=== design 1 ===
<file path="src/rtl/uart_tx.sv">
// uart_tx: 8N1 serial transmitter. It accepts one byte per tx_req while idle and has no buffering beyond that byte.
// Latency: uart_txd and tx_busy change one cycle after the accepting edge. A frame lasts 10*CLKS_PER_BIT cycles.
// Backpressure: while tx_busy is high, tx_req is ignored and the byte is silently dropped. Software must poll tx_busy before writing.
module uart_tx #(
  parameter int CLKS_PER_BIT = 868
) (
  input  logic       clk,
  input  logic       rst,
  input  logic       tx_req,
  input  logic [7:0] tx_data,
  output logic       tx_busy,
  output logic       tx_done,
  output logic       uart_txd
);

  // CLKS_PER_BIT of 2 or more always gives a counter width of at least 1.
  localparam int              BAUD_W    = (CLKS_PER_BIT > 1) ? $clog2(CLKS_PER_BIT) : 1;
  localparam logic [BAUD_W-1:0] BAUD_LAST = BAUD_W'(CLKS_PER_BIT - 1);

  typedef enum logic [1:0] {
    IDLE  = 2'd0,
    START = 2'd1,
    DATA  = 2'd2,
    STOP  = 2'd3
  } state_t;

  state_t            state_q;
  logic [BAUD_W-1:0] baud_cnt_q;
  logic [BAUD_W-1:0] baud_cnt_d;
  logic [2:0]        bit_idx_q;
  logic [7:0]        shift_q;
  logic              txd_q;
  logic              busy_q;
  logic              done_q;
  logic              baud_tc;

  // The last cycle of the current serial bit.
  assign baud_tc = (baud_cnt_q == BAUD_LAST);

  // The baud counter stays at 0 while idle, so the first frame cycle starts a full bit period.
  always_comb begin
    baud_cnt_d = '0;
    if (state_q != IDLE && !baud_tc) begin
      baud_cnt_d = baud_cnt_q + BAUD_W'(1);
    end
  end

  // Frame sequencer. All outputs are registered here, so no path runs from an input to an output.
  always_ff @(posedge clk) begin
    if (rst) begin
      state_q    <= IDLE;
      baud_cnt_q <= '0;
      bit_idx_q  <= 3'd0;
      shift_q    <= 8'h00;
      txd_q      <= 1'b1;
      busy_q     <= 1'b0;
      done_q     <= 1'b0;
    end else begin
      done_q     <= 1'b0;
      baud_cnt_q <= baud_cnt_d;
      case (state_q)
        IDLE: begin
          if (tx_req) begin
            shift_q <= tx_data;
            state_q <= START;
            txd_q   <= 1'b0;
            busy_q  <= 1'b1;
          end
        end
        START: begin
          if (baud_tc) begin
            state_q   <= DATA;
            bit_idx_q <= 3'd0;
            txd_q     <= shift_q[0];
          end
        end
        DATA: begin
          if (baud_tc) begin
            shift_q   <= {1'b0, shift_q[7:1]};
            bit_idx_q <= bit_idx_q + 3'd1;
            if (bit_idx_q == 3'd7) begin
              state_q <= STOP;
              txd_q   <= 1'b1;
            end else begin
              txd_q   <= shift_q[1];
            end
          end
        end
        STOP: begin
          if (baud_tc) begin
            state_q <= IDLE;
            busy_q  <= 1'b0;
            done_q  <= 1'b1;
            txd_q   <= 1'b1;
          end
        end
        default: begin
          state_q <= IDLE;
          busy_q  <= 1'b0;
          txd_q   <= 1'b1;
        end
      endcase
    end
  end

  assign tx_busy  = busy_q;
  assign tx_done  = done_q;
  assign uart_txd = txd_q;

endmodule

</file>
<file path="config.mk">
export PLATFORM = sky130hd
export DESIGN_NAME = uart_tx
export DESIGN_NICKNAME = d
export VERILOG_FILES = /design/src/rtl/uart_tx.sv
export SDC_FILE = /design/constraint.sdc
export NUM_CORES = 1
export LEC_CHECK = 0
export ABC_AREA = 1
export CAP_MARGIN = 20
export CORE_UTILIZATION = 50
export CTS_CLUSTER_SIZE = 40
export DETAILED_ROUTE_END_ITERATION = 10
export HOLD_SLACK_MARGIN = 0.15
export PLACE_DENSITY = 0.74
export SLEW_MARGIN = 10
export SYNTH_ARGS = -nofsm -noshare
export SYNTH_HDL_FRONTEND = slang
export SYNTH_SLANG_ARGS = --single-unit
export TNS_END_PERCENT = 10
</file>
<file path="constraint.sdc">
create_clock -name clk -period 1.6 [get_ports clk]
set_clock_uncertainty 0.15 [all_clocks]
set_input_delay 0.24 -clock clk [delete_from_list [all_inputs] [get_ports clk]]
set_output_delay 0.24 -clock clk [all_outputs]
set_load 0.01 [all_outputs]
</file>
=== design 2 ===
==> src/rtl/fetch_pkg.sv <==
// Shared definitions for the instruction fetch queue.
//   XLEN_DEF   : default pc/instruction width
//   NOP_INSTR  : instruction shown on d_instr_o when the head is not valid
//   fq_entry_t : one queue slot, {pc, instr}
package fetch_pkg;

  localparam int          XLEN_DEF  = 32;
  localparam logic [31:0] NOP_INSTR = 32'h0000_0013;

  typedef struct packed {
    logic [XLEN_DEF-1:0] pc;
    logic [XLEN_DEF-1:0] instr;
  } fq_entry_t;

endpackage

==> src/rtl/fq_ptr.sv <==
// Wrapping pointer register used for the read and write sides of fetch_queue.
//   clk_i  : clock, rising edge
//   rst_i  : asynchronous active-high reset, pointer -> 0
//   clr_i  : synchronous clear (flush), pointer -> 0
//   inc_i  : advance by one; wraps naturally from 2**W-1 to 0
//   ptr_o  : current pointer value
module fq_ptr #(
  parameter int W = 2
) (
  input  logic         clk_i,
  input  logic         rst_i,
  input  logic         clr_i,
  input  logic         inc_i,
  output logic [W-1:0] ptr_o
);

  logic [W-1:0] ptr_q;
  logic [W-1:0] ptr_d;

  always_comb begin
    ptr_d = ptr_q;
    if (clr_i) begin
      ptr_d = '0;
    end else if (inc_i) begin
      ptr_d = ptr_q + W'(1);
    end
  end

  always_ff @(posedge clk_i or posedge rst_i) begin
    if (rst_i) begin
      ptr_q <= '0;
    end else begin
      ptr_q <= ptr_d;
    end
  end

  assign ptr_o = ptr_q;

endmodule

==> src/rtl/fetch_queue.sv <==
// Instruction fetch queue between the fetch stage and decode.
// Buffers up to DEPTH {pc, instr} pairs in FIFO order; flush_i drops all of them.
// Optional build macro: FETCH_QUEUE_BYPASS_EN -- when the queue is empty, an
// incoming fetch is presented to decode in the same cycle.
//   clk_i      : clock, rising edge
//   rst_i      : asynchronous active-high reset
//   flush_i    : synchronous flush (redirect), discards every entry
//   f_valid_i  : fetch presents {f_pc_i, f_instr_i}
//   f_pc_i     : pc of fetched instruction
//   f_instr_i  : fetched instruction word
//   f_ready_o  : queue can accept a push this cycle (never depends on d_ready_i)
//   d_valid_o  : head entry valid toward decode
//   d_pc_o     : head pc (0 when not valid)
//   d_instr_o  : head instruction (NOP_INSTR when not valid)
//   d_ready_i  : decode consumes the head this cycle
//   count_o    : number of stored entries
module fetch_queue
  import fetch_pkg::*;
#(
  parameter  int XLEN  = XLEN_DEF,
  parameter  int DEPTH = 4,
  localparam int CNT_W = $clog2(DEPTH + 1)
) (
  input  logic             clk_i,
  input  logic             rst_i,
  input  logic             flush_i,
  input  logic             f_valid_i,
  input  logic [XLEN-1:0]  f_pc_i,
  input  logic [XLEN-1:0]  f_instr_i,
  output logic             f_ready_o,
  output logic             d_valid_o,
  output logic [XLEN-1:0]  d_pc_o,
  output logic [XLEN-1:0]  d_instr_o,
  input  logic             d_ready_i,
  output logic [CNT_W-1:0] count_o
);

  localparam int PTR_W = $clog2(DEPTH);

  fq_entry_t        mem_q [DEPTH];
  logic [CNT_W-1:0] count_q;
  logic [CNT_W-1:0] count_d;
  logic [PTR_W-1:0] wr_ptr;
  logic [PTR_W-1:0] rd_ptr;

  logic      full;
  logic      empty;
  logic      push;
  logic      push_store;
  logic      pop_store;
  logic      bypass;
  logic      bypass_take;
  fq_entry_t entry_in;
  fq_entry_t head;

  assign full  = (count_q == CNT_W'(DEPTH));
  assign empty = (count_q == '0);

  assign entry_in.pc    = f_pc_i;
  assign entry_in.instr = f_instr_i;

  assign f_ready_o = ~full & ~rst_i;
  assign push      = f_valid_i & f_ready_o & ~flush_i;

`ifdef FETCH_QUEUE_BYPASS_EN
  // Empty queue: hand the fetch straight to decode. rst_i gate keeps d_valid_o
  // low while reset is held even if fetch is still driving valid.
  assign bypass = empty & f_valid_i & ~flush_i & ~rst_i;
`else
  assign bypass = 1'b0;
`endif

  // A bypassed entry that decode takes immediately never touches storage.
  assign bypass_take = bypass & d_ready_i;
  assign push_store  = push & ~bypass_take;
  // Only stored entries are popped; a bypass hand-off is not a pop.
  assign pop_store   = ~empty & ~flush_i & d_ready_i;

  always_comb begin
    count_d = count_q;
    if (flush_i) begin
      count_d = '0;
    end else begin
      count_d = count_q + CNT_W'(push_store) - CNT_W'(pop_store);
    end
  end

  always_ff @(posedge clk_i or posedge rst_i) begin
    if (rst_i) begin
      count_q <= '0;
    end else begin
      count_q <= count_d;
    end
  end

  // Storage is not reset; slot validity is tracked entirely by count_q.
  always_ff @(posedge clk_i) begin
    if (push_store) begin
      mem_q[wr_ptr] <= entry_in;
    end
  end

  fq_ptr #(.W(PTR_W)) u_wr_ptr (
    .clk_i (clk_i),
    .rst_i (rst_i),
    .clr_i (flush_i),
    .inc_i (push_store),
    .ptr_o (wr_ptr)
  );

  fq_ptr #(.W(PTR_W)) u_rd_ptr (
    .clk_i (clk_i),
    .rst_i (rst_i),
    .clr_i (flush_i),
    .inc_i (pop_store),
    .ptr_o (rd_ptr)
  );

  assign head      = bypass ? entry_in : mem_q[rd_ptr];
  assign d_valid_o = (~empty & ~flush_i) | bypass;
  assign d_pc_o    = d_valid_o ? head.pc    : '0;
  assign d_instr_o = d_valid_o ? head.instr : XLEN'(NOP_INSTR);
  assign count_o   = count_q;

endmodule

==> config.mk <==
export PLATFORM = sky130hd
export DESIGN_NAME = fetch_queue
export DESIGN_NICKNAME = d
export VERILOG_FILES = /design/src/rtl/fetch_pkg.sv /design/src/rtl/fq_ptr.sv /design/src/rtl/fetch_queue.sv
export SDC_FILE = /design/constraint.sdc
export NUM_CORES = 1
export LEC_CHECK = 0
export ABC_AREA = 1
export ABC_CLOCK_PERIOD_IN_PS = 3800
export CAP_MARGIN = 20
export CORE_ASPECT_RATIO = 0.7
export CORE_MARGIN = 4
export CORE_UTILIZATION = 50
export CTS_CLUSTER_SIZE = 25
export DETAILED_ROUTE_END_ITERATION = 6
export GPL_ROUTABILITY_DRIVEN = 0
export PLACE_DENSITY = 0.76
export SYNTH_ARGS = -nofsm -noshare
export SYNTH_HDL_FRONTEND = slang
export SYNTH_SLANG_ARGS = --single-unit
==> constraint.sdc <==
create_clock -name clk_i -period 3.8 [get_ports clk_i]
set_input_delay 1.14 -clock clk_i [delete_from_list [all_inputs] [get_ports clk_i]]
set_output_delay 1.14 -clock clk_i [all_outputs]
set_load 0.02 [all_outputs]
=== design 3 ===
File: src/rtl/jg3_eval_sched.sv
// jg3_eval_sched
// Round-robin scheduler that shares one combinational JG3 evaluator between
// two requesters. A granted code is driven on eval_abc, the evaluator is
// given EVAL_CYCLES cycles to settle, then X/Y are sampled and returned with
// the requester id over a valid/ready response channel.
//
// Ports:
//   clk, rst_n                 clock (rising edge), synchronous active-low reset
//   req0_valid/abc/ready       requester 0 code channel (ready pulses on grant)
//   req1_valid/abc/ready       requester 1 code channel (ready pulses on grant)
//   eval_abc                   registered code driven to the shared evaluator
//   eval_x, eval_y             evaluator outputs
//   rsp_valid/id/x/y/ready     response channel
//   chk_err                    sticky evaluator mismatch flag
//
// Optional feature: define JG3_EVAL_CHECK_EN to build the internal reference
// model that checks every sample and raises chk_err on a mismatch. Without
// it chk_err is tied low.
module jg3_eval_sched #(
    parameter int unsigned EVAL_CYCLES = 1
) (
    input  logic       clk,
    input  logic       rst_n,
    input  logic       req0_valid,
    input  logic [2:0] req0_abc,
    output logic       req0_ready,
    input  logic       req1_valid,
    input  logic [2:0] req1_abc,
    output logic       req1_ready,
    output logic [2:0] eval_abc,
    input  logic       eval_x,
    input  logic       eval_y,
    output logic       rsp_valid,
    output logic       rsp_id,
    output logic       rsp_x,
    output logic       rsp_y,
    input  logic       rsp_ready,
    output logic       chk_err
);

    typedef enum logic [1:0] {
        IDLE = 2'd0,
        EVAL = 2'd1,
        RESP = 2'd2
    } state_t;

    // Last settle count value; the sample is taken when the counter hits it.
    localparam logic [3:0] CNT_LAST = 4'(EVAL_CYCLES - 1);

    state_t     state_r;
    state_t     state_s;
    logic [3:0] cnt_r;
    logic       grant_id_r;
    logic       last_grant_r;
    logic [2:0] eval_abc_r;
    logic       rsp_valid_r;
    logic       rsp_id_r;
    logic       rsp_x_r;
    logic       rsp_y_r;
    logic       grant_s;
    logic       grant_sel_s;
    logic       sample_s;
    logic       req0_ready_s;
    logic       req1_ready_s;

    // Next-state, grant arbitration and the one-cycle ready pulses.
    always_comb begin
        state_s      = state_r;
        grant_s      = 1'b0;
        grant_sel_s  = 1'b0;
        req0_ready_s = 1'b0;
        req1_ready_s = 1'b0;
        sample_s     = 1'b0;
        case (state_r)
            IDLE: begin
                if (req0_valid && req1_valid) begin
                    // Tie goes to whoever was not served last.
                    grant_s     = 1'b1;
                    grant_sel_s = ~last_grant_r;
                end else if (req0_valid) begin
                    grant_s     = 1'b1;
                    grant_sel_s = 1'b0;
                end else if (req1_valid) begin
                    grant_s     = 1'b1;
                    grant_sel_s = 1'b1;
                end else begin
                    grant_s     = 1'b0;
                    grant_sel_s = 1'b0;
                end
                if (grant_s) begin
                    state_s      = EVAL;
                    req0_ready_s = ~grant_sel_s;
                    req1_ready_s = grant_sel_s;
                end else begin
                    state_s = IDLE;
                end
            end
            EVAL: begin
                if (cnt_r == CNT_LAST) begin
                    sample_s = 1'b1;
                    state_s  = RESP;
                end else begin
                    state_s = EVAL;
                end
            end
            RESP: begin
                if (rsp_ready) begin
                    state_s = IDLE;
                end else begin
                    state_s = RESP;
                end
            end
            default: begin
                state_s = IDLE;
            end
        endcase
    end

    // State, grant bookkeeping, settle counter and response registers.
    always_ff @(posedge clk) begin
        if (!rst_n) begin
            state_r      <= IDLE;
            cnt_r        <= 4'd0;
            grant_id_r   <= 1'b0;
            last_grant_r <= 1'b1;
            eval_abc_r   <= 3'd0;
            rsp_valid_r  <= 1'b0;
            rsp_id_r     <= 1'b0;
            rsp_x_r      <= 1'b0;
            rsp_y_r      <= 1'b0;
        end else begin
            state_r <= state_s;
            if (grant_s) begin
                eval_abc_r   <= grant_sel_s ? req1_abc : req0_abc;
                grant_id_r   <= grant_sel_s;
                last_grant_r <= grant_sel_s;
                cnt_r        <= 4'd0;
            end else if (state_r == EVAL) begin
                cnt_r <= cnt_r + 4'd1;
            end
            if (sample_s) begin
                rsp_x_r     <= eval_x;
                rsp_y_r     <= eval_y;
                rsp_id_r    <= grant_id_r;
                rsp_valid_r <= 1'b1;
            end else if ((state_r == RESP) && rsp_ready) begin
                rsp_valid_r <= 1'b0;
            end
        end
    end

`ifdef JG3_EVAL_CHECK_EN
    logic chk_err_r;

    // Reference JG3 truth table, returned as {x, y}.
    function automatic logic [1:0] jg3_ref(input logic [2:0] abc);
        logic x_v;
        logic y_v;
        x_v = (abc == 3'b101) || (abc == 3'b110) || (abc == 3'b111);
        y_v = (abc == 3'b000) || (abc == 3'b111);
        return {x_v, y_v};
    endfunction

    // Sticky mismatch flag; compared against the code held on eval_abc.
    always_ff @(posedge clk) begin
        if (!rst_n) begin
            chk_err_r <= 1'b0;
        end else if (sample_s && ({eval_x, eval_y} != jg3_ref(eval_abc_r))) begin
            chk_err_r <= 1'b1;
        end
    end

    assign chk_err = chk_err_r;
`else
    assign chk_err = 1'b0;
`endif

    assign req0_ready = req0_ready_s;
    assign req1_ready = req1_ready_s;
    assign eval_abc   = eval_abc_r;
    assign rsp_valid  = rsp_valid_r;
    assign rsp_id     = rsp_id_r;
    assign rsp_x      = rsp_x_r;
    assign rsp_y      = rsp_y_r;

endmodule
File: config.mk
export PLATFORM = sky130hd
export DESIGN_NAME = jg3_eval_sched
export DESIGN_NICKNAME = d
export VERILOG_FILES = /design/src/rtl/jg3_eval_sched.sv
export SDC_FILE = /design/constraint.sdc
export NUM_CORES = 1
export LEC_CHECK = 0
export CORE_AREA = 4 4 41 43
export DETAILED_ROUTE_END_ITERATION = 6
export DIE_AREA = 0 0 45 47
export DONT_BUFFER_PORTS = 1
export PLACE_DENSITY = 0.67
export SYNTH_ARGS = -nofsm -noshare
export SYNTH_HDL_FRONTEND = slang
export SYNTH_SLANG_ARGS = --single-unit
export TNS_END_PERCENT = 10
File: constraint.sdc
create_clock -name clk -period 1.95 [get_ports clk]
set_input_delay 0.585 -clock clk [delete_from_list [all_inputs] [get_ports clk]]
set_output_delay 0.585 -clock clk [all_outputs]
set_load 0.02 [all_outputs]

==> gallery <==
Local utilization.
image #1
18 x 13 tiles, from black (low) to pale yellow (high), 0 to 100% covered.
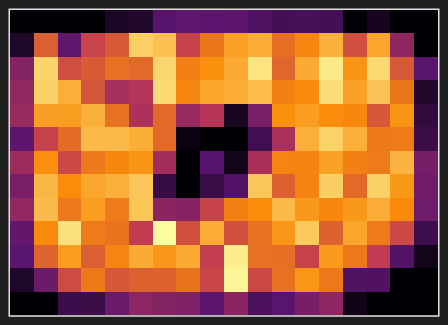
image #2
9 x 9 tiles, from black (low) to pale yellow (high), 0 to 100% covered.
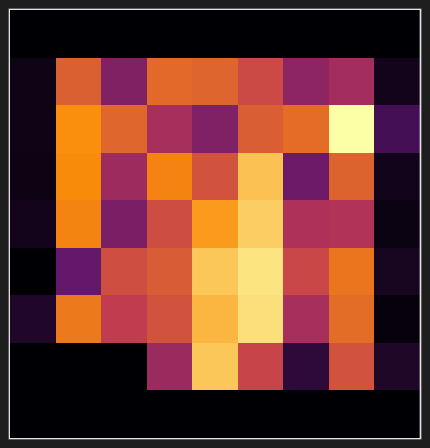
image #3
11 x 11 tiles, from black (low) to pale yellow (high), 0 to 100% covered.
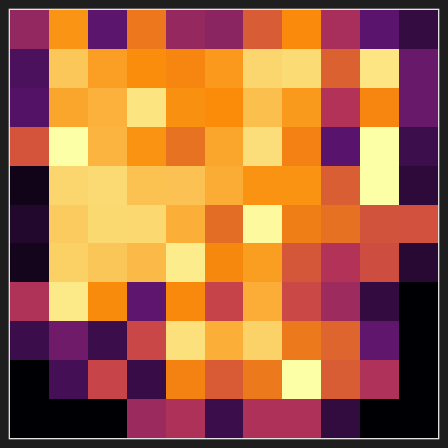
image #3 -> design 1
image #1 -> design 2
image #2 -> design 3

design_2/drive_strength.png
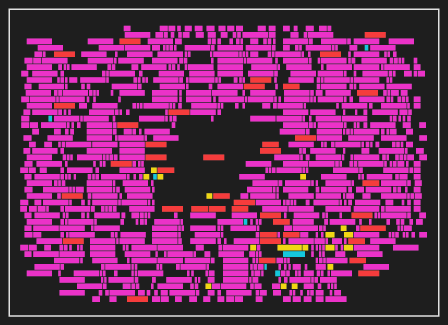
cyan -> drive 2  # cells 7, share 0.72%, most used clkinv_2
yellow -> drive 3 to 4  # cells 17, share 1.7%, most used buf_4
red -> drive 6 and up  # cells 40, share 4.1%, most used clkbuf_16
magenta -> drive 1 or less  # cells 911, share 93%, most used edfxtp_1
Non-CTS buffers: 163
P&R area growth vs syn: 23.4%
fin worst setup slack: 75.3 ps

==> flow_summary.yaml, design 2 <==
# yosys + openroad results
grt:
  grt_pass1_vias: 6311
  use_met2_pct: 29.8
status:
  status: "finished clean"
detailed_routing:
  top_layer_used: "met5"
  wl_mm: 22.3
clocking:
  cts_setup_buffers: 0
  cts_tree: "built"
layout:
  logic_gate_count: 485
  seq-cell-share_pct: 61.1
  layout_top_cell: "edfxtp_1"
  fin_nets: 1034
worst_setup_path:
  path_cells: "clkdlybuf4s50_1 -> clkinv_1 -> nand2_2 -> buf_12 -> a21oi_1 -> dlygate4sd2_1"
synth:
  avgSynthCellArea_um2: 12.8
  syn_nets: 892
min_path:
  min_path_cells: 2
final_timing:
  fin_crit_ps: 3720
power_and_ir_drop:
  pwr-share-clk_pct: 29.8
placed_design:
  portBuffers: 137
  placedCellCount: 1202
floorplan:
  initial_core_util_pct: 51.8
## design 2: logic make-up (layout without fill, tap and decap cells)
logic type                 Yosys count  in the layout  share of synthesized area [%]
and+or+nand+nor                    283            283                           10.3
DFF                                263            263                           75.4
AOI/OAI and AO/OA                  193            193                           9.41
buffers and inverters               68            227                           3.80
adders and majority gates            7              7                          0.912
xor gates and xnor gates             2              2                          0.168
## design 2: sequential cells by signal (all words and copies together), names as in the netlist
register,flops
u_rd_ptr.ptr_o,2
count_o,3
mem_q,256
u_wr_ptr.ptr_o,2
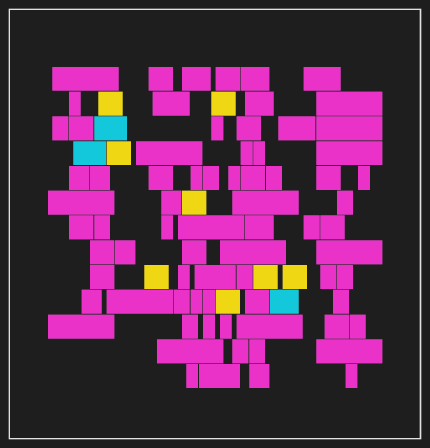
design_3/drive_strength.png
yellow -> drive 3 to 4  # cells 8, share 9.4%, most used buf_4
cyan -> drive 2  # cells 3, share 3.5%
magenta -> drive 1 or less  # cells 74, share 87%, most used dfxtp_1

==> flow_summary.yaml, design 3 <==
# yosys + openroad results
synth:
  avgSynthCellArea_um2: 8.85
  top_area_share_pct: 42.4
  ys_sh_xor_pct: 1.24
  yosys-stat-cells: 80
worst_setup_path:
  critPathKind: "register to output port"
  worst_setup_path_start_kind: "register"
clocking:
  cts_tree: "built"
layout:
  lay_top_cells: "dfxtp_1 (15), o21ai_0 (7), a21boi_0 (7)"
  largest_cell_class: "combinational gates"
  logic_gate_count: 58
  clkCellAreaFrac_pct: 3.39
  num_antenna_cells: 0
final_timing:
  fin_worst_skew_ps: 0.866
  fin_crit_ps: 1910
power_and_ir_drop:
  p_switching_uw: 200
  pg_comb_uw: 122
  power_leader: "registers"
  p_sw_share_pct: 30.0
status:
  status: "finished clean"
grt:
  grt_antenna_before_repair: 0
min_path:
  hold_class: "input port to register"
-- design 3: flip-flops by register name, indices dropped and copies added, names as in the netlist --
name and cells:
state_r 2, last_grant_r 1, rsp_y 1, eval_abc 3, rsp_x 1, rsp_valid 1, rsp_id 1, cnt_r 4
grant_id_r 1
-- design 3: worst max-delay path, cell delays in order, from the launching register on --
cell,delay [ps]
dfxtp_1,370
or2_0,270
nor3_2,400
-- design 3: metal layers --
metal / GRT usage [%] / part of all wire [%]
met1: 18.9 / 43
met2: 26.3 / 49
met5: 0 / 0
met3: 4.60 / 7.4
met4: 7.02 / 0.57
design_1/final_congestion.png
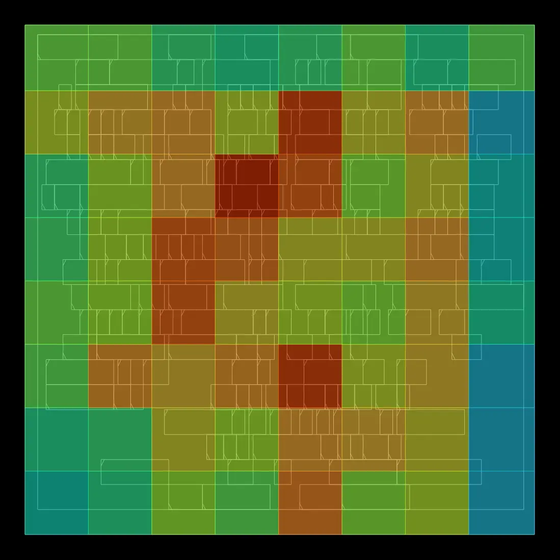
met3 GRT Util: 2.34%
most used routing layer: met2
DR WL/cell: 12.7 um
routing usage on met2: 33.2%

==> flow_summary.yaml, design 1 <==
# yosys + openroad results
synth:
  synth_area_um2: 1430
  fa_ha_area_share_pct: 7.01
  ys_sh_aoi_pct: 10.9
  syn_inst: 182
  ys_types: 30
placed_design:
  place_area_um2: 1650
  dp_slack_ps: -13.4
layout:
  fin_nets: 228
  fill_cells: 233
  seq_area_um2: 528
worst_setup_path:
  critical-path-max-stage-delay_ps: 520
detailed_routing:
  drt_pass1_iterations: 4
  drt-met1-wl_mm: 1.39
  drt_iter0_drc: 32
  wl_met3_um: 78
status:
  status: "finished clean"
min_path:
  holdCritStartpoint: "tx_busy"
  min_path_cells: 2
floorplan:
  coreArea_um2: 2730
  rows: 19
  fp.dieH_um: 55.5
grt:
  grt_pass1_vias: 1190
final_timing:
  hold-worst-slack_ps: 323
  max_freq_mhz: 637
  setup_tns_ps: 0
  hold_violations: 0
clocking:
  clk_pin_slew_ps: 140
flow_run:
  warnings: 32
[design 1: flip-flops by register name (all words and copies together) (netlist names)]
name        cells
baud_cnt_q     10
shift_q         8
bit_idx_q       3
state_q         2
tx_busy         1
tx_done         1
uart_txd        1
[design 1: final cells by class]
type / instances / area share [%]
well taps: 31 / 2.18
multi-input cells: 132 / 49.1
flip-flops and latches: 26 / 29.6
repair buffers: 26 / 13.5
clock buffers: 3 / 1.26
inverters: 20 / 4.35
[design 1: report_power, final]
group | total, mW | internal [mW] | switching (mW)
combinational | 1.59 | 0.692 | 0.893
sequential | 0.923 | 0.807 | 0.116
clock | 0.284 | 0.0885 | 0.196

=== design 4 ===
**src/rtl/axis_pattern_gen.sv**
```systemverilog
// AXI4-Stream byte-ramp source for bandwidth testing. It also produces the checksum
// a downstream signed-sum consumer should reach, plus beat/stall/run probe counters.
module axis_pattern_gen #(
  parameter int B = 64
) (
  input  logic         clk,
  input  logic         rstn,
  input  logic         start,
  input  logic [31:0]  len,
  input  logic [7:0]   seed,
  output logic         m_axis_tvalid,
  output logic [B-1:0] m_axis_tdata,
  input  logic         m_axis_tready,
  output logic         m_axis_tlast,
  output logic         busy,
  output logic         done,
  output logic [31:0]  exp_sum,
  output logic [159:0] probe,
  output logic [1:0]   dbg_state
);

  localparam int NB = B / 8;

  // Handshake: a beat transfers on a posedge where tvalid & tready. Once tvalid rises
  // it stays high, and tdata/tlast stay fixed, until that transfer. tvalid ignores tready.

  typedef enum logic [1:0] {
    S_IDLE = 2'd0,
    S_RUN  = 2'd1,
    S_DONE = 2'd2
  } state_t;

  state_t      state, state_nxt;
  logic [31:0] remaining;
  logic [7:0]  base;
  logic [31:0] beats, stalls, run_cycles;
  logic        hs;

  assign hs        = m_axis_tvalid & m_axis_tready;
  assign probe     = {64'd0, run_cycles, stalls, beats};
  assign dbg_state = state;

  function automatic logic [B-1:0] ramp(input logic [7:0] b0);
    logic [B-1:0] r;
    r = '0;
    for (int j = 0; j < NB; j++) r[8*j +: 8] = b0 + 8'(j);
    return r;
  endfunction

  // The per-beat sum wraps at 8 bits before sign extension, matching the consumer's adder tree.
  function automatic logic [31:0] beat_sum(input logic [B-1:0] d);
    logic [7:0] s;
    s = 8'd0;
    for (int j = 0; j < NB; j++) s = s + d[8*j +: 8];
    return {{24{s[7]}}, s};
  endfunction

  always_comb begin
    state_nxt = state;
    case (state)
      S_IDLE: if (start) state_nxt = (len == 32'd0) ? S_DONE : S_RUN;
      S_RUN:  if (hs && m_axis_tlast) state_nxt = S_DONE;
      S_DONE: state_nxt = S_IDLE;
      default: state_nxt = S_IDLE;
    endcase
  end

  always_ff @(posedge clk) begin
    if (!rstn) begin
      state         <= S_IDLE;
      m_axis_tvalid <= 1'b0;
      m_axis_tlast  <= 1'b0;
      m_axis_tdata  <= '0;
      busy          <= 1'b0;
      done          <= 1'b0;
      exp_sum       <= 32'd0;
      remaining     <= 32'd0;
      base          <= 8'd0;
      beats         <= 32'd0;
      stalls        <= 32'd0;
      run_cycles    <= 32'd0;
    end else begin
      state <= state_nxt;
      busy  <= (state_nxt == S_RUN);
      done  <= (state_nxt == S_DONE);
      case (state)
        S_IDLE: begin
          if (start) begin
            exp_sum    <= 32'd0;
            beats      <= 32'd0;
            stalls     <= 32'd0;
            run_cycles <= 32'd0;
            if (len != 32'd0) begin
              m_axis_tvalid <= 1'b1;
              m_axis_tdata  <= ramp(seed);
              m_axis_tlast  <= (len == 32'd1);
              remaining     <= len - 32'd1;
              base          <= seed + 8'(NB);
            end
          end
        end
        S_RUN: begin
          run_cycles <= run_cycles + 32'd1;
          if (m_axis_tvalid && !m_axis_tready) stalls <= stalls + 32'd1;
          if (hs) begin
            exp_sum <= exp_sum + beat_sum(m_axis_tdata);
            beats   <= beats + 32'd1;
            if (m_axis_tlast) begin
              m_axis_tvalid <= 1'b0;
              m_axis_tlast  <= 1'b0;
            end else begin
              // remaining counts beats still to follow the one just accepted
              m_axis_tdata <= ramp(base);
              base         <= base + 8'(NB);
              remaining    <= remaining - 32'd1;
              m_axis_tlast <= (remaining == 32'd1);
            end
          end
        end
        default: ;
      endcase
    end
  end

endmodule

```
**config.mk**
```make
export PLATFORM = sky130hd
export DESIGN_NAME = axis_pattern_gen
export DESIGN_NICKNAME = d
export VERILOG_FILES = /design/src/rtl/axis_pattern_gen.sv
export SDC_FILE = /design/constraint.sdc
export NUM_CORES = 1
export LEC_CHECK = 0
export ABC_AREA = 1
export CORE_AREA = 2 2 204 206
export CTS_BUF_LIST = sky130_fd_sc_hd__clkbuf_2
export CTS_CLUSTER_DIAMETER = 120
export DETAILED_ROUTE_END_ITERATION = 10
export DIE_AREA = 0 0 206 208
export PLACE_DENSITY = 0.62
export SLEW_MARGIN = 20
export SYNTH_ARGS = -nofsm -noshare
export SYNTH_HDL_FRONTEND = slang
export SYNTH_SLANG_ARGS = --single-unit
```
**constraint.sdc**
```tcl
create_clock -name clk -period 10.9 [get_ports clk]
set_clock_uncertainty 0.2 [all_clocks]
set_input_delay 1.635 -clock clk [delete_from_list [all_inputs] [get_ports clk]]
set_output_delay 1.635 -clock clk [all_outputs]
set_load 0.02 [all_outputs]
```
=== design 5 ===
### src/rtl/compare_result_tally_pkg.sv
// Shared constants for the comparator result tally: F bit positions,
// legal one-hot codes and the tracking FSM state encoding.
package compare_result_tally_pkg;

  localparam int F_GT = 2;
  localparam int F_EQ = 1;
  localparam int F_LT = 0;

  localparam logic [2:0] CODE_GT = 3'(1 << F_GT);
  localparam logic [2:0] CODE_EQ = 3'(1 << F_EQ);
  localparam logic [2:0] CODE_LT = 3'(1 << F_LT);

  typedef enum logic [1:0] {
    S_IDLE = 2'd0,
    S_RUN  = 2'd1,
    S_LOCK = 2'd2,
    S_ERR  = 2'd3
  } state_t;

  function automatic logic is_legal(input logic [2:0] code);
    return (code == CODE_GT) || (code == CODE_EQ) || (code == CODE_LT);
  endfunction

endpackage

### src/rtl/compare_result_tally_sat_counter.sv
// Saturating up-counter: holds at all-ones instead of wrapping.
module sat_counter #(
  parameter int CNT_W = 8
) (
  input  logic             clk,
  input  logic             rst,
  input  logic             clr,
  input  logic             inc,
  output logic [CNT_W-1:0] count
);

  always_ff @(posedge clk) begin
    if (rst || clr) begin
      count <= '0;
    end else if (inc && (count != {CNT_W{1'b1}})) begin
      count <= count + 1'b1;
    end
  end

endmodule

### src/rtl/compare_result_tally.sv
// Tallies comparator outcomes, tracks runs of identical outcomes and
// latches a sticky error on any non-one-hot result code.
module compare_result_tally
  import compare_result_tally_pkg::*;
#(
  parameter int CNT_W   = 8,
  parameter int RUN_LEN = 4
) (
  input  logic             clk,
  input  logic             rst,
  input  logic             clear,
  input  logic             f_valid,
  input  logic [2:0]       f,
  output logic [CNT_W-1:0] gt_cnt,
  output logic [CNT_W-1:0] eq_cnt,
  output logic [CNT_W-1:0] lt_cnt,
  output logic [2:0]       last_f,
  output logic [3:0]       streak,
  output logic             lock,
  output logic             err
);

  localparam logic [3:0] RUN_MAX = 4'(RUN_LEN);

  state_t state;
  logic   legal;
  logic   accept;

  assign legal  = is_legal(f);
  assign accept = f_valid && legal && !clear;

  sat_counter #(.CNT_W(CNT_W)) u_gt_cnt (
    .clk  (clk),
    .rst  (rst),
    .clr  (clear),
    .inc  (accept && (f == CODE_GT)),
    .count(gt_cnt)
  );

  sat_counter #(.CNT_W(CNT_W)) u_eq_cnt (
    .clk  (clk),
    .rst  (rst),
    .clr  (clear),
    .inc  (accept && (f == CODE_EQ)),
    .count(eq_cnt)
  );

  sat_counter #(.CNT_W(CNT_W)) u_lt_cnt (
    .clk  (clk),
    .rst  (rst),
    .clr  (clear),
    .inc  (accept && (f == CODE_LT)),
    .count(lt_cnt)
  );

  // Once in S_ERR the run tracking is frozen until rst/clear; counters keep going.
  always_ff @(posedge clk) begin
    if (rst || clear) begin
      state  <= S_IDLE;
      last_f <= 3'b000;
      streak <= 4'd0;
      err    <= 1'b0;
    end else if (f_valid) begin
      case (state)
        S_IDLE: begin
          if (legal) begin
            last_f <= f;
            streak <= 4'd1;
            state  <= S_RUN;
          end else begin
            err   <= 1'b1;
            state <= S_ERR;
          end
        end
        S_RUN: begin
          if (!legal) begin
            err   <= 1'b1;
            state <= S_ERR;
          end else if (f == last_f) begin
            streak <= streak + 4'd1;
            if ((streak + 4'd1) == RUN_MAX) begin
              state <= S_LOCK;
            end
          end else begin
            last_f <= f;
            streak <= 4'd1;
          end
        end
        S_LOCK: begin
          if (!legal) begin
            err   <= 1'b1;
            state <= S_ERR;
          end else if (f != last_f) begin
            last_f <= f;
            streak <= 4'd1;
            state  <= S_RUN;
          end
        end
        S_ERR: begin
          err <= 1'b1;
        end
      endcase
    end
  end

  assign lock = (state == S_LOCK);

endmodule

### config.mk
export PLATFORM = sky130hd
export DESIGN_NAME = compare_result_tally
export DESIGN_NICKNAME = d
export VERILOG_FILES = /design/src/rtl/compare_result_tally_pkg.sv /design/src/rtl/compare_result_tally_sat_counter.sv /design/src/rtl/compare_result_tally.sv
export SDC_FILE = /design/constraint.sdc
export NUM_CORES = 1
export LEC_CHECK = 0
export ABC_AREA = 1
export CAP_MARGIN = 20
export CORE_UTILIZATION = 54
export DETAILED_ROUTE_END_ITERATION = 6
export MAX_ROUTING_LAYER = met4
export PLACE_DENSITY_LB_ADDON = 0.25
export SKIP_LAST_GASP = 1
export SYNTH_ARGS = -nofsm -noshare
export SYNTH_HDL_FRONTEND = slang
export SYNTH_SLANG_ARGS = --single-unit
### constraint.sdc
create_clock -name clk -period 3.9 [get_ports clk]
set_input_delay 0.975 -clock clk [delete_from_list [all_inputs] [get_ports clk]]
set_output_delay 0.975 -clock clk [all_outputs]
set_load 0.01 [all_outputs]
=== design 6 ===
`src/rtl/turn_signal_ctrl.sv`:
```
`default_nettype none
// +--------------------------------------------------------------------------+
// | turn_signal_ctrl: tail-light blinker mode arbiter and lamp-sweep sequencer |
// | Rev 1.0                                                                  |
// +--------------------------------------------------------------------------+
module turn_signal_ctrl #(
  parameter int TICK_DIV = 12_500_000
) (
  input  logic       clock,
  input  logic       reset_n,
  input  logic       left_req,
  input  logic       right_req,
  input  logic       hazards,
  input  logic       brake,
  output logic [2:0] left_leds,
  output logic [2:0] right_leds,
  output logic [1:0] phase,
  output logic [1:0] mode
);

  localparam int            CW     = (TICK_DIV > 1) ? $clog2(TICK_DIV) : 1;
  localparam logic [CW-1:0] C_LAST = CW'(TICK_DIV - 1);

  typedef enum logic [1:0] {
    IDLE   = 2'd0,
    LEFT   = 2'd1,
    RIGHT  = 2'd2,
    HAZARD = 2'd3
  } state_t;

  state_t        r_state, w_state_nxt, w_req;
  logic [1:0]    r_phase, w_phase_nxt;
  logic [CW-1:0] r_count, w_count_nxt;
  logic          r_run;
  logic          w_tick, w_wrap;
  logic [2:0]    r_left_leds, r_right_leds;
  logic [2:0]    w_left_nxt, w_right_nxt, w_brake_bank;

  function automatic logic [2:0] lamp(input logic [1:0] p);
    case (p)
      2'd0:    lamp = 3'b000;
      2'd1:    lamp = 3'b001;
      2'd2:    lamp = 3'b011;
      default: lamp = 3'b111;
    endcase
  endfunction

  // Requests are ignored for the first edge after reset release.
  always_comb begin
    w_req = IDLE;
    if (r_run) begin
      if (hazards)
        w_req = HAZARD;
      else if (left_req ^ right_req)
        w_req = left_req ? LEFT : RIGHT;
    end
  end

  always_comb begin
    w_tick      = (r_count == C_LAST) && (r_state != IDLE);
    w_wrap      = w_tick && (r_phase == 2'd3);
    w_state_nxt = r_state;
    w_phase_nxt = r_phase;
    w_count_nxt = r_count;
    case (r_state)
      IDLE: begin
        w_state_nxt = w_req;
        w_phase_nxt = 2'd0;
        w_count_nxt = '0;
      end
      default: begin
        if ((r_state != HAZARD) && (w_req == HAZARD)) begin
          w_state_nxt = HAZARD;
          w_phase_nxt = 2'd0;
          w_count_nxt = '0;
        end else if (w_wrap) begin
          w_state_nxt = w_req;
          w_phase_nxt = 2'd0;
          w_count_nxt = '0;
        end else if (w_tick) begin
          w_phase_nxt = r_phase + 2'd1;
          w_count_nxt = '0;
        end else begin
          w_count_nxt = r_count + CW'(1);
        end
      end
    endcase
  end

  // LED banks are derived from the next state so they line up with mode/phase.
  always_comb begin
    w_brake_bank = {3{brake}};
    w_left_nxt   = w_brake_bank;
    w_right_nxt  = w_brake_bank;
    case (w_state_nxt)
      LEFT:    w_left_nxt  = lamp(w_phase_nxt);
      RIGHT:   w_right_nxt = lamp(w_phase_nxt);
      HAZARD: begin
        w_left_nxt  = lamp(w_phase_nxt);
        w_right_nxt = lamp(w_phase_nxt);
      end
      default: ;
    endcase
  end

  always_ff @(posedge clock or negedge reset_n) begin
    if (!reset_n) begin
      r_state      <= IDLE;
      r_phase      <= 2'd0;
      r_count      <= '0;
      r_run        <= 1'b0;
      r_left_leds  <= 3'b000;
      r_right_leds <= 3'b000;
    end else begin
      r_state      <= w_state_nxt;
      r_phase      <= w_phase_nxt;
      r_count      <= w_count_nxt;
      r_run        <= 1'b1;
      r_left_leds  <= w_left_nxt;
      r_right_leds <= w_right_nxt;
    end
  end

  assign left_leds  = r_left_leds;
  assign right_leds = r_right_leds;
  assign phase      = r_phase;
  assign mode       = r_state;

endmodule
`default_nettype wire
```
`config.mk`:
```
export PLATFORM = sky130hd
export DESIGN_NAME = turn_signal_ctrl
export DESIGN_NICKNAME = d
export VERILOG_FILES = /design/src/rtl/turn_signal_ctrl.sv
export SDC_FILE = /design/constraint.sdc
export NUM_CORES = 1
export LEC_CHECK = 0
export ABC_AREA = 1
export CORE_UTILIZATION = 45
export DETAILED_ROUTE_END_ITERATION = 12
export GPL_TIMING_DRIVEN = 0
export PLACE_DENSITY = 0.68
export REMOVE_ABC_BUFFERS = 1
export SLEW_MARGIN = 20
export SYNTH_ARGS = -nofsm -noshare
export SYNTH_HDL_FRONTEND = slang
export SYNTH_SLANG_ARGS = --single-unit
```
`constraint.sdc`:
```
create_clock -name clock -period 1.7 [get_ports clock]
set_input_delay 0.34 -clock clock [delete_from_list [all_inputs] [get_ports clock]]
set_output_delay 0.34 -clock clock [all_outputs]
set_load 0.03 [all_outputs]
```
=== design 7 ===
## src/rtl/barrel_cmd_seq.sv

```systemverilog
// barrel_cmd_seq: command FIFO + sequencer driving an 8-bit barrel rotator.
// Each command is either a single rotate step or a sweep over every sel value.
// sample_stb/sample_sel follow Load/sel by LAT cycles, so downstream logic
// knows when the rotator's data_out is valid and which amount it belongs to.
// Optional build macro: BARREL_CMD_SEQ_STATS_EN adds the cmd_done_cnt output.
module barrel_cmd_seq #(
   parameter int DATA_W     = 8,
   parameter int SEL_W      = 3,
   parameter int FIFO_DEPTH = 4,
   parameter int LAT        = 1
) (
   input  logic              clk,
   input  logic              reset,
   input  logic              in_valid,
   output logic              in_ready,
   input  logic [DATA_W-1:0] in_data,
   input  logic [SEL_W-1:0]  in_rot,
   input  logic              in_sweep,
   output logic              Load,
   output logic [SEL_W-1:0]  sel,
   output logic [DATA_W-1:0] data_in,
   output logic              sample_stb,
   output logic [SEL_W-1:0]  sample_sel,
   output logic              busy
`ifdef BARREL_CMD_SEQ_STATS_EN
   ,
   output logic [15:0]       cmd_done_cnt
`endif
);

   localparam int AW = $clog2(FIFO_DEPTH);
   localparam int EW = 1 + SEL_W + DATA_W;

   typedef enum logic {IDLE, APPLY} state_t;

   state_t            state, state_nxt;
   logic [EW-1:0]     mem [FIFO_DEPTH];
   logic [AW:0]       wr_ptr, rd_ptr;
   logic              full, empty, push, pop, done;
   logic              cur_sweep;
   logic [SEL_W-1:0]  cur_rot;
   logic [DATA_W-1:0] cur_data;
   logic [SEL_W:0]    k, k_nxt, k_inc;
   logic              load_nxt;
   logic [SEL_W-1:0]  sel_nxt;
   logic [DATA_W-1:0] data_nxt;
   logic [LAT-1:0]    vld_pipe;
   logic [SEL_W-1:0]  sel_pipe [LAT];

   // Extra pointer MSB distinguishes full from empty when the indices match.
   assign full     = (wr_ptr[AW] != rd_ptr[AW]) && (wr_ptr[AW-1:0] == rd_ptr[AW-1:0]);
   assign empty    = (wr_ptr == rd_ptr);
   assign in_ready = !full;
   assign push     = in_valid && !full;
   assign busy     = (state != IDLE) || !empty;
   assign k_inc    = k + 1'b1;

   // FIFO storage; contents need no reset since the pointers gate validity.
   always_ff @(posedge clk) begin
      if (push) mem[wr_ptr[AW-1:0]] <= {in_sweep, in_rot, in_data};
   end

   // FIFO pointers and the latched command popped by the FSM.
   always_ff @(posedge clk or posedge reset) begin
      if (reset) begin
         wr_ptr    <= '0;
         rd_ptr    <= '0;
         cur_sweep <= 1'b0;
         cur_rot   <= '0;
         cur_data  <= '0;
      end else begin
         if (push) wr_ptr <= wr_ptr + 1'b1;
         if (pop) begin
            rd_ptr                         <= rd_ptr + 1'b1;
            {cur_sweep, cur_rot, cur_data} <= mem[rd_ptr[AW-1:0]];
         end
      end
   end

   // Next state and next rotator drive; sel/data_in hold while idle.
   always_comb begin
      state_nxt = state;
      pop       = 1'b0;
      k_nxt     = k;
      load_nxt  = 1'b0;
      sel_nxt   = sel;
      data_nxt  = data_in;
      done      = 1'b0;
      case (state)
         IDLE: begin
            if (!empty) begin
               pop       = 1'b1;
               k_nxt     = '0;
               state_nxt = APPLY;
            end
         end
         APPLY: begin
            load_nxt = 1'b1;
            data_nxt = cur_data;
            if (cur_sweep) begin
               sel_nxt = k[SEL_W-1:0];
               k_nxt   = k_inc;
               if (k_inc[SEL_W]) begin
                  state_nxt = IDLE;
                  done      = 1'b1;
               end
            end else begin
               sel_nxt   = cur_rot;
               state_nxt = IDLE;
               done      = 1'b1;
            end
         end
         default: state_nxt = IDLE;
      endcase
   end

   // State register plus registered rotator outputs.
   always_ff @(posedge clk or posedge reset) begin
      if (reset) begin
         state   <= IDLE;
         k       <= '0;
         Load    <= 1'b0;
         sel     <= '0;
         data_in <= '0;
      end else begin
         state   <= state_nxt;
         k       <= k_nxt;
         Load    <= load_nxt;
         sel     <= sel_nxt;
         data_in <= data_nxt;
      end
   end

   // Delay Load/sel by the rotator latency to form the sample strobe.
   always_ff @(posedge clk or posedge reset) begin
      if (reset) begin
         vld_pipe <= '0;
         for (int i = 0; i < LAT; i++) sel_pipe[i] <= '0;
      end else begin
         for (int i = LAT - 1; i > 0; i--) begin
            vld_pipe[i] <= vld_pipe[i-1];
            sel_pipe[i] <= sel_pipe[i-1];
         end
         vld_pipe[0] <= Load;
         sel_pipe[0] <= sel;
      end
   end

   assign sample_stb = vld_pipe[LAT-1];
   assign sample_sel = sel_pipe[LAT-1];

`ifdef BARREL_CMD_SEQ_STATS_EN
   // Completed-command counter, bumped on each command's final APPLY cycle.
   always_ff @(posedge clk or posedge reset) begin
      if (reset)                              cmd_done_cnt <= '0;
      else if (done && cmd_done_cnt != 16'hFFFF) cmd_done_cnt <= cmd_done_cnt + 16'd1;
   end
`endif

endmodule

```

## config.mk

```make
export PLATFORM = sky130hd
export DESIGN_NAME = barrel_cmd_seq
export DESIGN_NICKNAME = d
export VERILOG_FILES = /design/src/rtl/barrel_cmd_seq.sv
export SDC_FILE = /design/constraint.sdc
export NUM_CORES = 1
export LEC_CHECK = 0
export CORE_MARGIN = 2
export CORE_UTILIZATION = 56
export CTS_BUF_LIST = sky130_fd_sc_hd__clkbuf_8 sky130_fd_sc_hd__clkbuf_16
export CTS_CLUSTER_SIZE = 28
export DETAILED_ROUTE_END_ITERATION = 10
export GPL_TIMING_DRIVEN = 0
export PLACE_DENSITY = 0.89
export SLEW_MARGIN = 20
export SYNTH_ARGS = -nofsm -noshare
export SYNTH_HDL_FRONTEND = slang
export SYNTH_SLANG_ARGS = --single-unit
```

## constraint.sdc

```tcl
create_clock -name clk -period 2.53 [get_ports clk]
set_input_delay 0.506 -clock clk [delete_from_list [all_inputs] [get_ports clk]]
set_output_delay 0.506 -clock clk [all_outputs]
set_load 0.005 [all_outputs]
```

=== design 8 ===
### src/rtl/register_bank_ram_if.sv
// register_bank_ram_if: request/response bus of the banked register RAM
interface register_bank_ram_if #(
  parameter int DATA_WIDTH = 8,
  parameter int BANK_BITS  = 4,
  parameter int REG_BITS   = 4
);
  logic [BANK_BITS-1:0]    bank;
  logic                    rd_en;
  logic                    rd_pair;
  logic [REG_BITS-1:0]     rd_reg;
  logic [2*DATA_WIDTH-1:0] rd_data;
  logic                    rd_valid;
  logic                    wr_en;
  logic [REG_BITS-1:0]     wr_reg;
  logic [DATA_WIDTH-1:0]   wr_data;
  logic                    clear_bank;
  logic                    busy;
  modport master (
    output bank, rd_en, rd_pair, rd_reg, wr_en, wr_reg, wr_data, clear_bank,
    input  rd_data, rd_valid, busy
  );
  modport slave (
    input  bank, rd_en, rd_pair, rd_reg, wr_en, wr_reg, wr_data, clear_bank,
    output rd_data, rd_valid, busy
  );
endinterface

### src/rtl/register_bank_ram.sv
// register_bank_ram: banked byte registers with pair reads, write-first bypass and a clear sequencer
module register_bank_ram #(
  parameter int DATA_WIDTH = 8,
  parameter int BANK_BITS  = 4,
  parameter int REG_BITS   = 4
) (
  input logic clock,
  input logic reset,
  register_bank_ram_if.slave bus
);
  localparam int AW = BANK_BITS + REG_BITS;
  typedef enum logic [1:0] {IDLE, CLEAR_ALL, CLEAR_BANK} state_t;
  state_t state, state_n;
  logic [AW-1:0] idx, clr_addr;
  logic [BANK_BITS-1:0] clr_bank;
  logic [DATA_WIDTH-1:0] mem [1<<AW];
  logic rd_ok, wr_ok, last;
  logic [REG_BITS-1:0] ev, od;
  logic [DATA_WIDTH-1:0] ev_q, od_q, by_q;
  always_comb begin
    rd_ok = state == IDLE && bus.rd_en && !bus.clear_bank;
    wr_ok = state == IDLE && bus.wr_en && !bus.clear_bank;
    ev = bus.rd_reg & ~REG_BITS'(1);
    od = bus.rd_reg | REG_BITS'(1);
    ev_q = wr_ok && bus.wr_reg == ev ? bus.wr_data : mem[{bus.bank, ev}];
    od_q = wr_ok && bus.wr_reg == od ? bus.wr_data : mem[{bus.bank, od}];
    by_q = bus.rd_reg[0] ? od_q : ev_q;
    // a bank clear walks only the register bits of the counter
    clr_addr = state == CLEAR_BANK ? {clr_bank, idx[REG_BITS-1:0]} : idx;
    last = state == CLEAR_BANK ? &idx[REG_BITS-1:0] : &idx;
    state_n = state == IDLE ? (bus.clear_bank ? CLEAR_BANK : IDLE) : (last ? IDLE : state);
  end
  assign bus.busy = state != IDLE;
  always_ff @(posedge clock) begin
    if (reset) begin
      state <= CLEAR_ALL;
      idx <= '0;
      bus.rd_data <= '0;
      bus.rd_valid <= 1'b0;
    end else begin
      state <= state_n;
      idx <= state == IDLE ? '0 : idx + 1'b1;
      if (state == IDLE && bus.clear_bank) clr_bank <= bus.bank;
      bus.rd_valid <= rd_ok;
      if (rd_ok) bus.rd_data <= bus.rd_pair ? {ev_q, od_q} : {{DATA_WIDTH{1'b0}}, by_q};
    end
  end
  always_ff @(posedge clock) begin
    if (state != IDLE) mem[clr_addr] <= '0;
    else if (wr_ok) mem[{bus.bank, bus.wr_reg}] <= bus.wr_data;
  end
endmodule
### src/flat_wrapper.sv
// flat-port wrapper written by rule: the top's interface ports become plain ports
module register_bank_ram_flat 
#(
  parameter int DATA_WIDTH = 8,
  parameter int BANK_BITS  = 4,
  parameter int REG_BITS   = 4
)
  (clock, reset, bus_bank, bus_rd_en, bus_rd_pair, bus_rd_reg, bus_wr_en, bus_wr_reg, bus_wr_data, bus_clear_bank, bus_rd_data, bus_rd_valid, bus_busy);
  register_bank_ram_if #(.DATA_WIDTH(DATA_WIDTH), .BANK_BITS(BANK_BITS), .REG_BITS(REG_BITS)) bus_i ();
  input logic clock;
  input logic reset;
  input wire logic [$bits(bus_i.bank)-1:0] bus_bank;
  input wire logic [$bits(bus_i.rd_en)-1:0] bus_rd_en;
  input wire logic [$bits(bus_i.rd_pair)-1:0] bus_rd_pair;
  input wire logic [$bits(bus_i.rd_reg)-1:0] bus_rd_reg;
  input wire logic [$bits(bus_i.wr_en)-1:0] bus_wr_en;
  input wire logic [$bits(bus_i.wr_reg)-1:0] bus_wr_reg;
  input wire logic [$bits(bus_i.wr_data)-1:0] bus_wr_data;
  input wire logic [$bits(bus_i.clear_bank)-1:0] bus_clear_bank;
  output wire logic [$bits(bus_i.rd_data)-1:0] bus_rd_data;
  output wire logic [$bits(bus_i.rd_valid)-1:0] bus_rd_valid;
  output wire logic [$bits(bus_i.busy)-1:0] bus_busy;
  assign bus_i.bank = bus_bank;
  assign bus_i.rd_en = bus_rd_en;
  assign bus_i.rd_pair = bus_rd_pair;
  assign bus_i.rd_reg = bus_rd_reg;
  assign bus_i.wr_en = bus_wr_en;
  assign bus_i.wr_reg = bus_wr_reg;
  assign bus_i.wr_data = bus_wr_data;
  assign bus_i.clear_bank = bus_clear_bank;
  assign bus_rd_data = bus_i.rd_data;
  assign bus_rd_valid = bus_i.rd_valid;
  assign bus_busy = bus_i.busy;
  register_bank_ram #(.DATA_WIDTH(DATA_WIDTH), .BANK_BITS(BANK_BITS), .REG_BITS(REG_BITS)) u_core (.clock(clock), .reset(reset), .bus(bus_i));
endmodule
### config.mk
export PLATFORM = sky130hd
export DESIGN_NAME = register_bank_ram_flat
export DESIGN_NICKNAME = d
export VERILOG_FILES = /design/src/rtl/register_bank_ram_if.sv /design/src/rtl/register_bank_ram.sv /design/src/flat_wrapper.sv
export SDC_FILE = /design/constraint.sdc
export NUM_CORES = 2
export LEC_CHECK = 0
export CAP_MARGIN = 20
export CORE_MARGIN = 1.5
export CORE_UTILIZATION = 38
export CTS_CLUSTER_DIAMETER = 80
export DETAILED_ROUTE_END_ITERATION = 12
export PLACE_DENSITY_LB_ADDON = 0.15
export SLEW_MARGIN = 0
export SYNTH_ARGS = -nofsm -noshare
export SYNTH_HDL_FRONTEND = slang
export SYNTH_SLANG_ARGS = --single-unit
### constraint.sdc
create_clock -name clock -period 6.7 [get_ports clock]
set_input_delay 0.67 -clock clock [delete_from_list [all_inputs] [get_ports clock]]
set_output_delay 0.67 -clock clock [all_outputs]
set_load 0.01 [all_outputs]
design_7/registers.png
Other sequential cells in the stronger grey, the rest of the logic in the fainter grey.
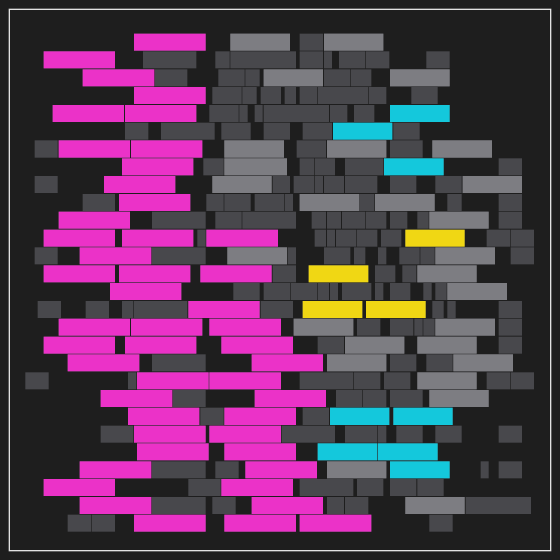
cyan -> cur_data  # placed flops 8
yellow -> k  # placed flops 4
magenta -> mem  # placed flops 48
not coloured = 27

==> flow_summary.yaml, design 7 <==
# yosys + openroad results
synth:
  ys_ff: 87
  ys_sh_xor_pct: 4.03
  synth.most_common_cell: "edfxtp_1"
  synth.yosys.seq_area_share_pct: 70.2
  syn_nets: 208
layout:
  num_antenna_cells: 0
  syn_to_final_growth_pct: 19.9
  largest_reg_flops: 48
grt:
  grt_usage_pct: 17.9
  grt_pass1_vias: 1724
min_path:
  holdCritStartpoint: "Load"
  hold_path_end: "sample_stb"
final_timing:
  rsz0062_at_grt: "no"
floorplan:
  io_pins: 33
  coreArea_um2: 5920
  die_w_um: 82.4
clocking:
  cts_buffers: 9
  htree_levels: 3
power_and_ir_drop:
  p_sw_share_pct: 31.4
status:
  status: "finished clean"
detailed_routing:
  drc_errors: 0
  drt_iter0_drc: 133
-- design 7: per-layer routing --
metal  GRT usage (%)  vias up  wire (um)
met5               0        -          0
met4            8.50        0        108
met3            5.98       13        198
met2            28.5       34       2650
met1            22.4      849       2310
li1                -      804          -
-- design 7: stage by stage --
stage	instance area, um^2	worst slack [ps]	utilization [%]	total power, mW	hold WS, ps
after global placement	3860	-68.4	65.2	4.17	357
after CTS	4110	18.2	69.4	5.26	386
after detailed placement	3900	120	65.9	4.30	357
final	4130	112	69.7	5.23	382
after floorplan	3440	620	-	3.60	352
after global routing	4130	22.4	69.7	5.56	403
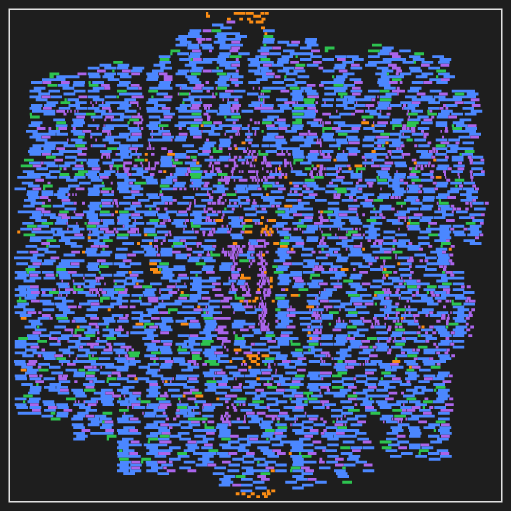
design_8/cell_classes.png
green -> clock drivers and dummy loads  # cells 402, share of their area 8.1%
purple -> all other logic  # cells 1675, share of their area 20%
blue -> flip-flops  # cells 2079, share of their area 70%
orange -> other buffers and delay cells  # cells 145, share of their area 1.7%

==> flow_summary.yaml, design 8 <==
# yosys + openroad results
min_path:
  hold_class: "register to register"
final_timing:
  fin_crit_ps: 4320
power_and_ir_drop:
  p_switching_mw: 5.73
  pwr-share-clk_pct: 44.5
  pg_seq_mw: 14.1
  ir_worst_vdd_v: 0.000243
  p_comb_share_pct: 3.4
synth:
  synth.yosys.seq_area_share_pct: 76.9
  common_cells: "edfxtp_1 (2052), mux4_2 (412), nor2_1 (320)"
grt:
  grt_first_pass_wirelength_mm: 311
layout:
  regMostFlops: "u_core.mem"
  largest_cell_class: "flip-flops and latches"
placed_design:
  place.gp.congestion: 0.909
  portBuffers: 43
worst_setup_path:
  worstPathRequired_ps: 7370
  critPathLaunch: "bus_bank[2]"
  crit_top_cell: "nor3_1"
clocking:
  clk_latency_ps: 870
status:
  status: "finished clean"
-- design 8: cells by family (layout without fill, tap and decap cells) --
family / after synthesis / count (layout)
other: 0 / 4
xor gates and xnor gates: 8 / 8
buffers and inverters: 243 / 554
and+or+nand+nor: 596 / 596
adders and majority gates: 1 / 1
DFF: 2079 / 2079
muxes: 633 / 633
AOI/OAI and AO/OA: 430 / 430
-- design 8: routing by layer --
layer	share of wire (%)	routed length [um]	vias up	global-route usage, %
met4	3.4	7530	2	6.96
met3	5.9	13000	345	3.43
met1	43	93600	21408	28.0
li1	-	-	16869	-
met5	0.0059	13	-	0
met2	48	105000	1352	32.3
design_6/final_congestion.png
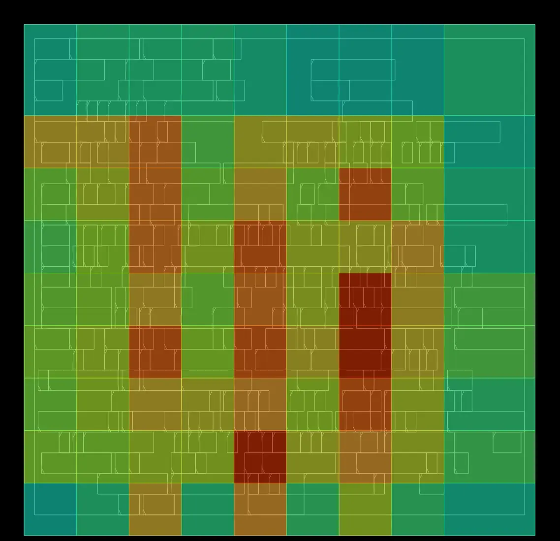
all-layer global routing usage: 19.1%
routing usage on met2: 30.4%

design_6/registers.png
Other sequential cells in the stronger grey, the rest of the logic in the fainter grey.
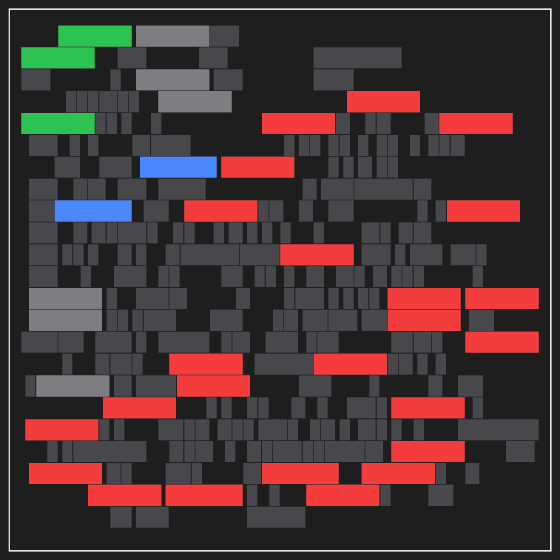
blue -> mode  # placed flops 2
red -> r_count  # placed flops 24, where widely spread
green -> left_leds  # placed flops 3
not coloured = 6

==> flow_summary.yaml, design 6 <==
# yosys + openroad results
layout:
  utilization_pct: 58.2
  comb_area_um2: 1020
  fill_cells: 375
  stdcell_count: 303
clocking:
  clk_latency_ps: 280
  cts_buffers: 5
grt:
  gr-total-overflow: 0
detailed_routing:
  drtAntennaViolNets: 0
power_and_ir_drop:
  ir_worst_vdd_v: 0.000824
worst_setup_path:
  critPathArrivalTime_ps: 1820
  path_cells: "ha_4 -> nand2_4 -> nor2_8 -> nand2_4 -> nor2_8 -> nand3_4 -> nand2_2 -> inv_2 -> nand2_4 -> inv_2 -> nand2_1 -> nand2_1"
  critPathLaunch: "r_count[0]"
min_path:
  min_path_cells: 1
  hold_class: "register to register"
  holdCritStartpoint: "r_count[0]"
final_timing:
  max_freq_mhz: 608
  slew_violations: 0
synth:
  top_area_share_pct: 45.8
  edf_count: 0
status:
  status: "finished clean"
-- design 6: cells by family (layout without fill, tap and decap cells) --
group	count (synthesis)	in the layout	share of synthesized area, %
flops	35	35	45.8
xor+xnor	9	9	4.13
other cells	1	1	0.196
simple gates	139	139	38.0
fa+ha+maj	2	2	1.31
buf+inv	26	50	5.30
compound gates	17	17	5.24
-- design 6: power groups by stage --
stage                     logic (mW)  registers [mW]  clock network, mW
final                          0.526            1.05              0.706
after global routing           0.592            1.07              0.763
after global placement         0.474            1.05                  0
after CTS                      0.498            1.03              0.736
after floorplan                0.316            1.07                  0
after detailed placement       0.490            1.04                  0
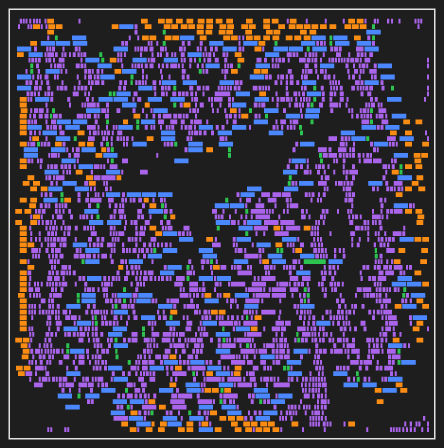
design_4/cell_classes.png
blue -> flip-flops  # cells 228, share of their area 25%
green -> clock drivers and dummy loads  # cells 115, share of their area 3.2%
orange -> other buffers and delay cells  # cells 248, share of their area 13%
purple -> all other logic  # cells 2092, share of their area 59%
final core utilization: 47.5%
Seq/total area: 23.7%
# rows: 74
Placeable Area: 40600 um^2

==> flow_summary.yaml, design 4 <==
# yosys + openroad results
status:
  status: "finished clean"
detailed_routing:
  wl_per_cell_um: 15.6
  drt_iter0_drc: 808
  wl_met3_mm: 2.98
  met2_length_mm: 24.1
  drt_pass1_iterations: 5
worst_setup_path:
  reg2reg_depth: 28
  r2r-end: "exp_sum[30]"
  critPathKind: "register to register"
  worstPathRequired_ps: 11480
  critical-path-max-stage-delay_ps: 540
placed_design:
  place.gp.congestion: 0.919
clocking:
  cts_max_path_buffers: 3
  cts.root.buffer_cell: "clkbuf_2"
  cts_resized: 0
grt:
  grt_usage_pct: 23.3
  gr-total-overflow: 0
  use_met2_pct: 39.8
power_and_ir_drop:
  power_leader: "combinational logic"
  p_sw_share_pct: 50.6
layout:
  nClkBuffers: 104
  fin_nets: 2785
  postLayoutCellArea_um2: 19300
  comb_share_pct: 50.0
  clkCellAreaFrac_pct: 3.05
  regMostFlops: "m_axis_tdata"
final_timing:
  worst_slack_ps: 4480
  hold_violations: 0
synth:
  ys_area_um2: 16100
  fa_ha_area_share_pct: 9.60
## design 4: cell usage after synthesis, drive strengths merged
cell type and n:
and2 1, dfxtp 228, mux2i 1, a21o 7, nand3b 12, xor2 46, o21bai 4, o211ai 5
a31oi 20, fa 38, a21oi 239, clkinv 2, o311a 2, a41oi 1, a22oi 5, a211oi 16
a311oi 1, o21ai 163, clkbuf 31, nor4 24, ha 63, o22ai 4, and3 2, or3 4
nand3 113, o31ai 1, conb 1, nor3b 1, buf 106, nand2 493, a21boi 3, nor2 235
xnor2 22, nor3 73, o21a 12, a221oi 4, o221ai 2, or2 10, a2bb2oi 1, inv 354
nand4 44
design_5/final_congestion.png
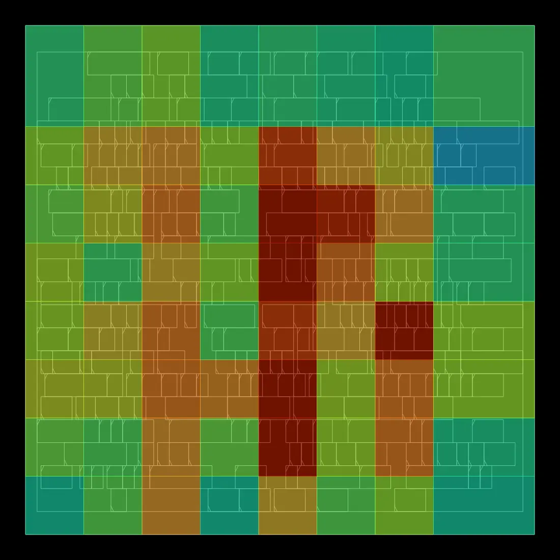
GR met1 Demand/Resource: 30.2%
routing usage on met2: 38.1%
final core utilization: 74.5%
DR WL/cell: 11.8 um

==> flow_summary.yaml, design 5 <==
# yosys + openroad results
min_path:
  holdCritStartpoint: "err"
power_and_ir_drop:
  ir_worst_vdd_v: 0.000208
  static-leakage-power_nw: 0.877
  p_int_uw: 464
worst_setup_path:
  r2r-end: "u_lt_cnt.count[6]"
  crit_fanout: 3
  path_depth: 3
synth:
  syn_inst: 253
  syn_nets: 264
  top_area_share_pct: 37.1
layout:
  layout_top_cell: "nand2_1"
  drive_gt1_share_pct: 14.8
  comb_area_um2: 988
detailed_routing:
  drt_pass1_iterations: 4
  drtAntennaViolNets: 0
floorplan:
  coreArea_um2: 3130
  initial_core_util_pct: 58.6
status:
  status: "finished clean"
clocking:
  clk_pin_slew_ps: 110
design 5: area by class of cell:
| cell class | count | share of cell area, % |
|---|---|---|
| Sequential cell | 34 | 29.2 |
| Tap cell | 44 | 2.36 |
| Inverter | 38 | 6.34 |
| Multi-Input combinational cell | 178 | 42.4 |
| Timing Repair Buffer | 40 | 17.1 |
| Clock inverter | 1 | 0.215 |
| Clock buffer | 7 | 2.36 |
design 5: routing by layer:
layer  track usage (%)  routed length [um]
met5                 -                   0
met4              9.63                 125
met3              8.66                 194
met2              38.1                1840
met1              30.2                1860

==> screenshots <==
Sizing map.
shot_01.png
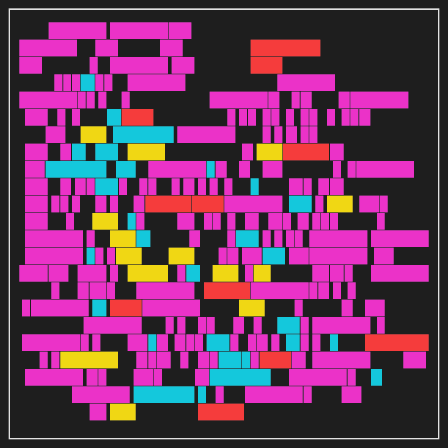
shot_02.png
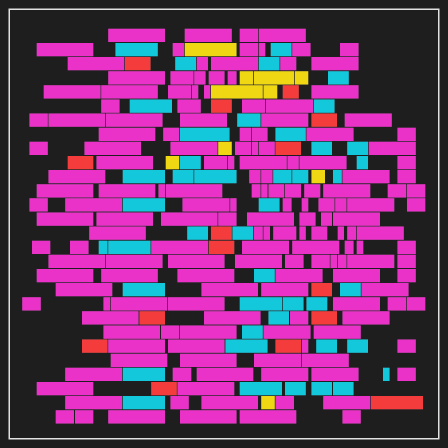
shot_03.png
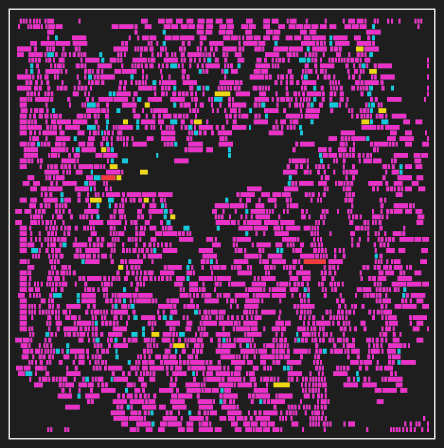
shot_04.png
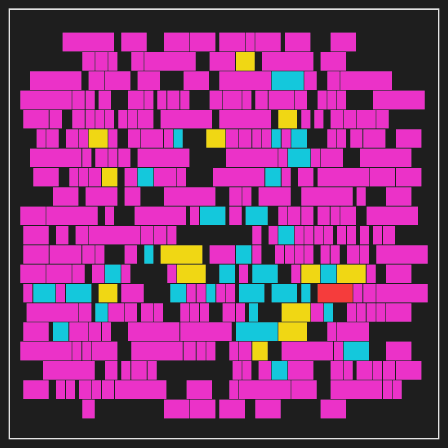
design 5 -> shot_04.png
design 4 -> shot_03.png
design 7 -> shot_02.png
design 6 -> shot_01.png
- most cells: shot_03.png

Key to shot_03.png:
cyan -> drive 2  # cells 168, share 6.3%, most used clkbuf_2
magenta -> drive 1 or less  # cells 2494, share 93%, most used nand2_1
yellow -> drive 3 to 4  # cells 19, share 0.71%, most used buf_4
red -> drive 6 and up  # cells 2, share 0.075%


=== design 9 ===
design_9/registers.png
Other sequential cells in the stronger grey, the rest of the logic in the fainter grey.
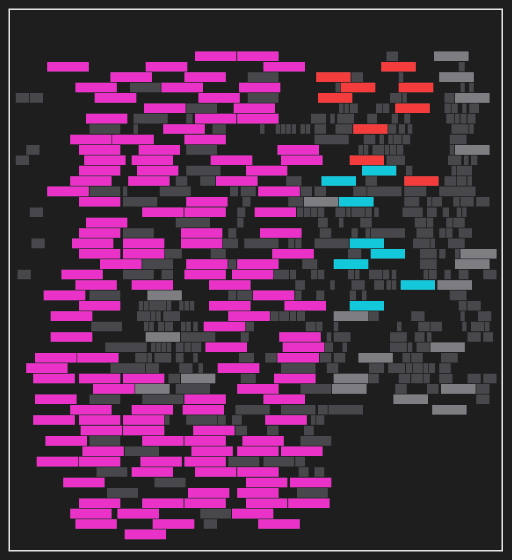

## src/rtl/uart_pkg.sv

```systemverilog
// Shared UART types: parity modes, transmitter FSM states and the baud divisor helper.
// The PARITY state only exists when UART_TX_PARITY_EN is defined.
package uart_pkg;

  typedef enum logic [1:0] {PAR_NONE, PAR_ODD, PAR_EVEN} parity_e;

`ifdef UART_TX_PARITY_EN
  typedef enum logic [2:0] {ST_IDLE, ST_START, ST_DATA, ST_PARITY, ST_STOP} tx_state_e;
`else
  typedef enum logic [1:0] {ST_IDLE, ST_START, ST_DATA, ST_STOP} tx_state_e;
`endif

  function automatic int baud_div(input int clk_freq, input int baud_rate);
    return clk_freq / baud_rate;
  endfunction

endpackage

```

## src/rtl/uart_sync_fifo.sv

```systemverilog
// Generic single-clock FIFO with first-word-fall-through head and registered occupancy.
// Pushes while full and pops while empty are ignored.
module uart_sync_fifo #(
  parameter int WIDTH = 8,
  parameter int DEPTH = 16
) (
  input  logic                     clk,
  input  logic                     reset,
  input  logic                     push,
  input  logic [WIDTH-1:0]         wr_data,
  input  logic                     pop,
  output logic [WIDTH-1:0]         rd_data,
  output logic                     full,
  output logic                     empty,
  output logic [$clog2(DEPTH):0]   level
);

  localparam int AW = $clog2(DEPTH);
  localparam logic [AW:0] FULL_LVL = DEPTH[AW:0];

  logic [WIDTH-1:0] mem [DEPTH];
  logic [AW-1:0]    wr_ptr_q, wr_ptr_d;
  logic [AW-1:0]    rd_ptr_q, rd_ptr_d;
  logic [AW:0]      level_q, level_d;
  logic             do_push, do_pop;

  assign full    = (level_q == FULL_LVL);
  assign empty   = (level_q == '0);
  assign level   = level_q;
  assign do_push = push && !full;
  assign do_pop  = pop && !empty;
  assign rd_data = mem[rd_ptr_q];

  always_comb begin
    wr_ptr_d = wr_ptr_q;
    rd_ptr_d = rd_ptr_q;
    level_d  = level_q;
    if (do_push) wr_ptr_d = wr_ptr_q + 1'b1;
    if (do_pop)  rd_ptr_d = rd_ptr_q + 1'b1;
    case ({do_push, do_pop})
      2'b10:   level_d = level_q + 1'b1;
      2'b01:   level_d = level_q - 1'b1;
      default: level_d = level_q;
    endcase
  end

  always_ff @(posedge clk or posedge reset) begin
    if (reset) begin
      wr_ptr_q <= '0;
      rd_ptr_q <= '0;
      level_q  <= '0;
    end else begin
      wr_ptr_q <= wr_ptr_d;
      rd_ptr_q <= rd_ptr_d;
      level_q  <= level_d;
    end
  end

  always_ff @(posedge clk) begin
    if (do_push) mem[wr_ptr_q] <= wr_data;
  end

endmodule

```

## src/rtl/uart_tx_stream.sv

```systemverilog
// Streaming UART transmitter: input FIFO feeding a start/data/[parity]/stop serialiser, frames back-to-back.
// Define UART_TX_PARITY_EN to build the parity state and generator.
module uart_tx_stream
  import uart_pkg::*;
#(
  parameter int      CLK_FREQ   = 50000000,
  parameter int      BAUD_RATE  = 115200,
  parameter int      DATA_BITS  = 8,
  parameter int      STOP_BITS  = 1,
  parameter parity_e PARITY     = PAR_NONE,
  parameter int      FIFO_DEPTH = 16
) (
  input  logic                          clk,
  input  logic                          reset,
  input  logic                          s_valid,
  output logic                          s_ready,
  input  logic [DATA_BITS-1:0]          s_data,
  output logic                          tx,
  output logic                          tx_busy,
  output logic [$clog2(FIFO_DEPTH):0]   fifo_level
);

  localparam int BAUD_DIV = baud_div(CLK_FREQ, BAUD_RATE);
  localparam int CW       = $clog2(BAUD_DIV);
  localparam int BW       = 4;
  localparam logic [CW-1:0] BAUD_LAST = CW'(BAUD_DIV - 1);
  localparam logic [BW-1:0] DATA_LAST = BW'(DATA_BITS - 1);
  localparam logic [BW-1:0] STOP_LAST = BW'(STOP_BITS - 1);

  tx_state_e            state_q, state_d;
  logic [CW-1:0]        baud_q, baud_d;
  logic [BW-1:0]        bit_q, bit_d;
  logic [DATA_BITS-1:0] shift_q, shift_d;
  logic                 tx_q, tx_d;
  logic                 load;
  logic                 fifo_full, fifo_empty;
  logic [DATA_BITS-1:0] head;
  logic                 bit_end;

  uart_sync_fifo #(
    .WIDTH (DATA_BITS),
    .DEPTH (FIFO_DEPTH)
  ) u_fifo (
    .clk     (clk),
    .reset   (reset),
    .push    (s_valid),
    .wr_data (s_data),
    .pop     (load),
    .rd_data (head),
    .full    (fifo_full),
    .empty   (fifo_empty),
    .level   (fifo_level)
  );

  assign s_ready = !fifo_full;
  assign tx      = tx_q;
  assign tx_busy = (state_q != ST_IDLE);
  assign bit_end = (baud_q == BAUD_LAST);

`ifdef UART_TX_PARITY_EN
  localparam bit PAR_ACTIVE = (PARITY != PAR_NONE);
  logic par_q, par_d;
`else
  logic unused_parity;
  assign unused_parity = (PARITY != PAR_NONE);
`endif

  always_comb begin
    state_d = state_q;
    baud_d  = bit_end ? '0 : baud_q + 1'b1;
    bit_d   = bit_q;
    shift_d = shift_q;
    tx_d    = tx_q;
    load    = 1'b0;
`ifdef UART_TX_PARITY_EN
    par_d   = par_q;
`endif
    case (state_q)
      ST_IDLE: begin
        baud_d = '0;
        tx_d   = 1'b1;
        load   = !fifo_empty;
      end
      ST_START: begin
        if (bit_end) begin
          state_d = ST_DATA;
          bit_d   = '0;
          tx_d    = shift_q[0];
          shift_d = shift_q >> 1;
        end
      end
      ST_DATA: begin
        if (bit_end) begin
          if (bit_q == DATA_LAST) begin
            state_d = ST_STOP;
            bit_d   = '0;
            tx_d    = 1'b1;
`ifdef UART_TX_PARITY_EN
            if (PAR_ACTIVE) begin
              state_d = ST_PARITY;
              tx_d    = par_q;
            end
`endif
          end else begin
            bit_d   = bit_q + 1'b1;
            tx_d    = shift_q[0];
            shift_d = shift_q >> 1;
          end
        end
      end
`ifdef UART_TX_PARITY_EN
      ST_PARITY: begin
        if (bit_end) begin
          state_d = ST_STOP;
          bit_d   = '0;
          tx_d    = 1'b1;
        end
      end
`endif
      ST_STOP: begin
        if (bit_end) begin
          if (bit_q == STOP_LAST) begin
            // Chain straight into the next start bit when more data is waiting.
            if (!fifo_empty) begin
              load = 1'b1;
            end else begin
              state_d = ST_IDLE;
              tx_d    = 1'b1;
            end
          end else begin
            bit_d = bit_q + 1'b1;
          end
        end
      end
      default: begin
        state_d = ST_IDLE;
        tx_d    = 1'b1;
      end
    endcase
    if (load) begin
      state_d = ST_START;
      shift_d = head;
      baud_d  = '0;
      tx_d    = 1'b0;
`ifdef UART_TX_PARITY_EN
      par_d   = (PARITY == PAR_ODD) ? ~(^head) : ^head;
`endif
    end
  end

  always_ff @(posedge clk or posedge reset) begin
    if (reset) begin
      state_q <= ST_IDLE;
      baud_q  <= '0;
      bit_q   <= '0;
      shift_q <= '0;
      tx_q    <= 1'b1;
`ifdef UART_TX_PARITY_EN
      par_q   <= 1'b0;
`endif
    end else begin
      state_q <= state_d;
      baud_q  <= baud_d;
      bit_q   <= bit_d;
      shift_q <= shift_d;
      tx_q    <= tx_d;
`ifdef UART_TX_PARITY_EN
      par_q   <= par_d;
`endif
    end
  end

endmodule

```

## config.mk

```make
export PLATFORM = sky130hd
export DESIGN_NAME = uart_tx_stream
export DESIGN_NICKNAME = d
export VERILOG_FILES = /design/src/rtl/uart_pkg.sv /design/src/rtl/uart_sync_fifo.sv /design/src/rtl/uart_tx_stream.sv
export SDC_FILE = /design/constraint.sdc
export NUM_CORES = 1
export LEC_CHECK = 0
export CAP_MARGIN = 20
export CORE_ASPECT_RATIO = 1.1
export CORE_UTILIZATION = 40
export DETAILED_ROUTE_END_ITERATION = 7
export SLEW_MARGIN = 30
export SYNTH_ARGS = -nofsm -noshare
export SYNTH_HDL_FRONTEND = slang
export SYNTH_SLANG_ARGS = --single-unit
```

## constraint.sdc

```tcl
create_clock -name clk -period 7.15 [get_ports clk]
set_input_delay 1.0725 -clock clk [delete_from_list [all_inputs] [get_ports clk]]
set_output_delay 1.0725 -clock clk [all_outputs]
set_load 0.03 [all_outputs]
```

=== design 10 ===
### src/rtl/mm_engine.sv
// mm_engine: runtime-sized A*B matrix multiply with scaled, saturated results and a valid-tracked MAC pipeline
module mm_engine #(
  parameter int width          = 8,
  parameter int A_depth_bits   = 9,
  parameter int B_depth_bits   = 9,
  parameter int RES_depth_bits = 9,
  parameter int DIM_BITS       = 8,
  parameter int RD_LAT         = 1,
  parameter int ACC_W          = 32
) (
  input  logic                      clk,
  input  logic                      aresetn,
  input  logic                      Start,
  input  logic [DIM_BITS-1:0]       cfg_m,
  input  logic [DIM_BITS-1:0]       cfg_n,
  input  logic [DIM_BITS-1:0]       cfg_p,
  input  logic [$clog2(ACC_W)-1:0]  cfg_shift,
  output logic                      Busy,
  output logic                      Done,
  output logic                      A_read_en,
  output logic [A_depth_bits-1:0]   A_read_address,
  input  logic [width-1:0]          A_read_data_out,
  output logic                      B_read_en,
  output logic [B_depth_bits-1:0]   B_read_address,
  input  logic [width-1:0]          B_read_data_out,
  output logic                      RES_write_en,
  output logic [RES_depth_bits-1:0] RES_write_address,
  output logic [width-1:0]          RES_write_data_in
);
  localparam int SW = $clog2(ACC_W);
  localparam int AW = 2 * DIM_BITS;
  localparam logic [DIM_BITS-1:0] ONE = 1;
  if (ACC_W < 2 * width + DIM_BITS) begin : g_acc_chk
    $error("ACC_W must be at least 2*width+DIM_BITS");
  end
  if (RD_LAT < 1 || RD_LAT > 4) begin : g_lat_chk
    $error("RD_LAT must be 1..4");
  end
  typedef enum logic [2:0] {IDLE, RUN, DRAIN, STORE, DONE} state_t;
  state_t state_q, state_d;
  logic [DIM_BITS-1:0] m_q, m_d, n_q, n_d, p_q, p_d, i_q, i_d, j_q, j_d, k_q, k_d;
  logic [SW-1:0] sh_q, sh_d;
  logic [2:0] d_q, d_d;
  logic [RD_LAT-1:0] v_q, v_d;
  logic [ACC_W-1:0] acc_q, acc_d, scaled;
  logic we_q, we_d;
  logic [RES_depth_bits-1:0] wa_q, wa_d;
  logic [width-1:0] wd_q, wd_d;
  logic [AW-1:0] a_full, b_full, r_full;
  logic issue;
  always_comb begin
    state_d = state_q;
    m_d = m_q;
    n_d = n_q;
    p_d = p_q;
    sh_d = sh_q;
    i_d = i_q;
    j_d = j_q;
    k_d = k_q;
    d_d = d_q;
    issue = state_q == RUN;
    v_d = RD_LAT'({v_q, issue});
    acc_d = v_q[RD_LAT-1] ? acc_q + ACC_W'(A_read_data_out) * ACC_W'(B_read_data_out) : acc_q;
    case (state_q)
      IDLE: if (Start) begin
        m_d = cfg_m;
        n_d = cfg_n;
        p_d = cfg_p;
        sh_d = cfg_shift;
        i_d = '0;
        j_d = '0;
        k_d = '0;
        acc_d = '0;
        state_d = (cfg_m != '0 && cfg_n != '0 && cfg_p != '0) ? RUN : DONE;
      end
      RUN: begin
        j_d = (j_q == n_q - ONE) ? '0 : j_q + ONE;
        d_d = '0;
        state_d = (j_q == n_q - ONE) ? DRAIN : RUN;
      end
      DRAIN: begin
        d_d = d_q + 3'd1;
        state_d = (d_q == 3'(RD_LAT - 1)) ? STORE : DRAIN;
      end
      STORE: begin
        acc_d = '0;
        k_d = (k_q == p_q - ONE) ? '0 : k_q + ONE;
        i_d = (k_q == p_q - ONE) ? i_q + ONE : i_q;
        state_d = (k_q == p_q - ONE && i_q == m_q - ONE) ? DONE : RUN;
      end
      default: state_d = IDLE;
    endcase
    a_full = AW'(i_q) * AW'(n_q) + AW'(j_q);
    b_full = AW'(j_q) * AW'(p_q) + AW'(k_q);
    r_full = AW'(i_q) * AW'(p_q) + AW'(k_q);
    scaled = acc_d >> sh_q;
    we_d = state_d == STORE;
    wa_d = we_d ? RES_depth_bits'(r_full) : wa_q;
    wd_d = we_d ? ((|scaled[ACC_W-1:width]) ? '1 : scaled[width-1:0]) : wd_q;
  end
  always_ff @(posedge clk or negedge aresetn) begin
    if (!aresetn) begin
      state_q <= IDLE;
      m_q <= '0;
      n_q <= '0;
      p_q <= '0;
      sh_q <= '0;
      i_q <= '0;
      j_q <= '0;
      k_q <= '0;
      d_q <= '0;
      v_q <= '0;
      acc_q <= '0;
      we_q <= 1'b0;
      wa_q <= '0;
      wd_q <= '0;
    end else begin
      state_q <= state_d;
      m_q <= m_d;
      n_q <= n_d;
      p_q <= p_d;
      sh_q <= sh_d;
      i_q <= i_d;
      j_q <= j_d;
      k_q <= k_d;
      d_q <= d_d;
      v_q <= v_d;
      acc_q <= acc_d;
      we_q <= we_d;
      wa_q <= wa_d;
      wd_q <= wd_d;
    end
  end
  assign Busy = state_q == RUN || state_q == DRAIN || state_q == STORE;
  assign Done = state_q == DONE;
  assign A_read_en = issue;
  assign B_read_en = issue;
  assign A_read_address = A_depth_bits'(a_full);
  assign B_read_address = B_depth_bits'(b_full);
  assign RES_write_en = we_q;
  assign RES_write_address = wa_q;
  assign RES_write_data_in = wd_q;
endmodule

### config.mk
export PLATFORM = sky130hd
export DESIGN_NAME = mm_engine
export DESIGN_NICKNAME = d
export VERILOG_FILES = /design/src/rtl/mm_engine.sv
export SDC_FILE = /design/constraint.sdc
export NUM_CORES = 1
export LEC_CHECK = 0
export CAP_MARGIN = 20
export CORE_MARGIN = 4
export CORE_UTILIZATION = 55
export CTS_CLUSTER_DIAMETER = 30
export DETAILED_ROUTE_END_ITERATION = 16
export GPL_ROUTABILITY_DRIVEN = 1
export PLACE_DENSITY = 0.87
export REMOVE_ABC_BUFFERS = 1
export SLEW_MARGIN = 25
export SYNTH_ARGS = -nofsm -noshare
export SYNTH_HDL_FRONTEND = slang
export SYNTH_SLANG_ARGS = --single-unit
### constraint.sdc
create_clock -name clk -period 6.8 [get_ports clk]
set_clock_uncertainty 0.05 [all_clocks]
set_input_delay 1.36 -clock clk [delete_from_list [all_inputs] [get_ports clk]]
set_output_delay 1.36 -clock clk [all_outputs]
set_load 0.005 [all_outputs]
design_9/drive_strength.png
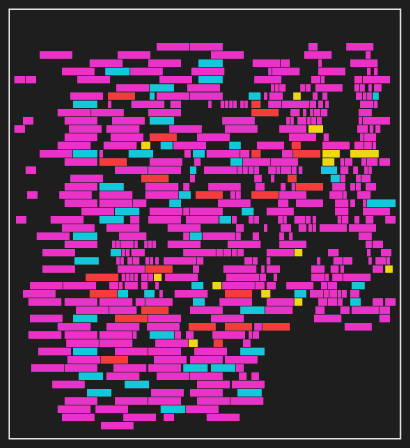
yellow -> drive 3 to 4  # cells 13, share 2.7%
red -> drive 6 and up  # cells 24, share 4.9%, most used clkbuf_16
cyan -> drive 2  # cells 49, share 10%, most used mux4_2
magenta -> drive 1 or less  # cells 400, share 82%, most used edfxtp_1
Non-CTS buffers: 22
fin worst setup slack: 3960 ps

design_9/final_congestion.png
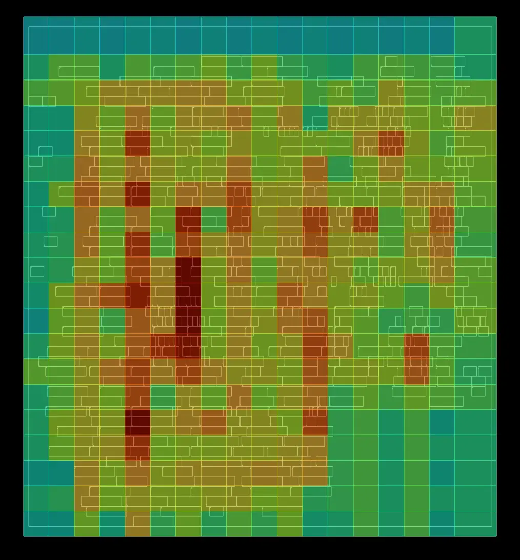
GR met1 Demand/Resource: 21.5%
final core utilization: 47.1%

## Picture notes: design_9/registers.png
magenta -> u_fifo.mem  # placed flops 128
cyan -> shift_q  # placed flops 8, where right middle
red -> baud_q  # placed flops 9, where top right
not coloured = 20

==> flow_summary.yaml, design 9 <==
# yosys + openroad results
layout:
  drive_gt1_share_pct: 17.7
  comb_share_pct: 26.7
worst_setup_path:
  worstPathRequired_ps: 6080
  cp_top_family: "simple AND/OR/NAND/NOR gates"
  path_cells: "nor4_2 -> nand2_1 -> clkdlybuf4s50_1"
  reg2reg_from: "state_q[1]"
grt:
  gr-total-overflow: 0
min_path:
  hold_path_end: "shift_q[6]"
  holdCritStartpoint: "shift_q[6]"
synth:
  top_logic_kind: "multiplexers"
  syn_inst: 450
  yosys-stat-cells: 450
  syn_nets: 479
  ys_ff: 165
flow_run:
  warnings: 37
final_timing:
  hold-worst-slack_ps: 480
  hold_violations: 0
placed_design:
  portBuffers: 18
status:
  status: "finished clean"
detailed_routing:
  drt-met1-wl_mm: 6.13
design 9: synthesized netlist by cell type (9+ instances only):
master	count
mux2_2	13
nor2_1	29
o21ai_0	23
ha_1	18
inv_1	12
nor3_1	9
mux4_2	25
edfxtp_1	128
dfrtp_1	36
xnor2_1	10
nand2_1	33
clkbuf_1	10
design 9: state kept, by name (all words and copies together), names as in the netlist:
signal / cells
u_fifo.level: 5
u_fifo.rd_ptr_q: 4
u_fifo.wr_ptr_q: 4
u_fifo.mem: 128
bit_q: 4
baud_q: 9
shift_q: 8
tx: 1
state_q: 2
design_10/cell_classes.png
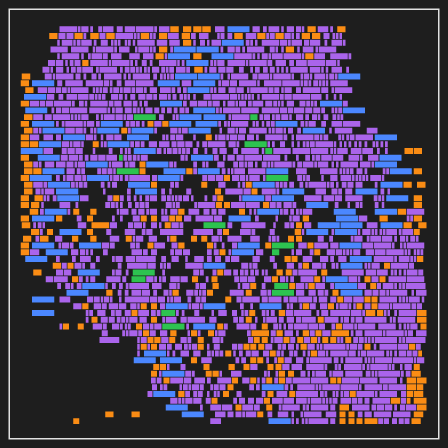
purple -> all other logic  # cells 1580, share of their area 69%
blue -> flip-flops  # cells 110, share of their area 16%
green -> clock drivers and dummy loads  # cells 16, share of their area 1.8%
orange -> other buffers and delay cells  # cells 270, share of their area 13%
Placeable Area: 26300 um^2
# rows: 59
final core utilization: 67.9%
design area: 17800 um^2

design_10/registers.png
Other sequential cells in the stronger grey, the rest of the logic in the fainter grey.
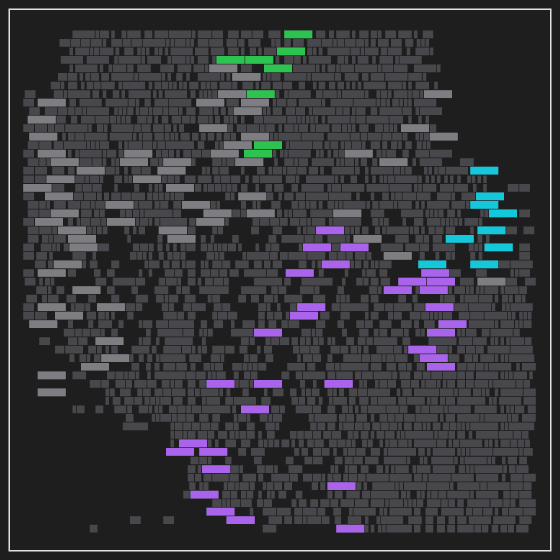
purple -> acc_q  # placed flops 32
green -> p_q  # placed flops 8, where top middle
cyan -> RES_write_address  # placed flops 9, where right middle

==> flow_summary.yaml, design 10 <==
# yosys + openroad results
synth:
  ys_warn_count: 0
  top_cells_by_area: "dfrtp_1 (19%), fa_1 (17%), ha_1 (8.7%)"
placed_design:
  portBuffers: 87
  dp.final_hpwl_mm: 33.2
flow_run:
  maxCapViolCount: 0
  warnings: 27
worst_setup_path:
  critPathSlowestCell: "fa_1"
  r2r_slack_ps: 740
  worstPathRequired_ps: 6990
  critical-path-max-stage-delay_ps: 560
  path_cells: "buf_6 -> nand2_1 -> fa_1 -> inv_1 -> fa_1 -> fa_1 -> inv_1 -> fa_1 -> inv_1 -> ha_4 -> a21o_1 -> buf_4 -> a31oi_1 -> o21ai_2 -> buf_12 -> a31oi_2 -> xor2_1 -> o221ai_1 -> a21oi_2 -> a211oi_2 -> a311oi_4 -> and4b_1 -> o2111a_2 -> a31oi_2"
final_timing:
  worst_slack_ps: -140
  final.period_utilization_pct: 102
  maxSlewHeadroom_pct: 41.0
  finalSetupViolCount: 8
  max_freq_mhz: 144
layout:
  seq_area_um2: 2750
  flop-count: 110
  drive_gt1_share_pct: 18.4
status:
  failed_checks: "setup timing"
  status: "complete, but fails checks"
grt:
  gr-total-overflow: 0
clocking:
  cts_max_path_buffers: 2
  clock_sinks: 110
floorplan:
  taps: 335
-- design 10: per-stage QoR --
stage	cells	hold slack, ps
floorplan	1690	420
global placement	2273	414
detailed placement	2273	417
CTS	2299	437
global route	2311	451
finish	2311	431
-- design 10: registers in the layout (all words and copies together) (netlist names) --
register           count
i_q                    8
sh_q                   5
m_q                    8
d_q                    3
v_q                    1
RES_write_en           1
acc_q                 32
RES_write_data_in      8
k_q                    8
p_q                    8
RES_write_address      9
n_q                    8
state_q                3
j_q                    8

=== design 11 ===
==> config.mk <==
export PLATFORM = sky130hd
export DESIGN_NAME = axi4_st_rr_arbiter
export DESIGN_NICKNAME = d
export VERILOG_FILES = /design/src/rtl/axi4_st_rr_arbiter_pkg.sv /design/src/rtl/axi4_st_rr_arbiter_rr_pick.sv /design/src/rtl/axi4_st_rr_arbiter.sv
export SDC_FILE = /design/constraint.sdc
export NUM_CORES = 1
export LEC_CHECK = 0
export CAP_MARGIN = 20
export CORE_MARGIN = 4
export CORE_UTILIZATION = 41
export CTS_CLUSTER_SIZE = 12
export DETAILED_ROUTE_END_ITERATION = 8
export PLACE_DENSITY_LB_ADDON = 0.12
export SYNTH_ARGS = -nofsm -noshare
export SYNTH_HDL_FRONTEND = slang
export SYNTH_SLANG_ARGS = --single-unit
==> constraint.sdc <==
create_clock -name in_clk -period 5.65 [get_ports in_clk]
set_clock_uncertainty 0.2 [all_clocks]
set_input_delay 1.13 -clock in_clk [delete_from_list [all_inputs] [get_ports in_clk]]
set_output_delay 1.13 -clock in_clk [all_outputs]
set_load 0.01 [all_outputs]
==> src/rtl/axi4_st_rr_arbiter_pkg.sv <==
// -----------------------------------------------------------------------------
// axi4_st_rr_arbiter_pkg
// Shared definitions for the AXI4-Stream round-robin arbiter:
//   state_t       - arbiter FSM encoding (ST_IDLE, ST_GRANT)
//   BEAT_CNT_W    - width of the per-packet beat counter
//   BEAT_CNT_MAX  - saturation value of the beat counter
// -----------------------------------------------------------------------------
package axi4_st_rr_arbiter_pkg;

    typedef enum logic {
        ST_IDLE  = 1'b0,
        ST_GRANT = 1'b1
    } state_t;

    localparam int                    BEAT_CNT_W   = 16;
    localparam logic [BEAT_CNT_W-1:0] BEAT_CNT_MAX = '1;

endpackage : axi4_st_rr_arbiter_pkg

==> src/rtl/axi4_st_rr_arbiter_rr_pick.sv <==
// -----------------------------------------------------------------------------
// axi4_st_rr_arbiter_rr_pick
// Combinational round-robin priority picker. Returns the first set bit of req
// searching upward from ptr, wrapping from N_SRC-1 back to 0.
// Ports:
//   req   [N_SRC] - request vector
//   ptr   [ID_W]  - highest-priority index for this search
//   found         - at least one request is set
//   idx   [ID_W]  - winning index (0 when nothing is found)
// -----------------------------------------------------------------------------
module axi4_st_rr_arbiter_rr_pick #(
    parameter int N_SRC = 4,
    parameter int ID_W  = 2
) (
    input  logic [N_SRC-1:0] req,
    input  logic [ID_W-1:0]  ptr,
    output logic             found,
    output logic [ID_W-1:0]  idx
);

    int              w_base;
    int              w_pos;
    logic [ID_W-1:0] w_cand;

    // NOTE: every variable written here is given a value before any
    //       conditional path, otherwise synthesis infers a latch.
    always_comb begin
        found  = 1'b0;
        idx    = '0;
        w_pos  = 0;
        w_cand = '0;
        // A pointer outside 0..N_SRC-1 cannot occur in normal operation;
        // fall back to 0 so an out-of-range index is never produced.
        w_base = (int'(ptr) < N_SRC) ? int'(ptr) : 0;
        for (int k = 0; k < N_SRC; k++) begin
            // Explicit wrap so non-power-of-2 N_SRC never reaches index N_SRC.
            w_pos = w_base + k;
            if (w_pos >= N_SRC) begin
                w_pos = w_pos - N_SRC;
            end
            w_cand = ID_W'(w_pos);
            if (!found && req[w_cand]) begin
                found = 1'b1;
                idx   = w_cand;
            end
        end
    end

endmodule : axi4_st_rr_arbiter_rr_pick

==> src/rtl/axi4_st_rr_arbiter.sv <==
// -----------------------------------------------------------------------------
// axi4_st_rr_arbiter
// Packet-atomic round-robin arbiter sharing one downstream AXI4-Stream channel
// between N_SRC upstream sources. The grant is registered; the data path is a
// combinational mux steered by it. A grant is held from the first beat until
// the TLAST beat is accepted, then arbitration reruns on the same edge.
// Ports:
//   in_clk, in_rst            - clock, asynchronous active-high reset
//   s_tdata/s_tvalid/s_tlast  - upstream sources (source i at slice i)
//   s_tready                  - per-source ready, only the granted one can be 1
//   m_tdata/m_tvalid/m_tlast  - muxed stream to the sink
//   m_tid                     - index of the granted source
//   m_tready                  - sink ready
//   o_busy                    - a packet grant is held
//   o_pkt_done                - registered pulse after a TLAST beat is accepted
//   o_beat_cnt                - beats accepted in the current packet, saturating
// -----------------------------------------------------------------------------
module axi4_st_rr_arbiter
    import axi4_st_rr_arbiter_pkg::*;
#(
    parameter int N_SRC  = 4,
    parameter int DATA_W = 16,
    parameter int ID_W   = 2
) (
    input  logic                    in_clk,
    input  logic                    in_rst,
    input  logic [N_SRC*DATA_W-1:0] s_tdata,
    input  logic [N_SRC-1:0]        s_tvalid,
    input  logic [N_SRC-1:0]        s_tlast,
    output logic [N_SRC-1:0]        s_tready,
    output logic [DATA_W-1:0]       m_tdata,
    output logic                    m_tvalid,
    output logic                    m_tlast,
    output logic [ID_W-1:0]         m_tid,
    input  logic                    m_tready,
    output logic                    o_busy,
    output logic                    o_pkt_done,
    output logic [BEAT_CNT_W-1:0]   o_beat_cnt
);

    state_t                r_state,    w_state_nxt;
    logic [ID_W-1:0]       r_gnt_idx,  w_gnt_nxt;
    logic [ID_W-1:0]       r_rr_ptr,   w_ptr_nxt;
    logic [BEAT_CNT_W-1:0] r_beat_cnt, w_cnt_nxt;
    logic                  r_pkt_done, w_done_nxt;

    logic [ID_W-1:0]       w_gnt_inc;
    logic                  w_idle_found, w_b2b_found;
    logic [ID_W-1:0]       w_idle_idx,   w_b2b_idx;
    logic                  w_beat, w_last_beat;
    logic [DATA_W-1:0]     w_src_data [N_SRC];

    for (genvar gi = 0; gi < N_SRC; gi++) begin : g_unpack
        assign w_src_data[gi] = s_tdata[gi*DATA_W +: DATA_W];
    end

    // Source after the current grant, wrapping explicitly at N_SRC-1.
    assign w_gnt_inc = (r_gnt_idx == ID_W'(N_SRC - 1)) ? '0 : r_gnt_idx + ID_W'(1);

    // Arbitration out of IDLE starts at the stored pointer.
    axi4_st_rr_arbiter_rr_pick #(.N_SRC(N_SRC), .ID_W(ID_W)) u_pick_idle (
        .req   (s_tvalid),
        .ptr   (r_rr_ptr),
        .found (w_idle_found),
        .idx   (w_idle_idx)
    );

    // Back-to-back arbitration on the last beat starts just past the source
    // that is finishing, so it only wins again when nobody else requests.
    axi4_st_rr_arbiter_rr_pick #(.N_SRC(N_SRC), .ID_W(ID_W)) u_pick_b2b (
        .req   (s_tvalid),
        .ptr   (w_gnt_inc),
        .found (w_b2b_found),
        .idx   (w_b2b_idx)
    );

    // Data path: everything is zero unless a grant is held.
    always_comb begin
        s_tready = '0;
        m_tvalid = 1'b0;
        m_tdata  = '0;
        m_tlast  = 1'b0;
        m_tid    = '0;
        o_busy   = 1'b0;
        if (r_state == ST_GRANT) begin
            m_tvalid            = s_tvalid[r_gnt_idx];
            m_tdata             = w_src_data[r_gnt_idx];
            m_tlast             = s_tlast[r_gnt_idx];
            m_tid               = r_gnt_idx;
            s_tready[r_gnt_idx] = m_tready;
            o_busy              = 1'b1;
        end
    end

    assign w_beat      = m_tvalid & m_tready;
    assign w_last_beat = w_beat & m_tlast;

    always_comb begin
        w_state_nxt = r_state;
        w_gnt_nxt   = r_gnt_idx;
        w_ptr_nxt   = r_rr_ptr;
        w_cnt_nxt   = r_beat_cnt;
        w_done_nxt  = 1'b0;
        case (r_state)
            ST_IDLE: begin
                if (w_idle_found) begin
                    w_state_nxt = ST_GRANT;
                    w_gnt_nxt   = w_idle_idx;
                end
            end
            ST_GRANT: begin
                // The grant is released only by an accepted TLAST beat; a
                // source dropping tvalid mid-packet keeps the channel locked.
                if (w_last_beat) begin
                    w_ptr_nxt  = w_gnt_inc;
                    w_cnt_nxt  = '0;
                    w_done_nxt = 1'b1;
                    if (w_b2b_found) begin
                        w_gnt_nxt = w_b2b_idx;
                    end else begin
                        w_state_nxt = ST_IDLE;
                    end
                end else if (w_beat && (r_beat_cnt != BEAT_CNT_MAX)) begin
                    w_cnt_nxt = r_beat_cnt + 1'b1;
                end
            end
            default: w_state_nxt = ST_IDLE;
        endcase
    end

    // NOTE: state registers use non-blocking assignments so every flop
    //       samples the pre-edge values, independent of statement order.
    always_ff @(posedge in_clk or posedge in_rst) begin
        if (in_rst) begin
            r_state    <= ST_IDLE;
            r_gnt_idx  <= '0;
            r_rr_ptr   <= '0;
            r_beat_cnt <= '0;
            r_pkt_done <= 1'b0;
        end else begin
            r_state    <= w_state_nxt;
            r_gnt_idx  <= w_gnt_nxt;
            r_rr_ptr   <= w_ptr_nxt;
            r_beat_cnt <= w_cnt_nxt;
            r_pkt_done <= w_done_nxt;
        end
    end

    assign o_pkt_done = r_pkt_done;
    assign o_beat_cnt = r_beat_cnt;

endmodule : axi4_st_rr_arbiter

=== design 12 ===
--- config.mk ---
export PLATFORM = sky130hd
export DESIGN_NAME = alu_muldiv_seq
export DESIGN_NICKNAME = d
export VERILOG_FILES = /design/src/rtl/alu_muldiv_seq_pkg.sv /design/src/rtl/alu_muldiv_seq_alu.sv /design/src/rtl/alu_muldiv_seq.sv
export SDC_FILE = /design/constraint.sdc
export NUM_CORES = 1
export LEC_CHECK = 0
export ABC_CLOCK_PERIOD_IN_PS = 5400
export CAP_MARGIN = 20
export CORE_AREA = 2 2 152 154
export DETAILED_ROUTE_END_ITERATION = 6
export DIE_AREA = 0 0 154 156
export PLACE_DENSITY = 0.73
export SYNTH_ARGS = -nofsm -noshare
export SYNTH_HDL_FRONTEND = slang
export SYNTH_SLANG_ARGS = --single-unit
--- constraint.sdc ---
create_clock -name i_clk -period 5.4 [get_ports i_clk]
set_input_delay 1.08 -clock i_clk [delete_from_list [all_inputs] [get_ports i_clk]]
set_output_delay 1.08 -clock i_clk [all_outputs]
set_load 0.01 [all_outputs]
--- src/rtl/alu_muldiv_seq_pkg.sv ---
// Shared widths, ALU control encoding, mul/div op encoding and sequencer states.
package alu_muldiv_seq_pkg;

  localparam int unsigned Xlen = 32;
  localparam int unsigned CntW = 6;

  // Control encoding understood by the execute-stage ALU.
  typedef enum logic [2:0] {
    AluAdd  = 3'd0,
    AluSub  = 3'd1,
    AluAnd  = 3'd2,
    AluOr   = 3'd3,
    AluXor  = 3'd4,
    AluSltu = 3'd5
  } alu_op_e;

  typedef enum logic [1:0] {
    OpMul   = 2'b00,
    OpMulhu = 2'b01,
    OpDivu  = 2'b10,
    OpRemu  = 2'b11
  } md_op_e;

  typedef enum logic [1:0] {
    StIdle = 2'd0,
    StRun  = 2'd1,
    StDone = 2'd2
  } md_state_e;

endpackage

--- src/rtl/alu_muldiv_seq_alu.sv ---
// Execute-stage ALU; the mul/div sequencer owns a private instance of it.
module alu_muldiv_seq_alu import alu_muldiv_seq_pkg::*; #(
  parameter int unsigned XLEN = Xlen
) (
  input  logic [2:0]      i_ctrl,
  input  logic [XLEN-1:0] i_a,
  input  logic [XLEN-1:0] i_b,
  output logic [XLEN-1:0] o_result
);

  // Combinational operation select; unknown codes fall back to ADD.
  always_comb begin
    o_result = i_a + i_b;
    case (alu_op_e'(i_ctrl))
      AluAdd:  o_result = i_a + i_b;
      AluSub:  o_result = i_a - i_b;
      AluAnd:  o_result = i_a & i_b;
      AluOr:   o_result = i_a | i_b;
      AluXor:  o_result = i_a ^ i_b;
      AluSltu: o_result = {{(XLEN-1){1'b0}}, (i_a < i_b)};
      default: o_result = i_a + i_b;
    endcase
  end

endmodule

--- src/rtl/alu_muldiv_seq.sv ---
// Fixed-latency unsigned MUL/MULHU/DIVU/REMU sequencer built around one ALU.
// Multiply: shift-add with {hi,lo}; divide: restoring with {rem,quo}.
// r_hi doubles as hi/rem, r_lo as lo/quo and r_md as multiplicand/divisor.
module alu_muldiv_seq import alu_muldiv_seq_pkg::*; #(
  parameter int unsigned XLEN  = Xlen,
  parameter int unsigned CNT_W = CntW
) (
  input  logic            i_clk,
  input  logic            i_rst,
  input  logic            i_start,
  input  logic [1:0]      i_op,
  input  logic [XLEN-1:0] i_a,
  input  logic [XLEN-1:0] i_b,
  output logic            o_busy,
  output logic            o_done,
  output logic [XLEN-1:0] o_result
);

  md_state_e         r_state, w_state_d;
  logic [1:0]        r_op, w_op_d;
  logic [XLEN-1:0]   r_hi, w_hi_d;
  logic [XLEN-1:0]   r_lo, w_lo_d;
  logic [XLEN-1:0]   r_md, w_md_d;
  logic [CNT_W-1:0]  r_cnt, w_cnt_d;
  logic [XLEN-1:0]   r_result, w_result_d;

  logic              w_div;
  logic [XLEN-1:0]   w_sh;
  logic [XLEN-1:0]   w_alu_a;
  logic [2:0]        w_alu_ctrl;
  logic [XLEN-1:0]   w_alu_res;
  logic [XLEN-1:0]   w_sum;
  logic              w_carry;
  logic              w_take;
  logic [XLEN-1:0]   w_step_hi, w_step_lo;

  assign w_div   = r_op[1];
  assign w_sh    = {r_hi[XLEN-2:0], r_lo[XLEN-1]};
  assign w_alu_a = w_div ? w_sh : r_hi;

  // ALU control: SUB only while dividing in RUN, otherwise a fixed ADD.
  always_comb begin
    w_alu_ctrl = 3'(AluAdd);
    if (r_state == StRun && w_div) begin
      w_alu_ctrl = 3'(AluSub);
    end
  end

  alu_muldiv_seq_alu #(
    .XLEN (XLEN)
  ) u_alu (
    .i_ctrl   (w_alu_ctrl),
    .i_a      (w_alu_a),
    .i_b      (r_md),
    .o_result (w_alu_res)
  );

  // One iteration of shift-add multiply or restoring divide.
  always_comb begin
    w_sum     = r_lo[0] ? w_alu_res : r_hi;
    w_carry   = r_lo[0] && (w_alu_res < r_hi);
    // rem[XLEN-1] set means the shifted value overflowed XLEN bits, so it exceeds dv.
    w_take    = r_hi[XLEN-1] || (w_sh >= r_md);
    w_step_hi = {w_carry, w_sum[XLEN-1:1]};
    w_step_lo = {w_sum[0], r_lo[XLEN-1:1]};
    if (w_div) begin
      w_step_hi = w_take ? w_alu_res : w_sh;
      w_step_lo = {r_lo[XLEN-2:0], w_take};
    end
  end

  // Next-state logic: accept in IDLE/DONE, iterate XLEN times in RUN.
  always_comb begin
    w_state_d  = r_state;
    w_op_d     = r_op;
    w_hi_d     = r_hi;
    w_lo_d     = r_lo;
    w_md_d     = r_md;
    w_cnt_d    = r_cnt;
    w_result_d = r_result;
    case (r_state)
      StRun: begin
        w_hi_d  = w_step_hi;
        w_lo_d  = w_step_lo;
        w_cnt_d = r_cnt + CNT_W'(1);
        if (r_cnt == CNT_W'(XLEN - 1)) begin
          w_state_d = StDone;
          w_cnt_d   = '0;
          unique case (md_op_e'(r_op))
            OpMul:   w_result_d = w_step_lo;
            OpMulhu: w_result_d = w_step_hi;
            OpDivu:  w_result_d = w_step_lo;
            OpRemu:  w_result_d = w_step_hi;
          endcase
        end
      end
      StIdle, StDone: begin
        w_state_d = StIdle;
        if (i_start) begin
          w_state_d = StRun;
          w_op_d    = i_op;
          w_hi_d    = '0;
          w_lo_d    = i_op[1] ? i_a : i_b;
          w_md_d    = i_op[1] ? i_b : i_a;
          w_cnt_d   = '0;
        end
      end
      default: w_state_d = StIdle;
    endcase
  end

  // State and datapath registers with synchronous reset.
  always_ff @(posedge i_clk) begin
    if (i_rst) begin
      r_state  <= StIdle;
      r_op     <= '0;
      r_hi     <= '0;
      r_lo     <= '0;
      r_md     <= '0;
      r_cnt    <= '0;
      r_result <= '0;
    end else begin
      r_state  <= w_state_d;
      r_op     <= w_op_d;
      r_hi     <= w_hi_d;
      r_lo     <= w_lo_d;
      r_md     <= w_md_d;
      r_cnt    <= w_cnt_d;
      r_result <= w_result_d;
    end
  end

  assign o_busy   = (r_state == StRun);
  assign o_done   = (r_state == StDone);
  assign o_result = r_result;

endmodule

=== design 13 ===
## src/rtl/uart_led_channels.sv

```systemverilog
// Multi-channel LED driver: off / on / blink / pulse-stretched activity per channel.
// Optional UART_LED_PHASE_SYNC_EN: any accepted write restarts all blinking channels in phase.
module uart_led_channels #(
  parameter int CHANNELS   = 4,
  parameter int CNT_BITS   = 24,
  parameter int UART_CLOCK = 115200,
  parameter int STRETCH    = 11520,
  localparam int CH_BITS   = (CHANNELS > 1) ? $clog2(CHANNELS) : 1
) (
  input  logic                uart_clock,
  input  logic                reset,
  input  logic                cfg_we,
  input  logic [CH_BITS-1:0]  cfg_chan,
  input  logic [1:0]          cfg_mode,
  input  logic [CNT_BITS-1:0] cfg_half,
  input  logic [CHANNELS-1:0] activity,
  output logic [CHANNELS-1:0] led,
  output logic [CHANNELS-1:0] toggle
);

  typedef enum logic [1:0] {
    MODE_OFF   = 2'b00,
    MODE_ON    = 2'b01,
    MODE_BLINK = 2'b10,
    MODE_ACT   = 2'b11
  } mode_t;

  mode_t               mode_q [CHANNELS];
  logic [CNT_BITS-1:0] half_q [CHANNELS];
  logic [CNT_BITS-1:0] cnt_q  [CHANNELS];
  logic [CNT_BITS-1:0] str_q  [CHANNELS];
  logic [CHANNELS-1:0] tc;
  logic                wr_ok;

  assign wr_ok = cfg_we && (32'(cfg_chan) < 32'(CHANNELS));

  // half of zero behaves as one, so the terminal count is then counter == 0
  always_comb begin
    tc = '0;
    for (int i = 0; i < CHANNELS; i++) begin
      tc[i] = (half_q[i] == '0) ? (cnt_q[i] == '0)
                                : (cnt_q[i] == half_q[i] - CNT_BITS'(1));
    end
  end

  always_ff @(posedge uart_clock) begin
    for (int i = 0; i < CHANNELS; i++) begin
      if (reset) begin
        mode_q[i] <= MODE_OFF;
        half_q[i] <= CNT_BITS'(UART_CLOCK);
        cnt_q[i]  <= '0;
        str_q[i]  <= '0;
        led[i]    <= 1'b0;
        toggle[i] <= 1'b0;
      end else if (wr_ok && (32'(cfg_chan) == 32'(i))) begin
        mode_q[i] <= mode_t'(cfg_mode);
        half_q[i] <= cfg_half;
        cnt_q[i]  <= '0;
        str_q[i]  <= '0;
        led[i]    <= (cfg_mode == MODE_ON);
        toggle[i] <= 1'b0;
      end
`ifdef UART_LED_PHASE_SYNC_EN
      else if (wr_ok && (mode_q[i] == MODE_BLINK)) begin
        cnt_q[i]  <= '0;
        led[i]    <= 1'b0;
        toggle[i] <= 1'b0;
      end
`endif
      else begin
        case (mode_q[i])
          MODE_OFF: begin
            cnt_q[i]  <= '0;
            str_q[i]  <= '0;
            led[i]    <= 1'b0;
            toggle[i] <= 1'b0;
          end
          MODE_ON: begin
            cnt_q[i]  <= '0;
            str_q[i]  <= '0;
            led[i]    <= 1'b1;
            toggle[i] <= 1'b0;
          end
          MODE_BLINK: begin
            str_q[i]  <= '0;
            toggle[i] <= tc[i];
            if (tc[i]) begin
              cnt_q[i] <= '0;
              led[i]   <= ~led[i];
            end else begin
              cnt_q[i] <= cnt_q[i] + CNT_BITS'(1);
            end
          end
          default: begin
            cnt_q[i]  <= '0;
            toggle[i] <= 1'b0;
            if (activity[i]) begin
              str_q[i] <= CNT_BITS'(STRETCH);
              led[i]   <= 1'b1;
            end else if (str_q[i] != '0) begin
              str_q[i] <= str_q[i] - CNT_BITS'(1);
              if (str_q[i] == CNT_BITS'(1)) led[i] <= 1'b0;
            end
          end
        endcase
      end
    end
  end

endmodule

```

## config.mk

```make
export PLATFORM = sky130hd
export DESIGN_NAME = uart_led_channels
export DESIGN_NICKNAME = d
export VERILOG_FILES = /design/src/rtl/uart_led_channels.sv
export SDC_FILE = /design/constraint.sdc
export NUM_CORES = 1
export LEC_CHECK = 0
export CORE_MARGIN = 2
export CORE_UTILIZATION = 57
export CTS_CLUSTER_DIAMETER = 120
export DETAILED_ROUTE_END_ITERATION = 10
export PLACE_DENSITY = 0.89
export SYNTH_ARGS = -nofsm -noshare
export SYNTH_HDL_FRONTEND = slang
export SYNTH_SLANG_ARGS = --single-unit
```

## constraint.sdc

```tcl
create_clock -name uart_clock -period 3.4 [get_ports uart_clock]
set_input_delay 0.68 -clock uart_clock [delete_from_list [all_inputs] [get_ports uart_clock]]
set_output_delay 0.68 -clock uart_clock [all_outputs]
set_load 0.02 [all_outputs]
```

design_11/final_congestion.png
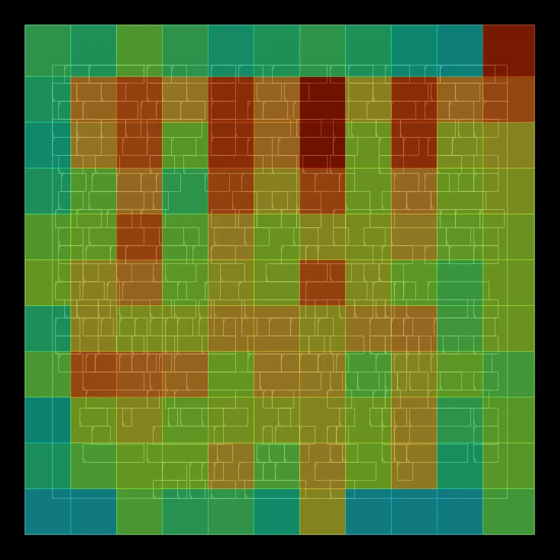
all-layer global routing usage: 21.4%
DR WL/cell: 17.7 um
routing usage on met2: 39.1%
met3 GRT Util: 5.27%
most used routing layer: met2

design_11/density.png
8 x 8 tiles, from black (low) to pale yellow (high), 0 to 100% covered.
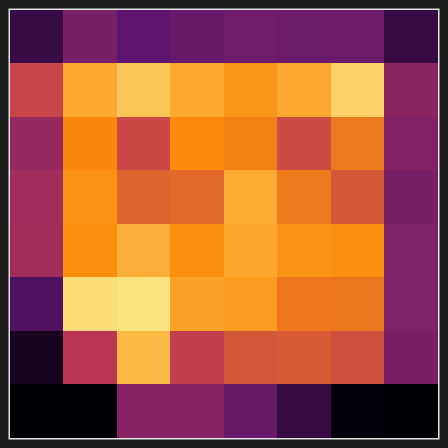
mean over tiles = 53%
fullest tile = 94%
densest ninth of the die = middle
nearly empty tiles = 6.2%
tiles over 75% full = 30%

==> flow_summary.yaml, design 11 <==
# yosys + openroad results
layout:
  utilization_pct: 70.8
  logic_gate_count: 155
  comb_share_pct: 40.5
  largest_cell_class: "combinational gates"
  fill_cells: 359
  nClkBuffers: 3
synth:
  top_cells_by_area: "dfrtp_1 (28%), mux4_2 (21%), and2_1 (6.8%)"
  ys_area_um2: 1940
  ys_types: 48
  fa_ha_area_share_pct: 3.23
  common_cells: "dfrtp_1 (22), and2_1 (21), mux4_2 (18)"
  ys_ff: 22
  ys_sh_aoi_pct: 18.0
  ys_sh_xor_pct: 0.452
  top_logic_kind: "multiplexers"
min_path:
  min_path_cells: 1
detailed_routing:
  drc_errors: 0
  vias: 2018
clocking:
  clk_pin_slew_ps: 80
  hold_buffers: 0
  cts_max_path_buffers: 2
worst_setup_path:
  cp_top_family: "buffers and inverters"
  r2r_slack_ps: 2590
final_timing:
  worst_pin_slew_ps: 942
placed_design:
  place_area_um2: 3090
grt:
  grtUsageMet1_pct: 24.7
flow_run:
  warnings: 29
floorplan:
  taps: 52
power_and_ir_drop:
  p_switching_uw: 397
status:
  status: "finished clean"
## design 11: layout by cell type (no fill, tap or decap), types with 2 or more instances in the layout
master and instances:
nand2b_1 6, or3_1 6, o41ai_1 3, a31oi_1 2, nand3_1 5, ha_1 5
dfrtp_1 22, o221ai_1 2, and3_1 9, o21ai_0 17, a21oi_1 14, mux4_2 18
o22ai_1 2, and2_1 21, a41oi_1 3, inv_1 5, and4_1 2, nor2_1 2
clkbuf_8 3, o31ai_1 2, o311ai_0 2, mux2_2 2, clkdlybuf4s50_1 116, nand2_1 12
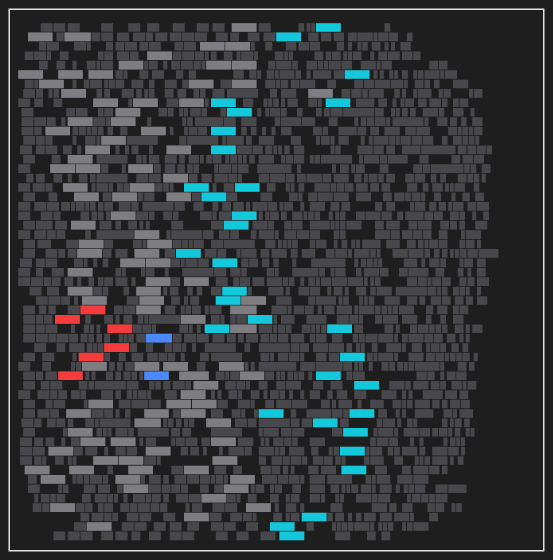
design_12/registers.png
Other sequential cells in the stronger grey, the rest of the logic in the fainter grey.
cyan -> r_hi  # placed flops 32
blue -> r_state  # placed flops 2
red -> r_cnt  # placed flops 6, where left middle
not coloured = 98

design_12/final_congestion.png
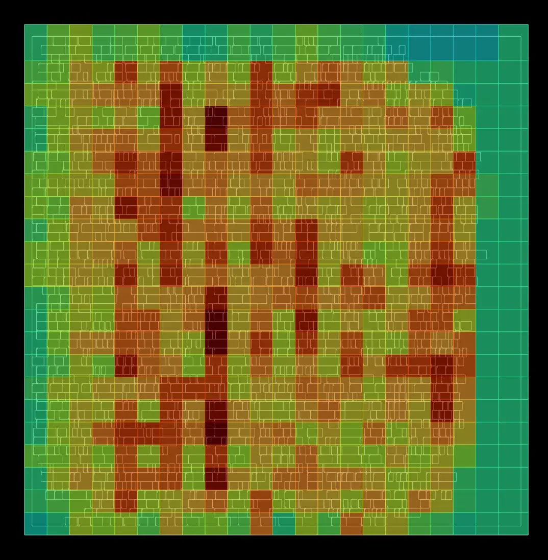
met3 GRT Util: 4.53%
GR met1 Demand/Resource: 45.7%

==> flow_summary.yaml, design 12 <==
# yosys + openroad results
status:
  status: "finished clean"
detailed_routing:
  wl_met3_mm: 3.12
  drt_pass1_iterations: 6
  routed_via_density: 6.28
  wl_per_cell_um: 19.6
worst_setup_path:
  path_buffers: 4
  worstPathRequired_ps: 5750
  critPathLaunch: "r_md[10]"
  critical-path-max-stage-delay_ps: 530
  crit_fanout: 4
  critPathSlowestCell: "or4_4"
  path_depth: 25
synth:
  edf_count: 0
  ys_area_um2: 11900
  ys_sh_simple_pct: 17.1
  ys_warn_count: 0
  synth_area_um2: 11900
power_and_ir_drop:
  p_comb_share_pct: 37.0
  p_int_mw: 2.39
  power_leader: "combinational logic"
  total_power_mw: 3.72
final_timing:
  hold_violations: 0
min_path:
  hold_path_end: "o_result[30]"
layout:
  syn_to_final_growth_pct: 22.2
  lay_top_cells: "nor2_1 (148), dfxtp_1 (132), a21oi_1 (124)"
clocking:
  cts_tree: "built"
placed_design:
  placedCellCount: 1915
[design 12: synth_stat cells (12+ instances only)]
master,number
nand4_1,17
mux2i_1,98
a211oi_1,124
a21oi_1,131
dfxtp_1,138
nor3_1,34
ha_1,97
nor2_1,152
o211ai_1,16
a22o_1,25
buf_1,12
a21o_1,20
nand2_1,116
xnor2_1,44
nor2b_1,38
inv_1,86
o21ai_0,94
nand3_1,16
clkbuf_1,89
[design 12: sequential cells by signal (all words and copies together) (netlist names)]
register,count
o_result,32
r_cnt,6
r_lo,32
r_md,32
r_op,2
r_hi,32
r_state,2
design_13/registers.png
Other sequential cells in the stronger grey, the rest of the logic in the fainter grey.
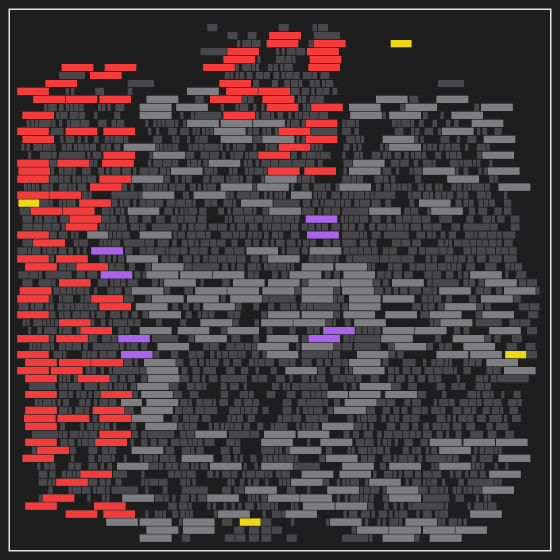
yellow -> toggle  # placed flops 4, where widely spread
red -> str_q  # placed flops 96
purple -> mode_q  # placed flops 8

design_13/drive_strength.png
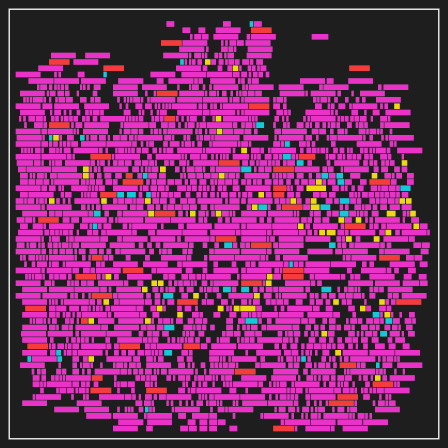
yellow -> drive 3 to 4  # cells 63, share 3.1%, most used buf_4
magenta -> drive 1 or less  # cells 1873, share 92%, most used edfxtp_1
red -> drive 6 and up  # cells 49, share 2.4%, most used clkbuf_16
cyan -> drive 2  # cells 43, share 2.1%

==> flow_summary.yaml, design 13 <==
# yosys + openroad results
status:
  status: "finished clean"
detailed_routing:
  wl_mm: 44.9
worst_setup_path:
  worst_setup_path_start_kind: "register"
  critPathSlowestCell: "or4_1"
final_timing:
  finalSetupViolCount: 0
  maxSlewHeadroom_pct: 22.5
  max_freq_mhz: 306
  slew_violations: 0
  final.period_utilization_pct: 96.0
clocking:
  clk_pin_slew_ps: 60
  cts_setup_buffers: 0
  htree_levels: 2
layout:
  flop-count: 304
  comb_share_pct: 44.4
  utilization_pct: 66.7
  nNonClkBuffers: 102
  seq_area_um2: 9050
grt:
  grt_antenna_before_repair: 0
synth:
  ys_sh_aoi_pct: 6.02
power_and_ir_drop:
  pg_clk_mw: 3.77
## design 13: state kept, by name (all words and copies together), names as in the netlist
name / cells
cnt_q: 96
half_q: 96
str_q: 96
mode_q: 8
led: 4
toggle: 4
## design 13: path summary, 6_finish.rpt
| path | from | end | depth (start not counted) |
|---|---|---|---|
| worst max-delay path | half_q[3][13] | cnt_q[3][16] | 8 |
| worst max register to register | half_q[3][13] | cnt_q[3][16] | 8 |
| worst min-delay path | led[0] | led[0] | 2 |
| worst min register to register | led[0] | led[0] | 2 |


## Gallery

Sequential cells grouped by signal name.
Other sequential cells in the stronger grey, the rest of the logic in the fainter grey.
(a)
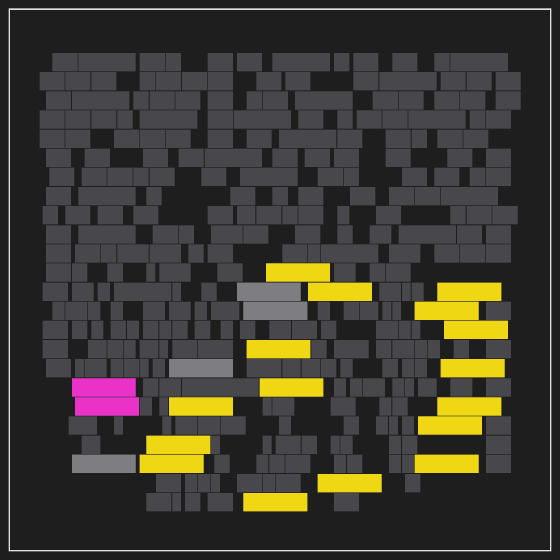
(b)
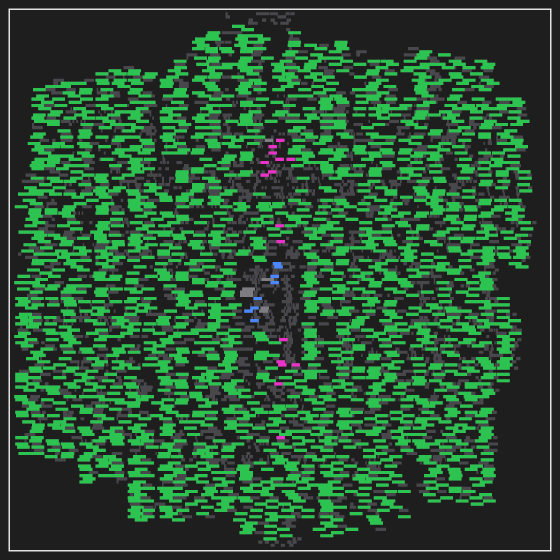
(c)
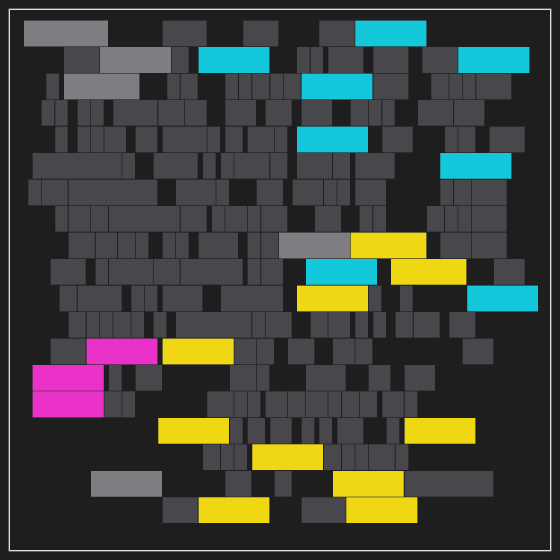
(d)
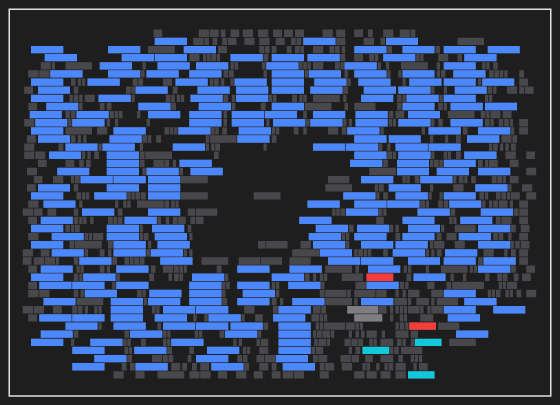
(e)
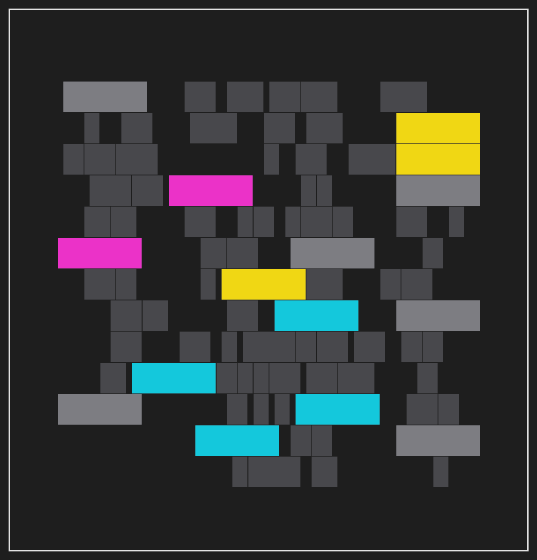
(f)
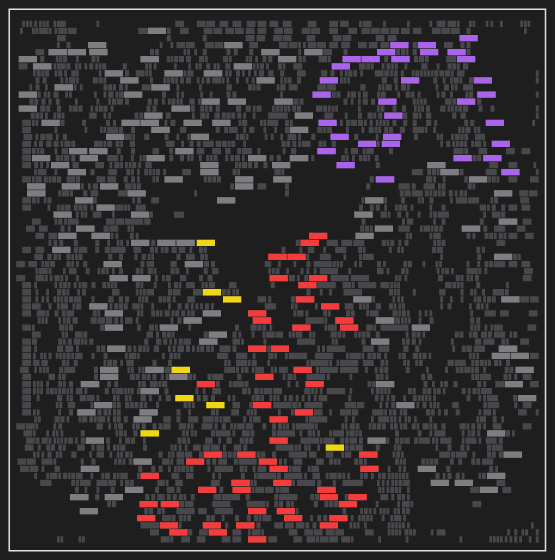
The one with the most cells is (b).
(f) -> design 4
(c) -> design 1
(b) -> design 8
(a) -> design 11
(d) -> design 2
(e) -> design 3


==> gallery <==
Routing congestion map.
Plate I
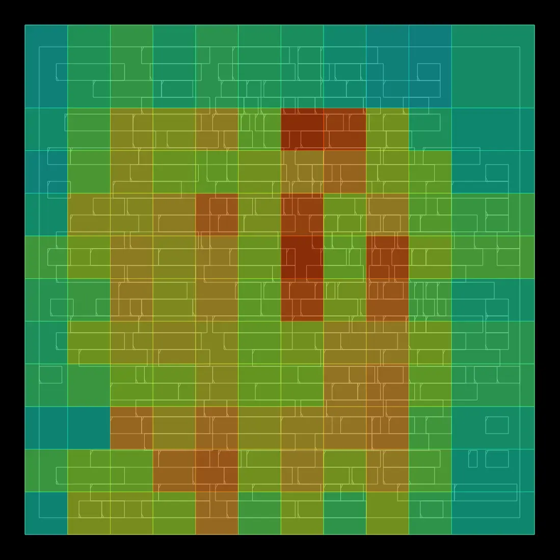
Plate II
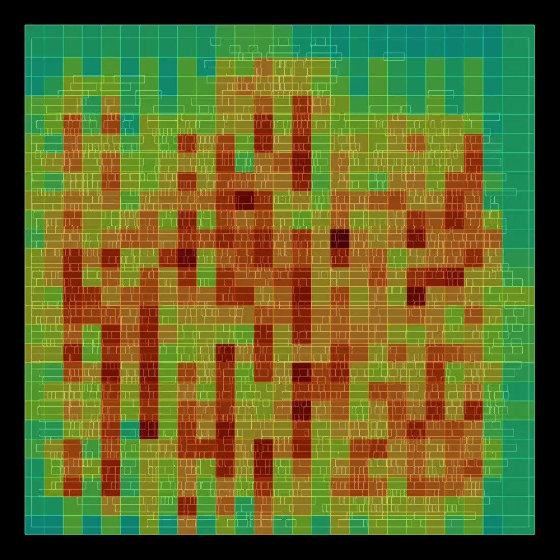
Plate III
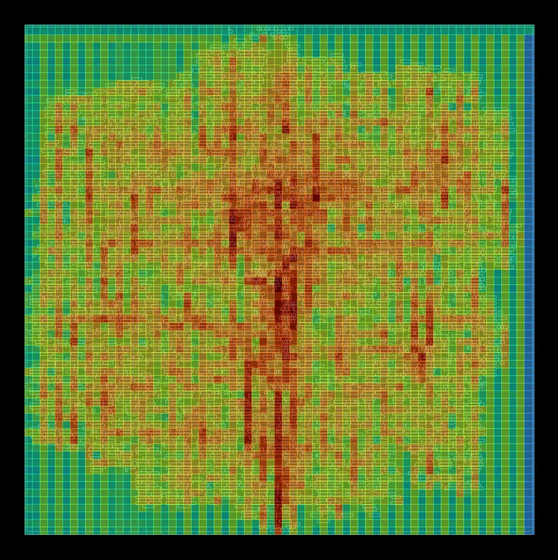
Plate IV
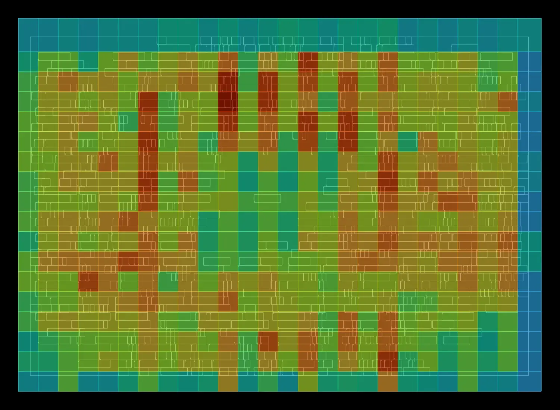
Plate V
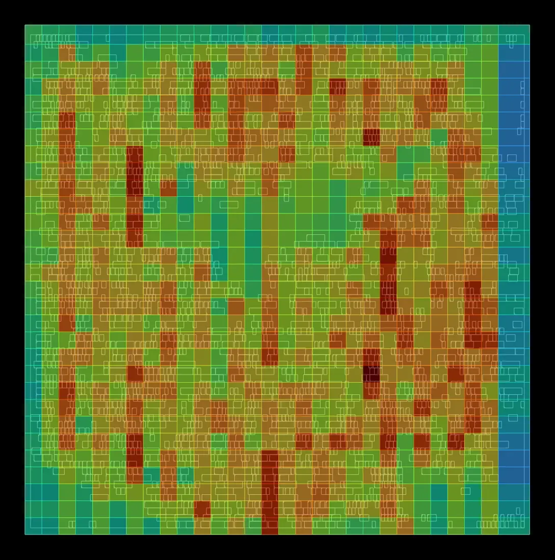
Plate VI
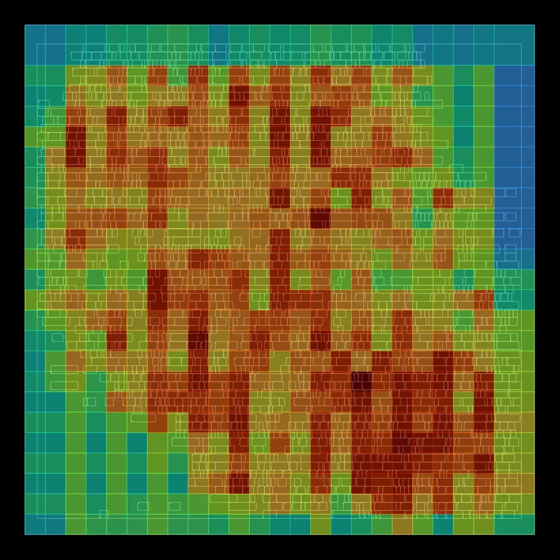
- Plate I = design 7
- Plate VI = design 10
- Plate IV = design 2
- Plate III = design 8
- Plate II = design 13
- Plate V = design 4
- most wire per cell: Plate III

Power figures rest on the tool's default switching activity, not on a simulated workload.
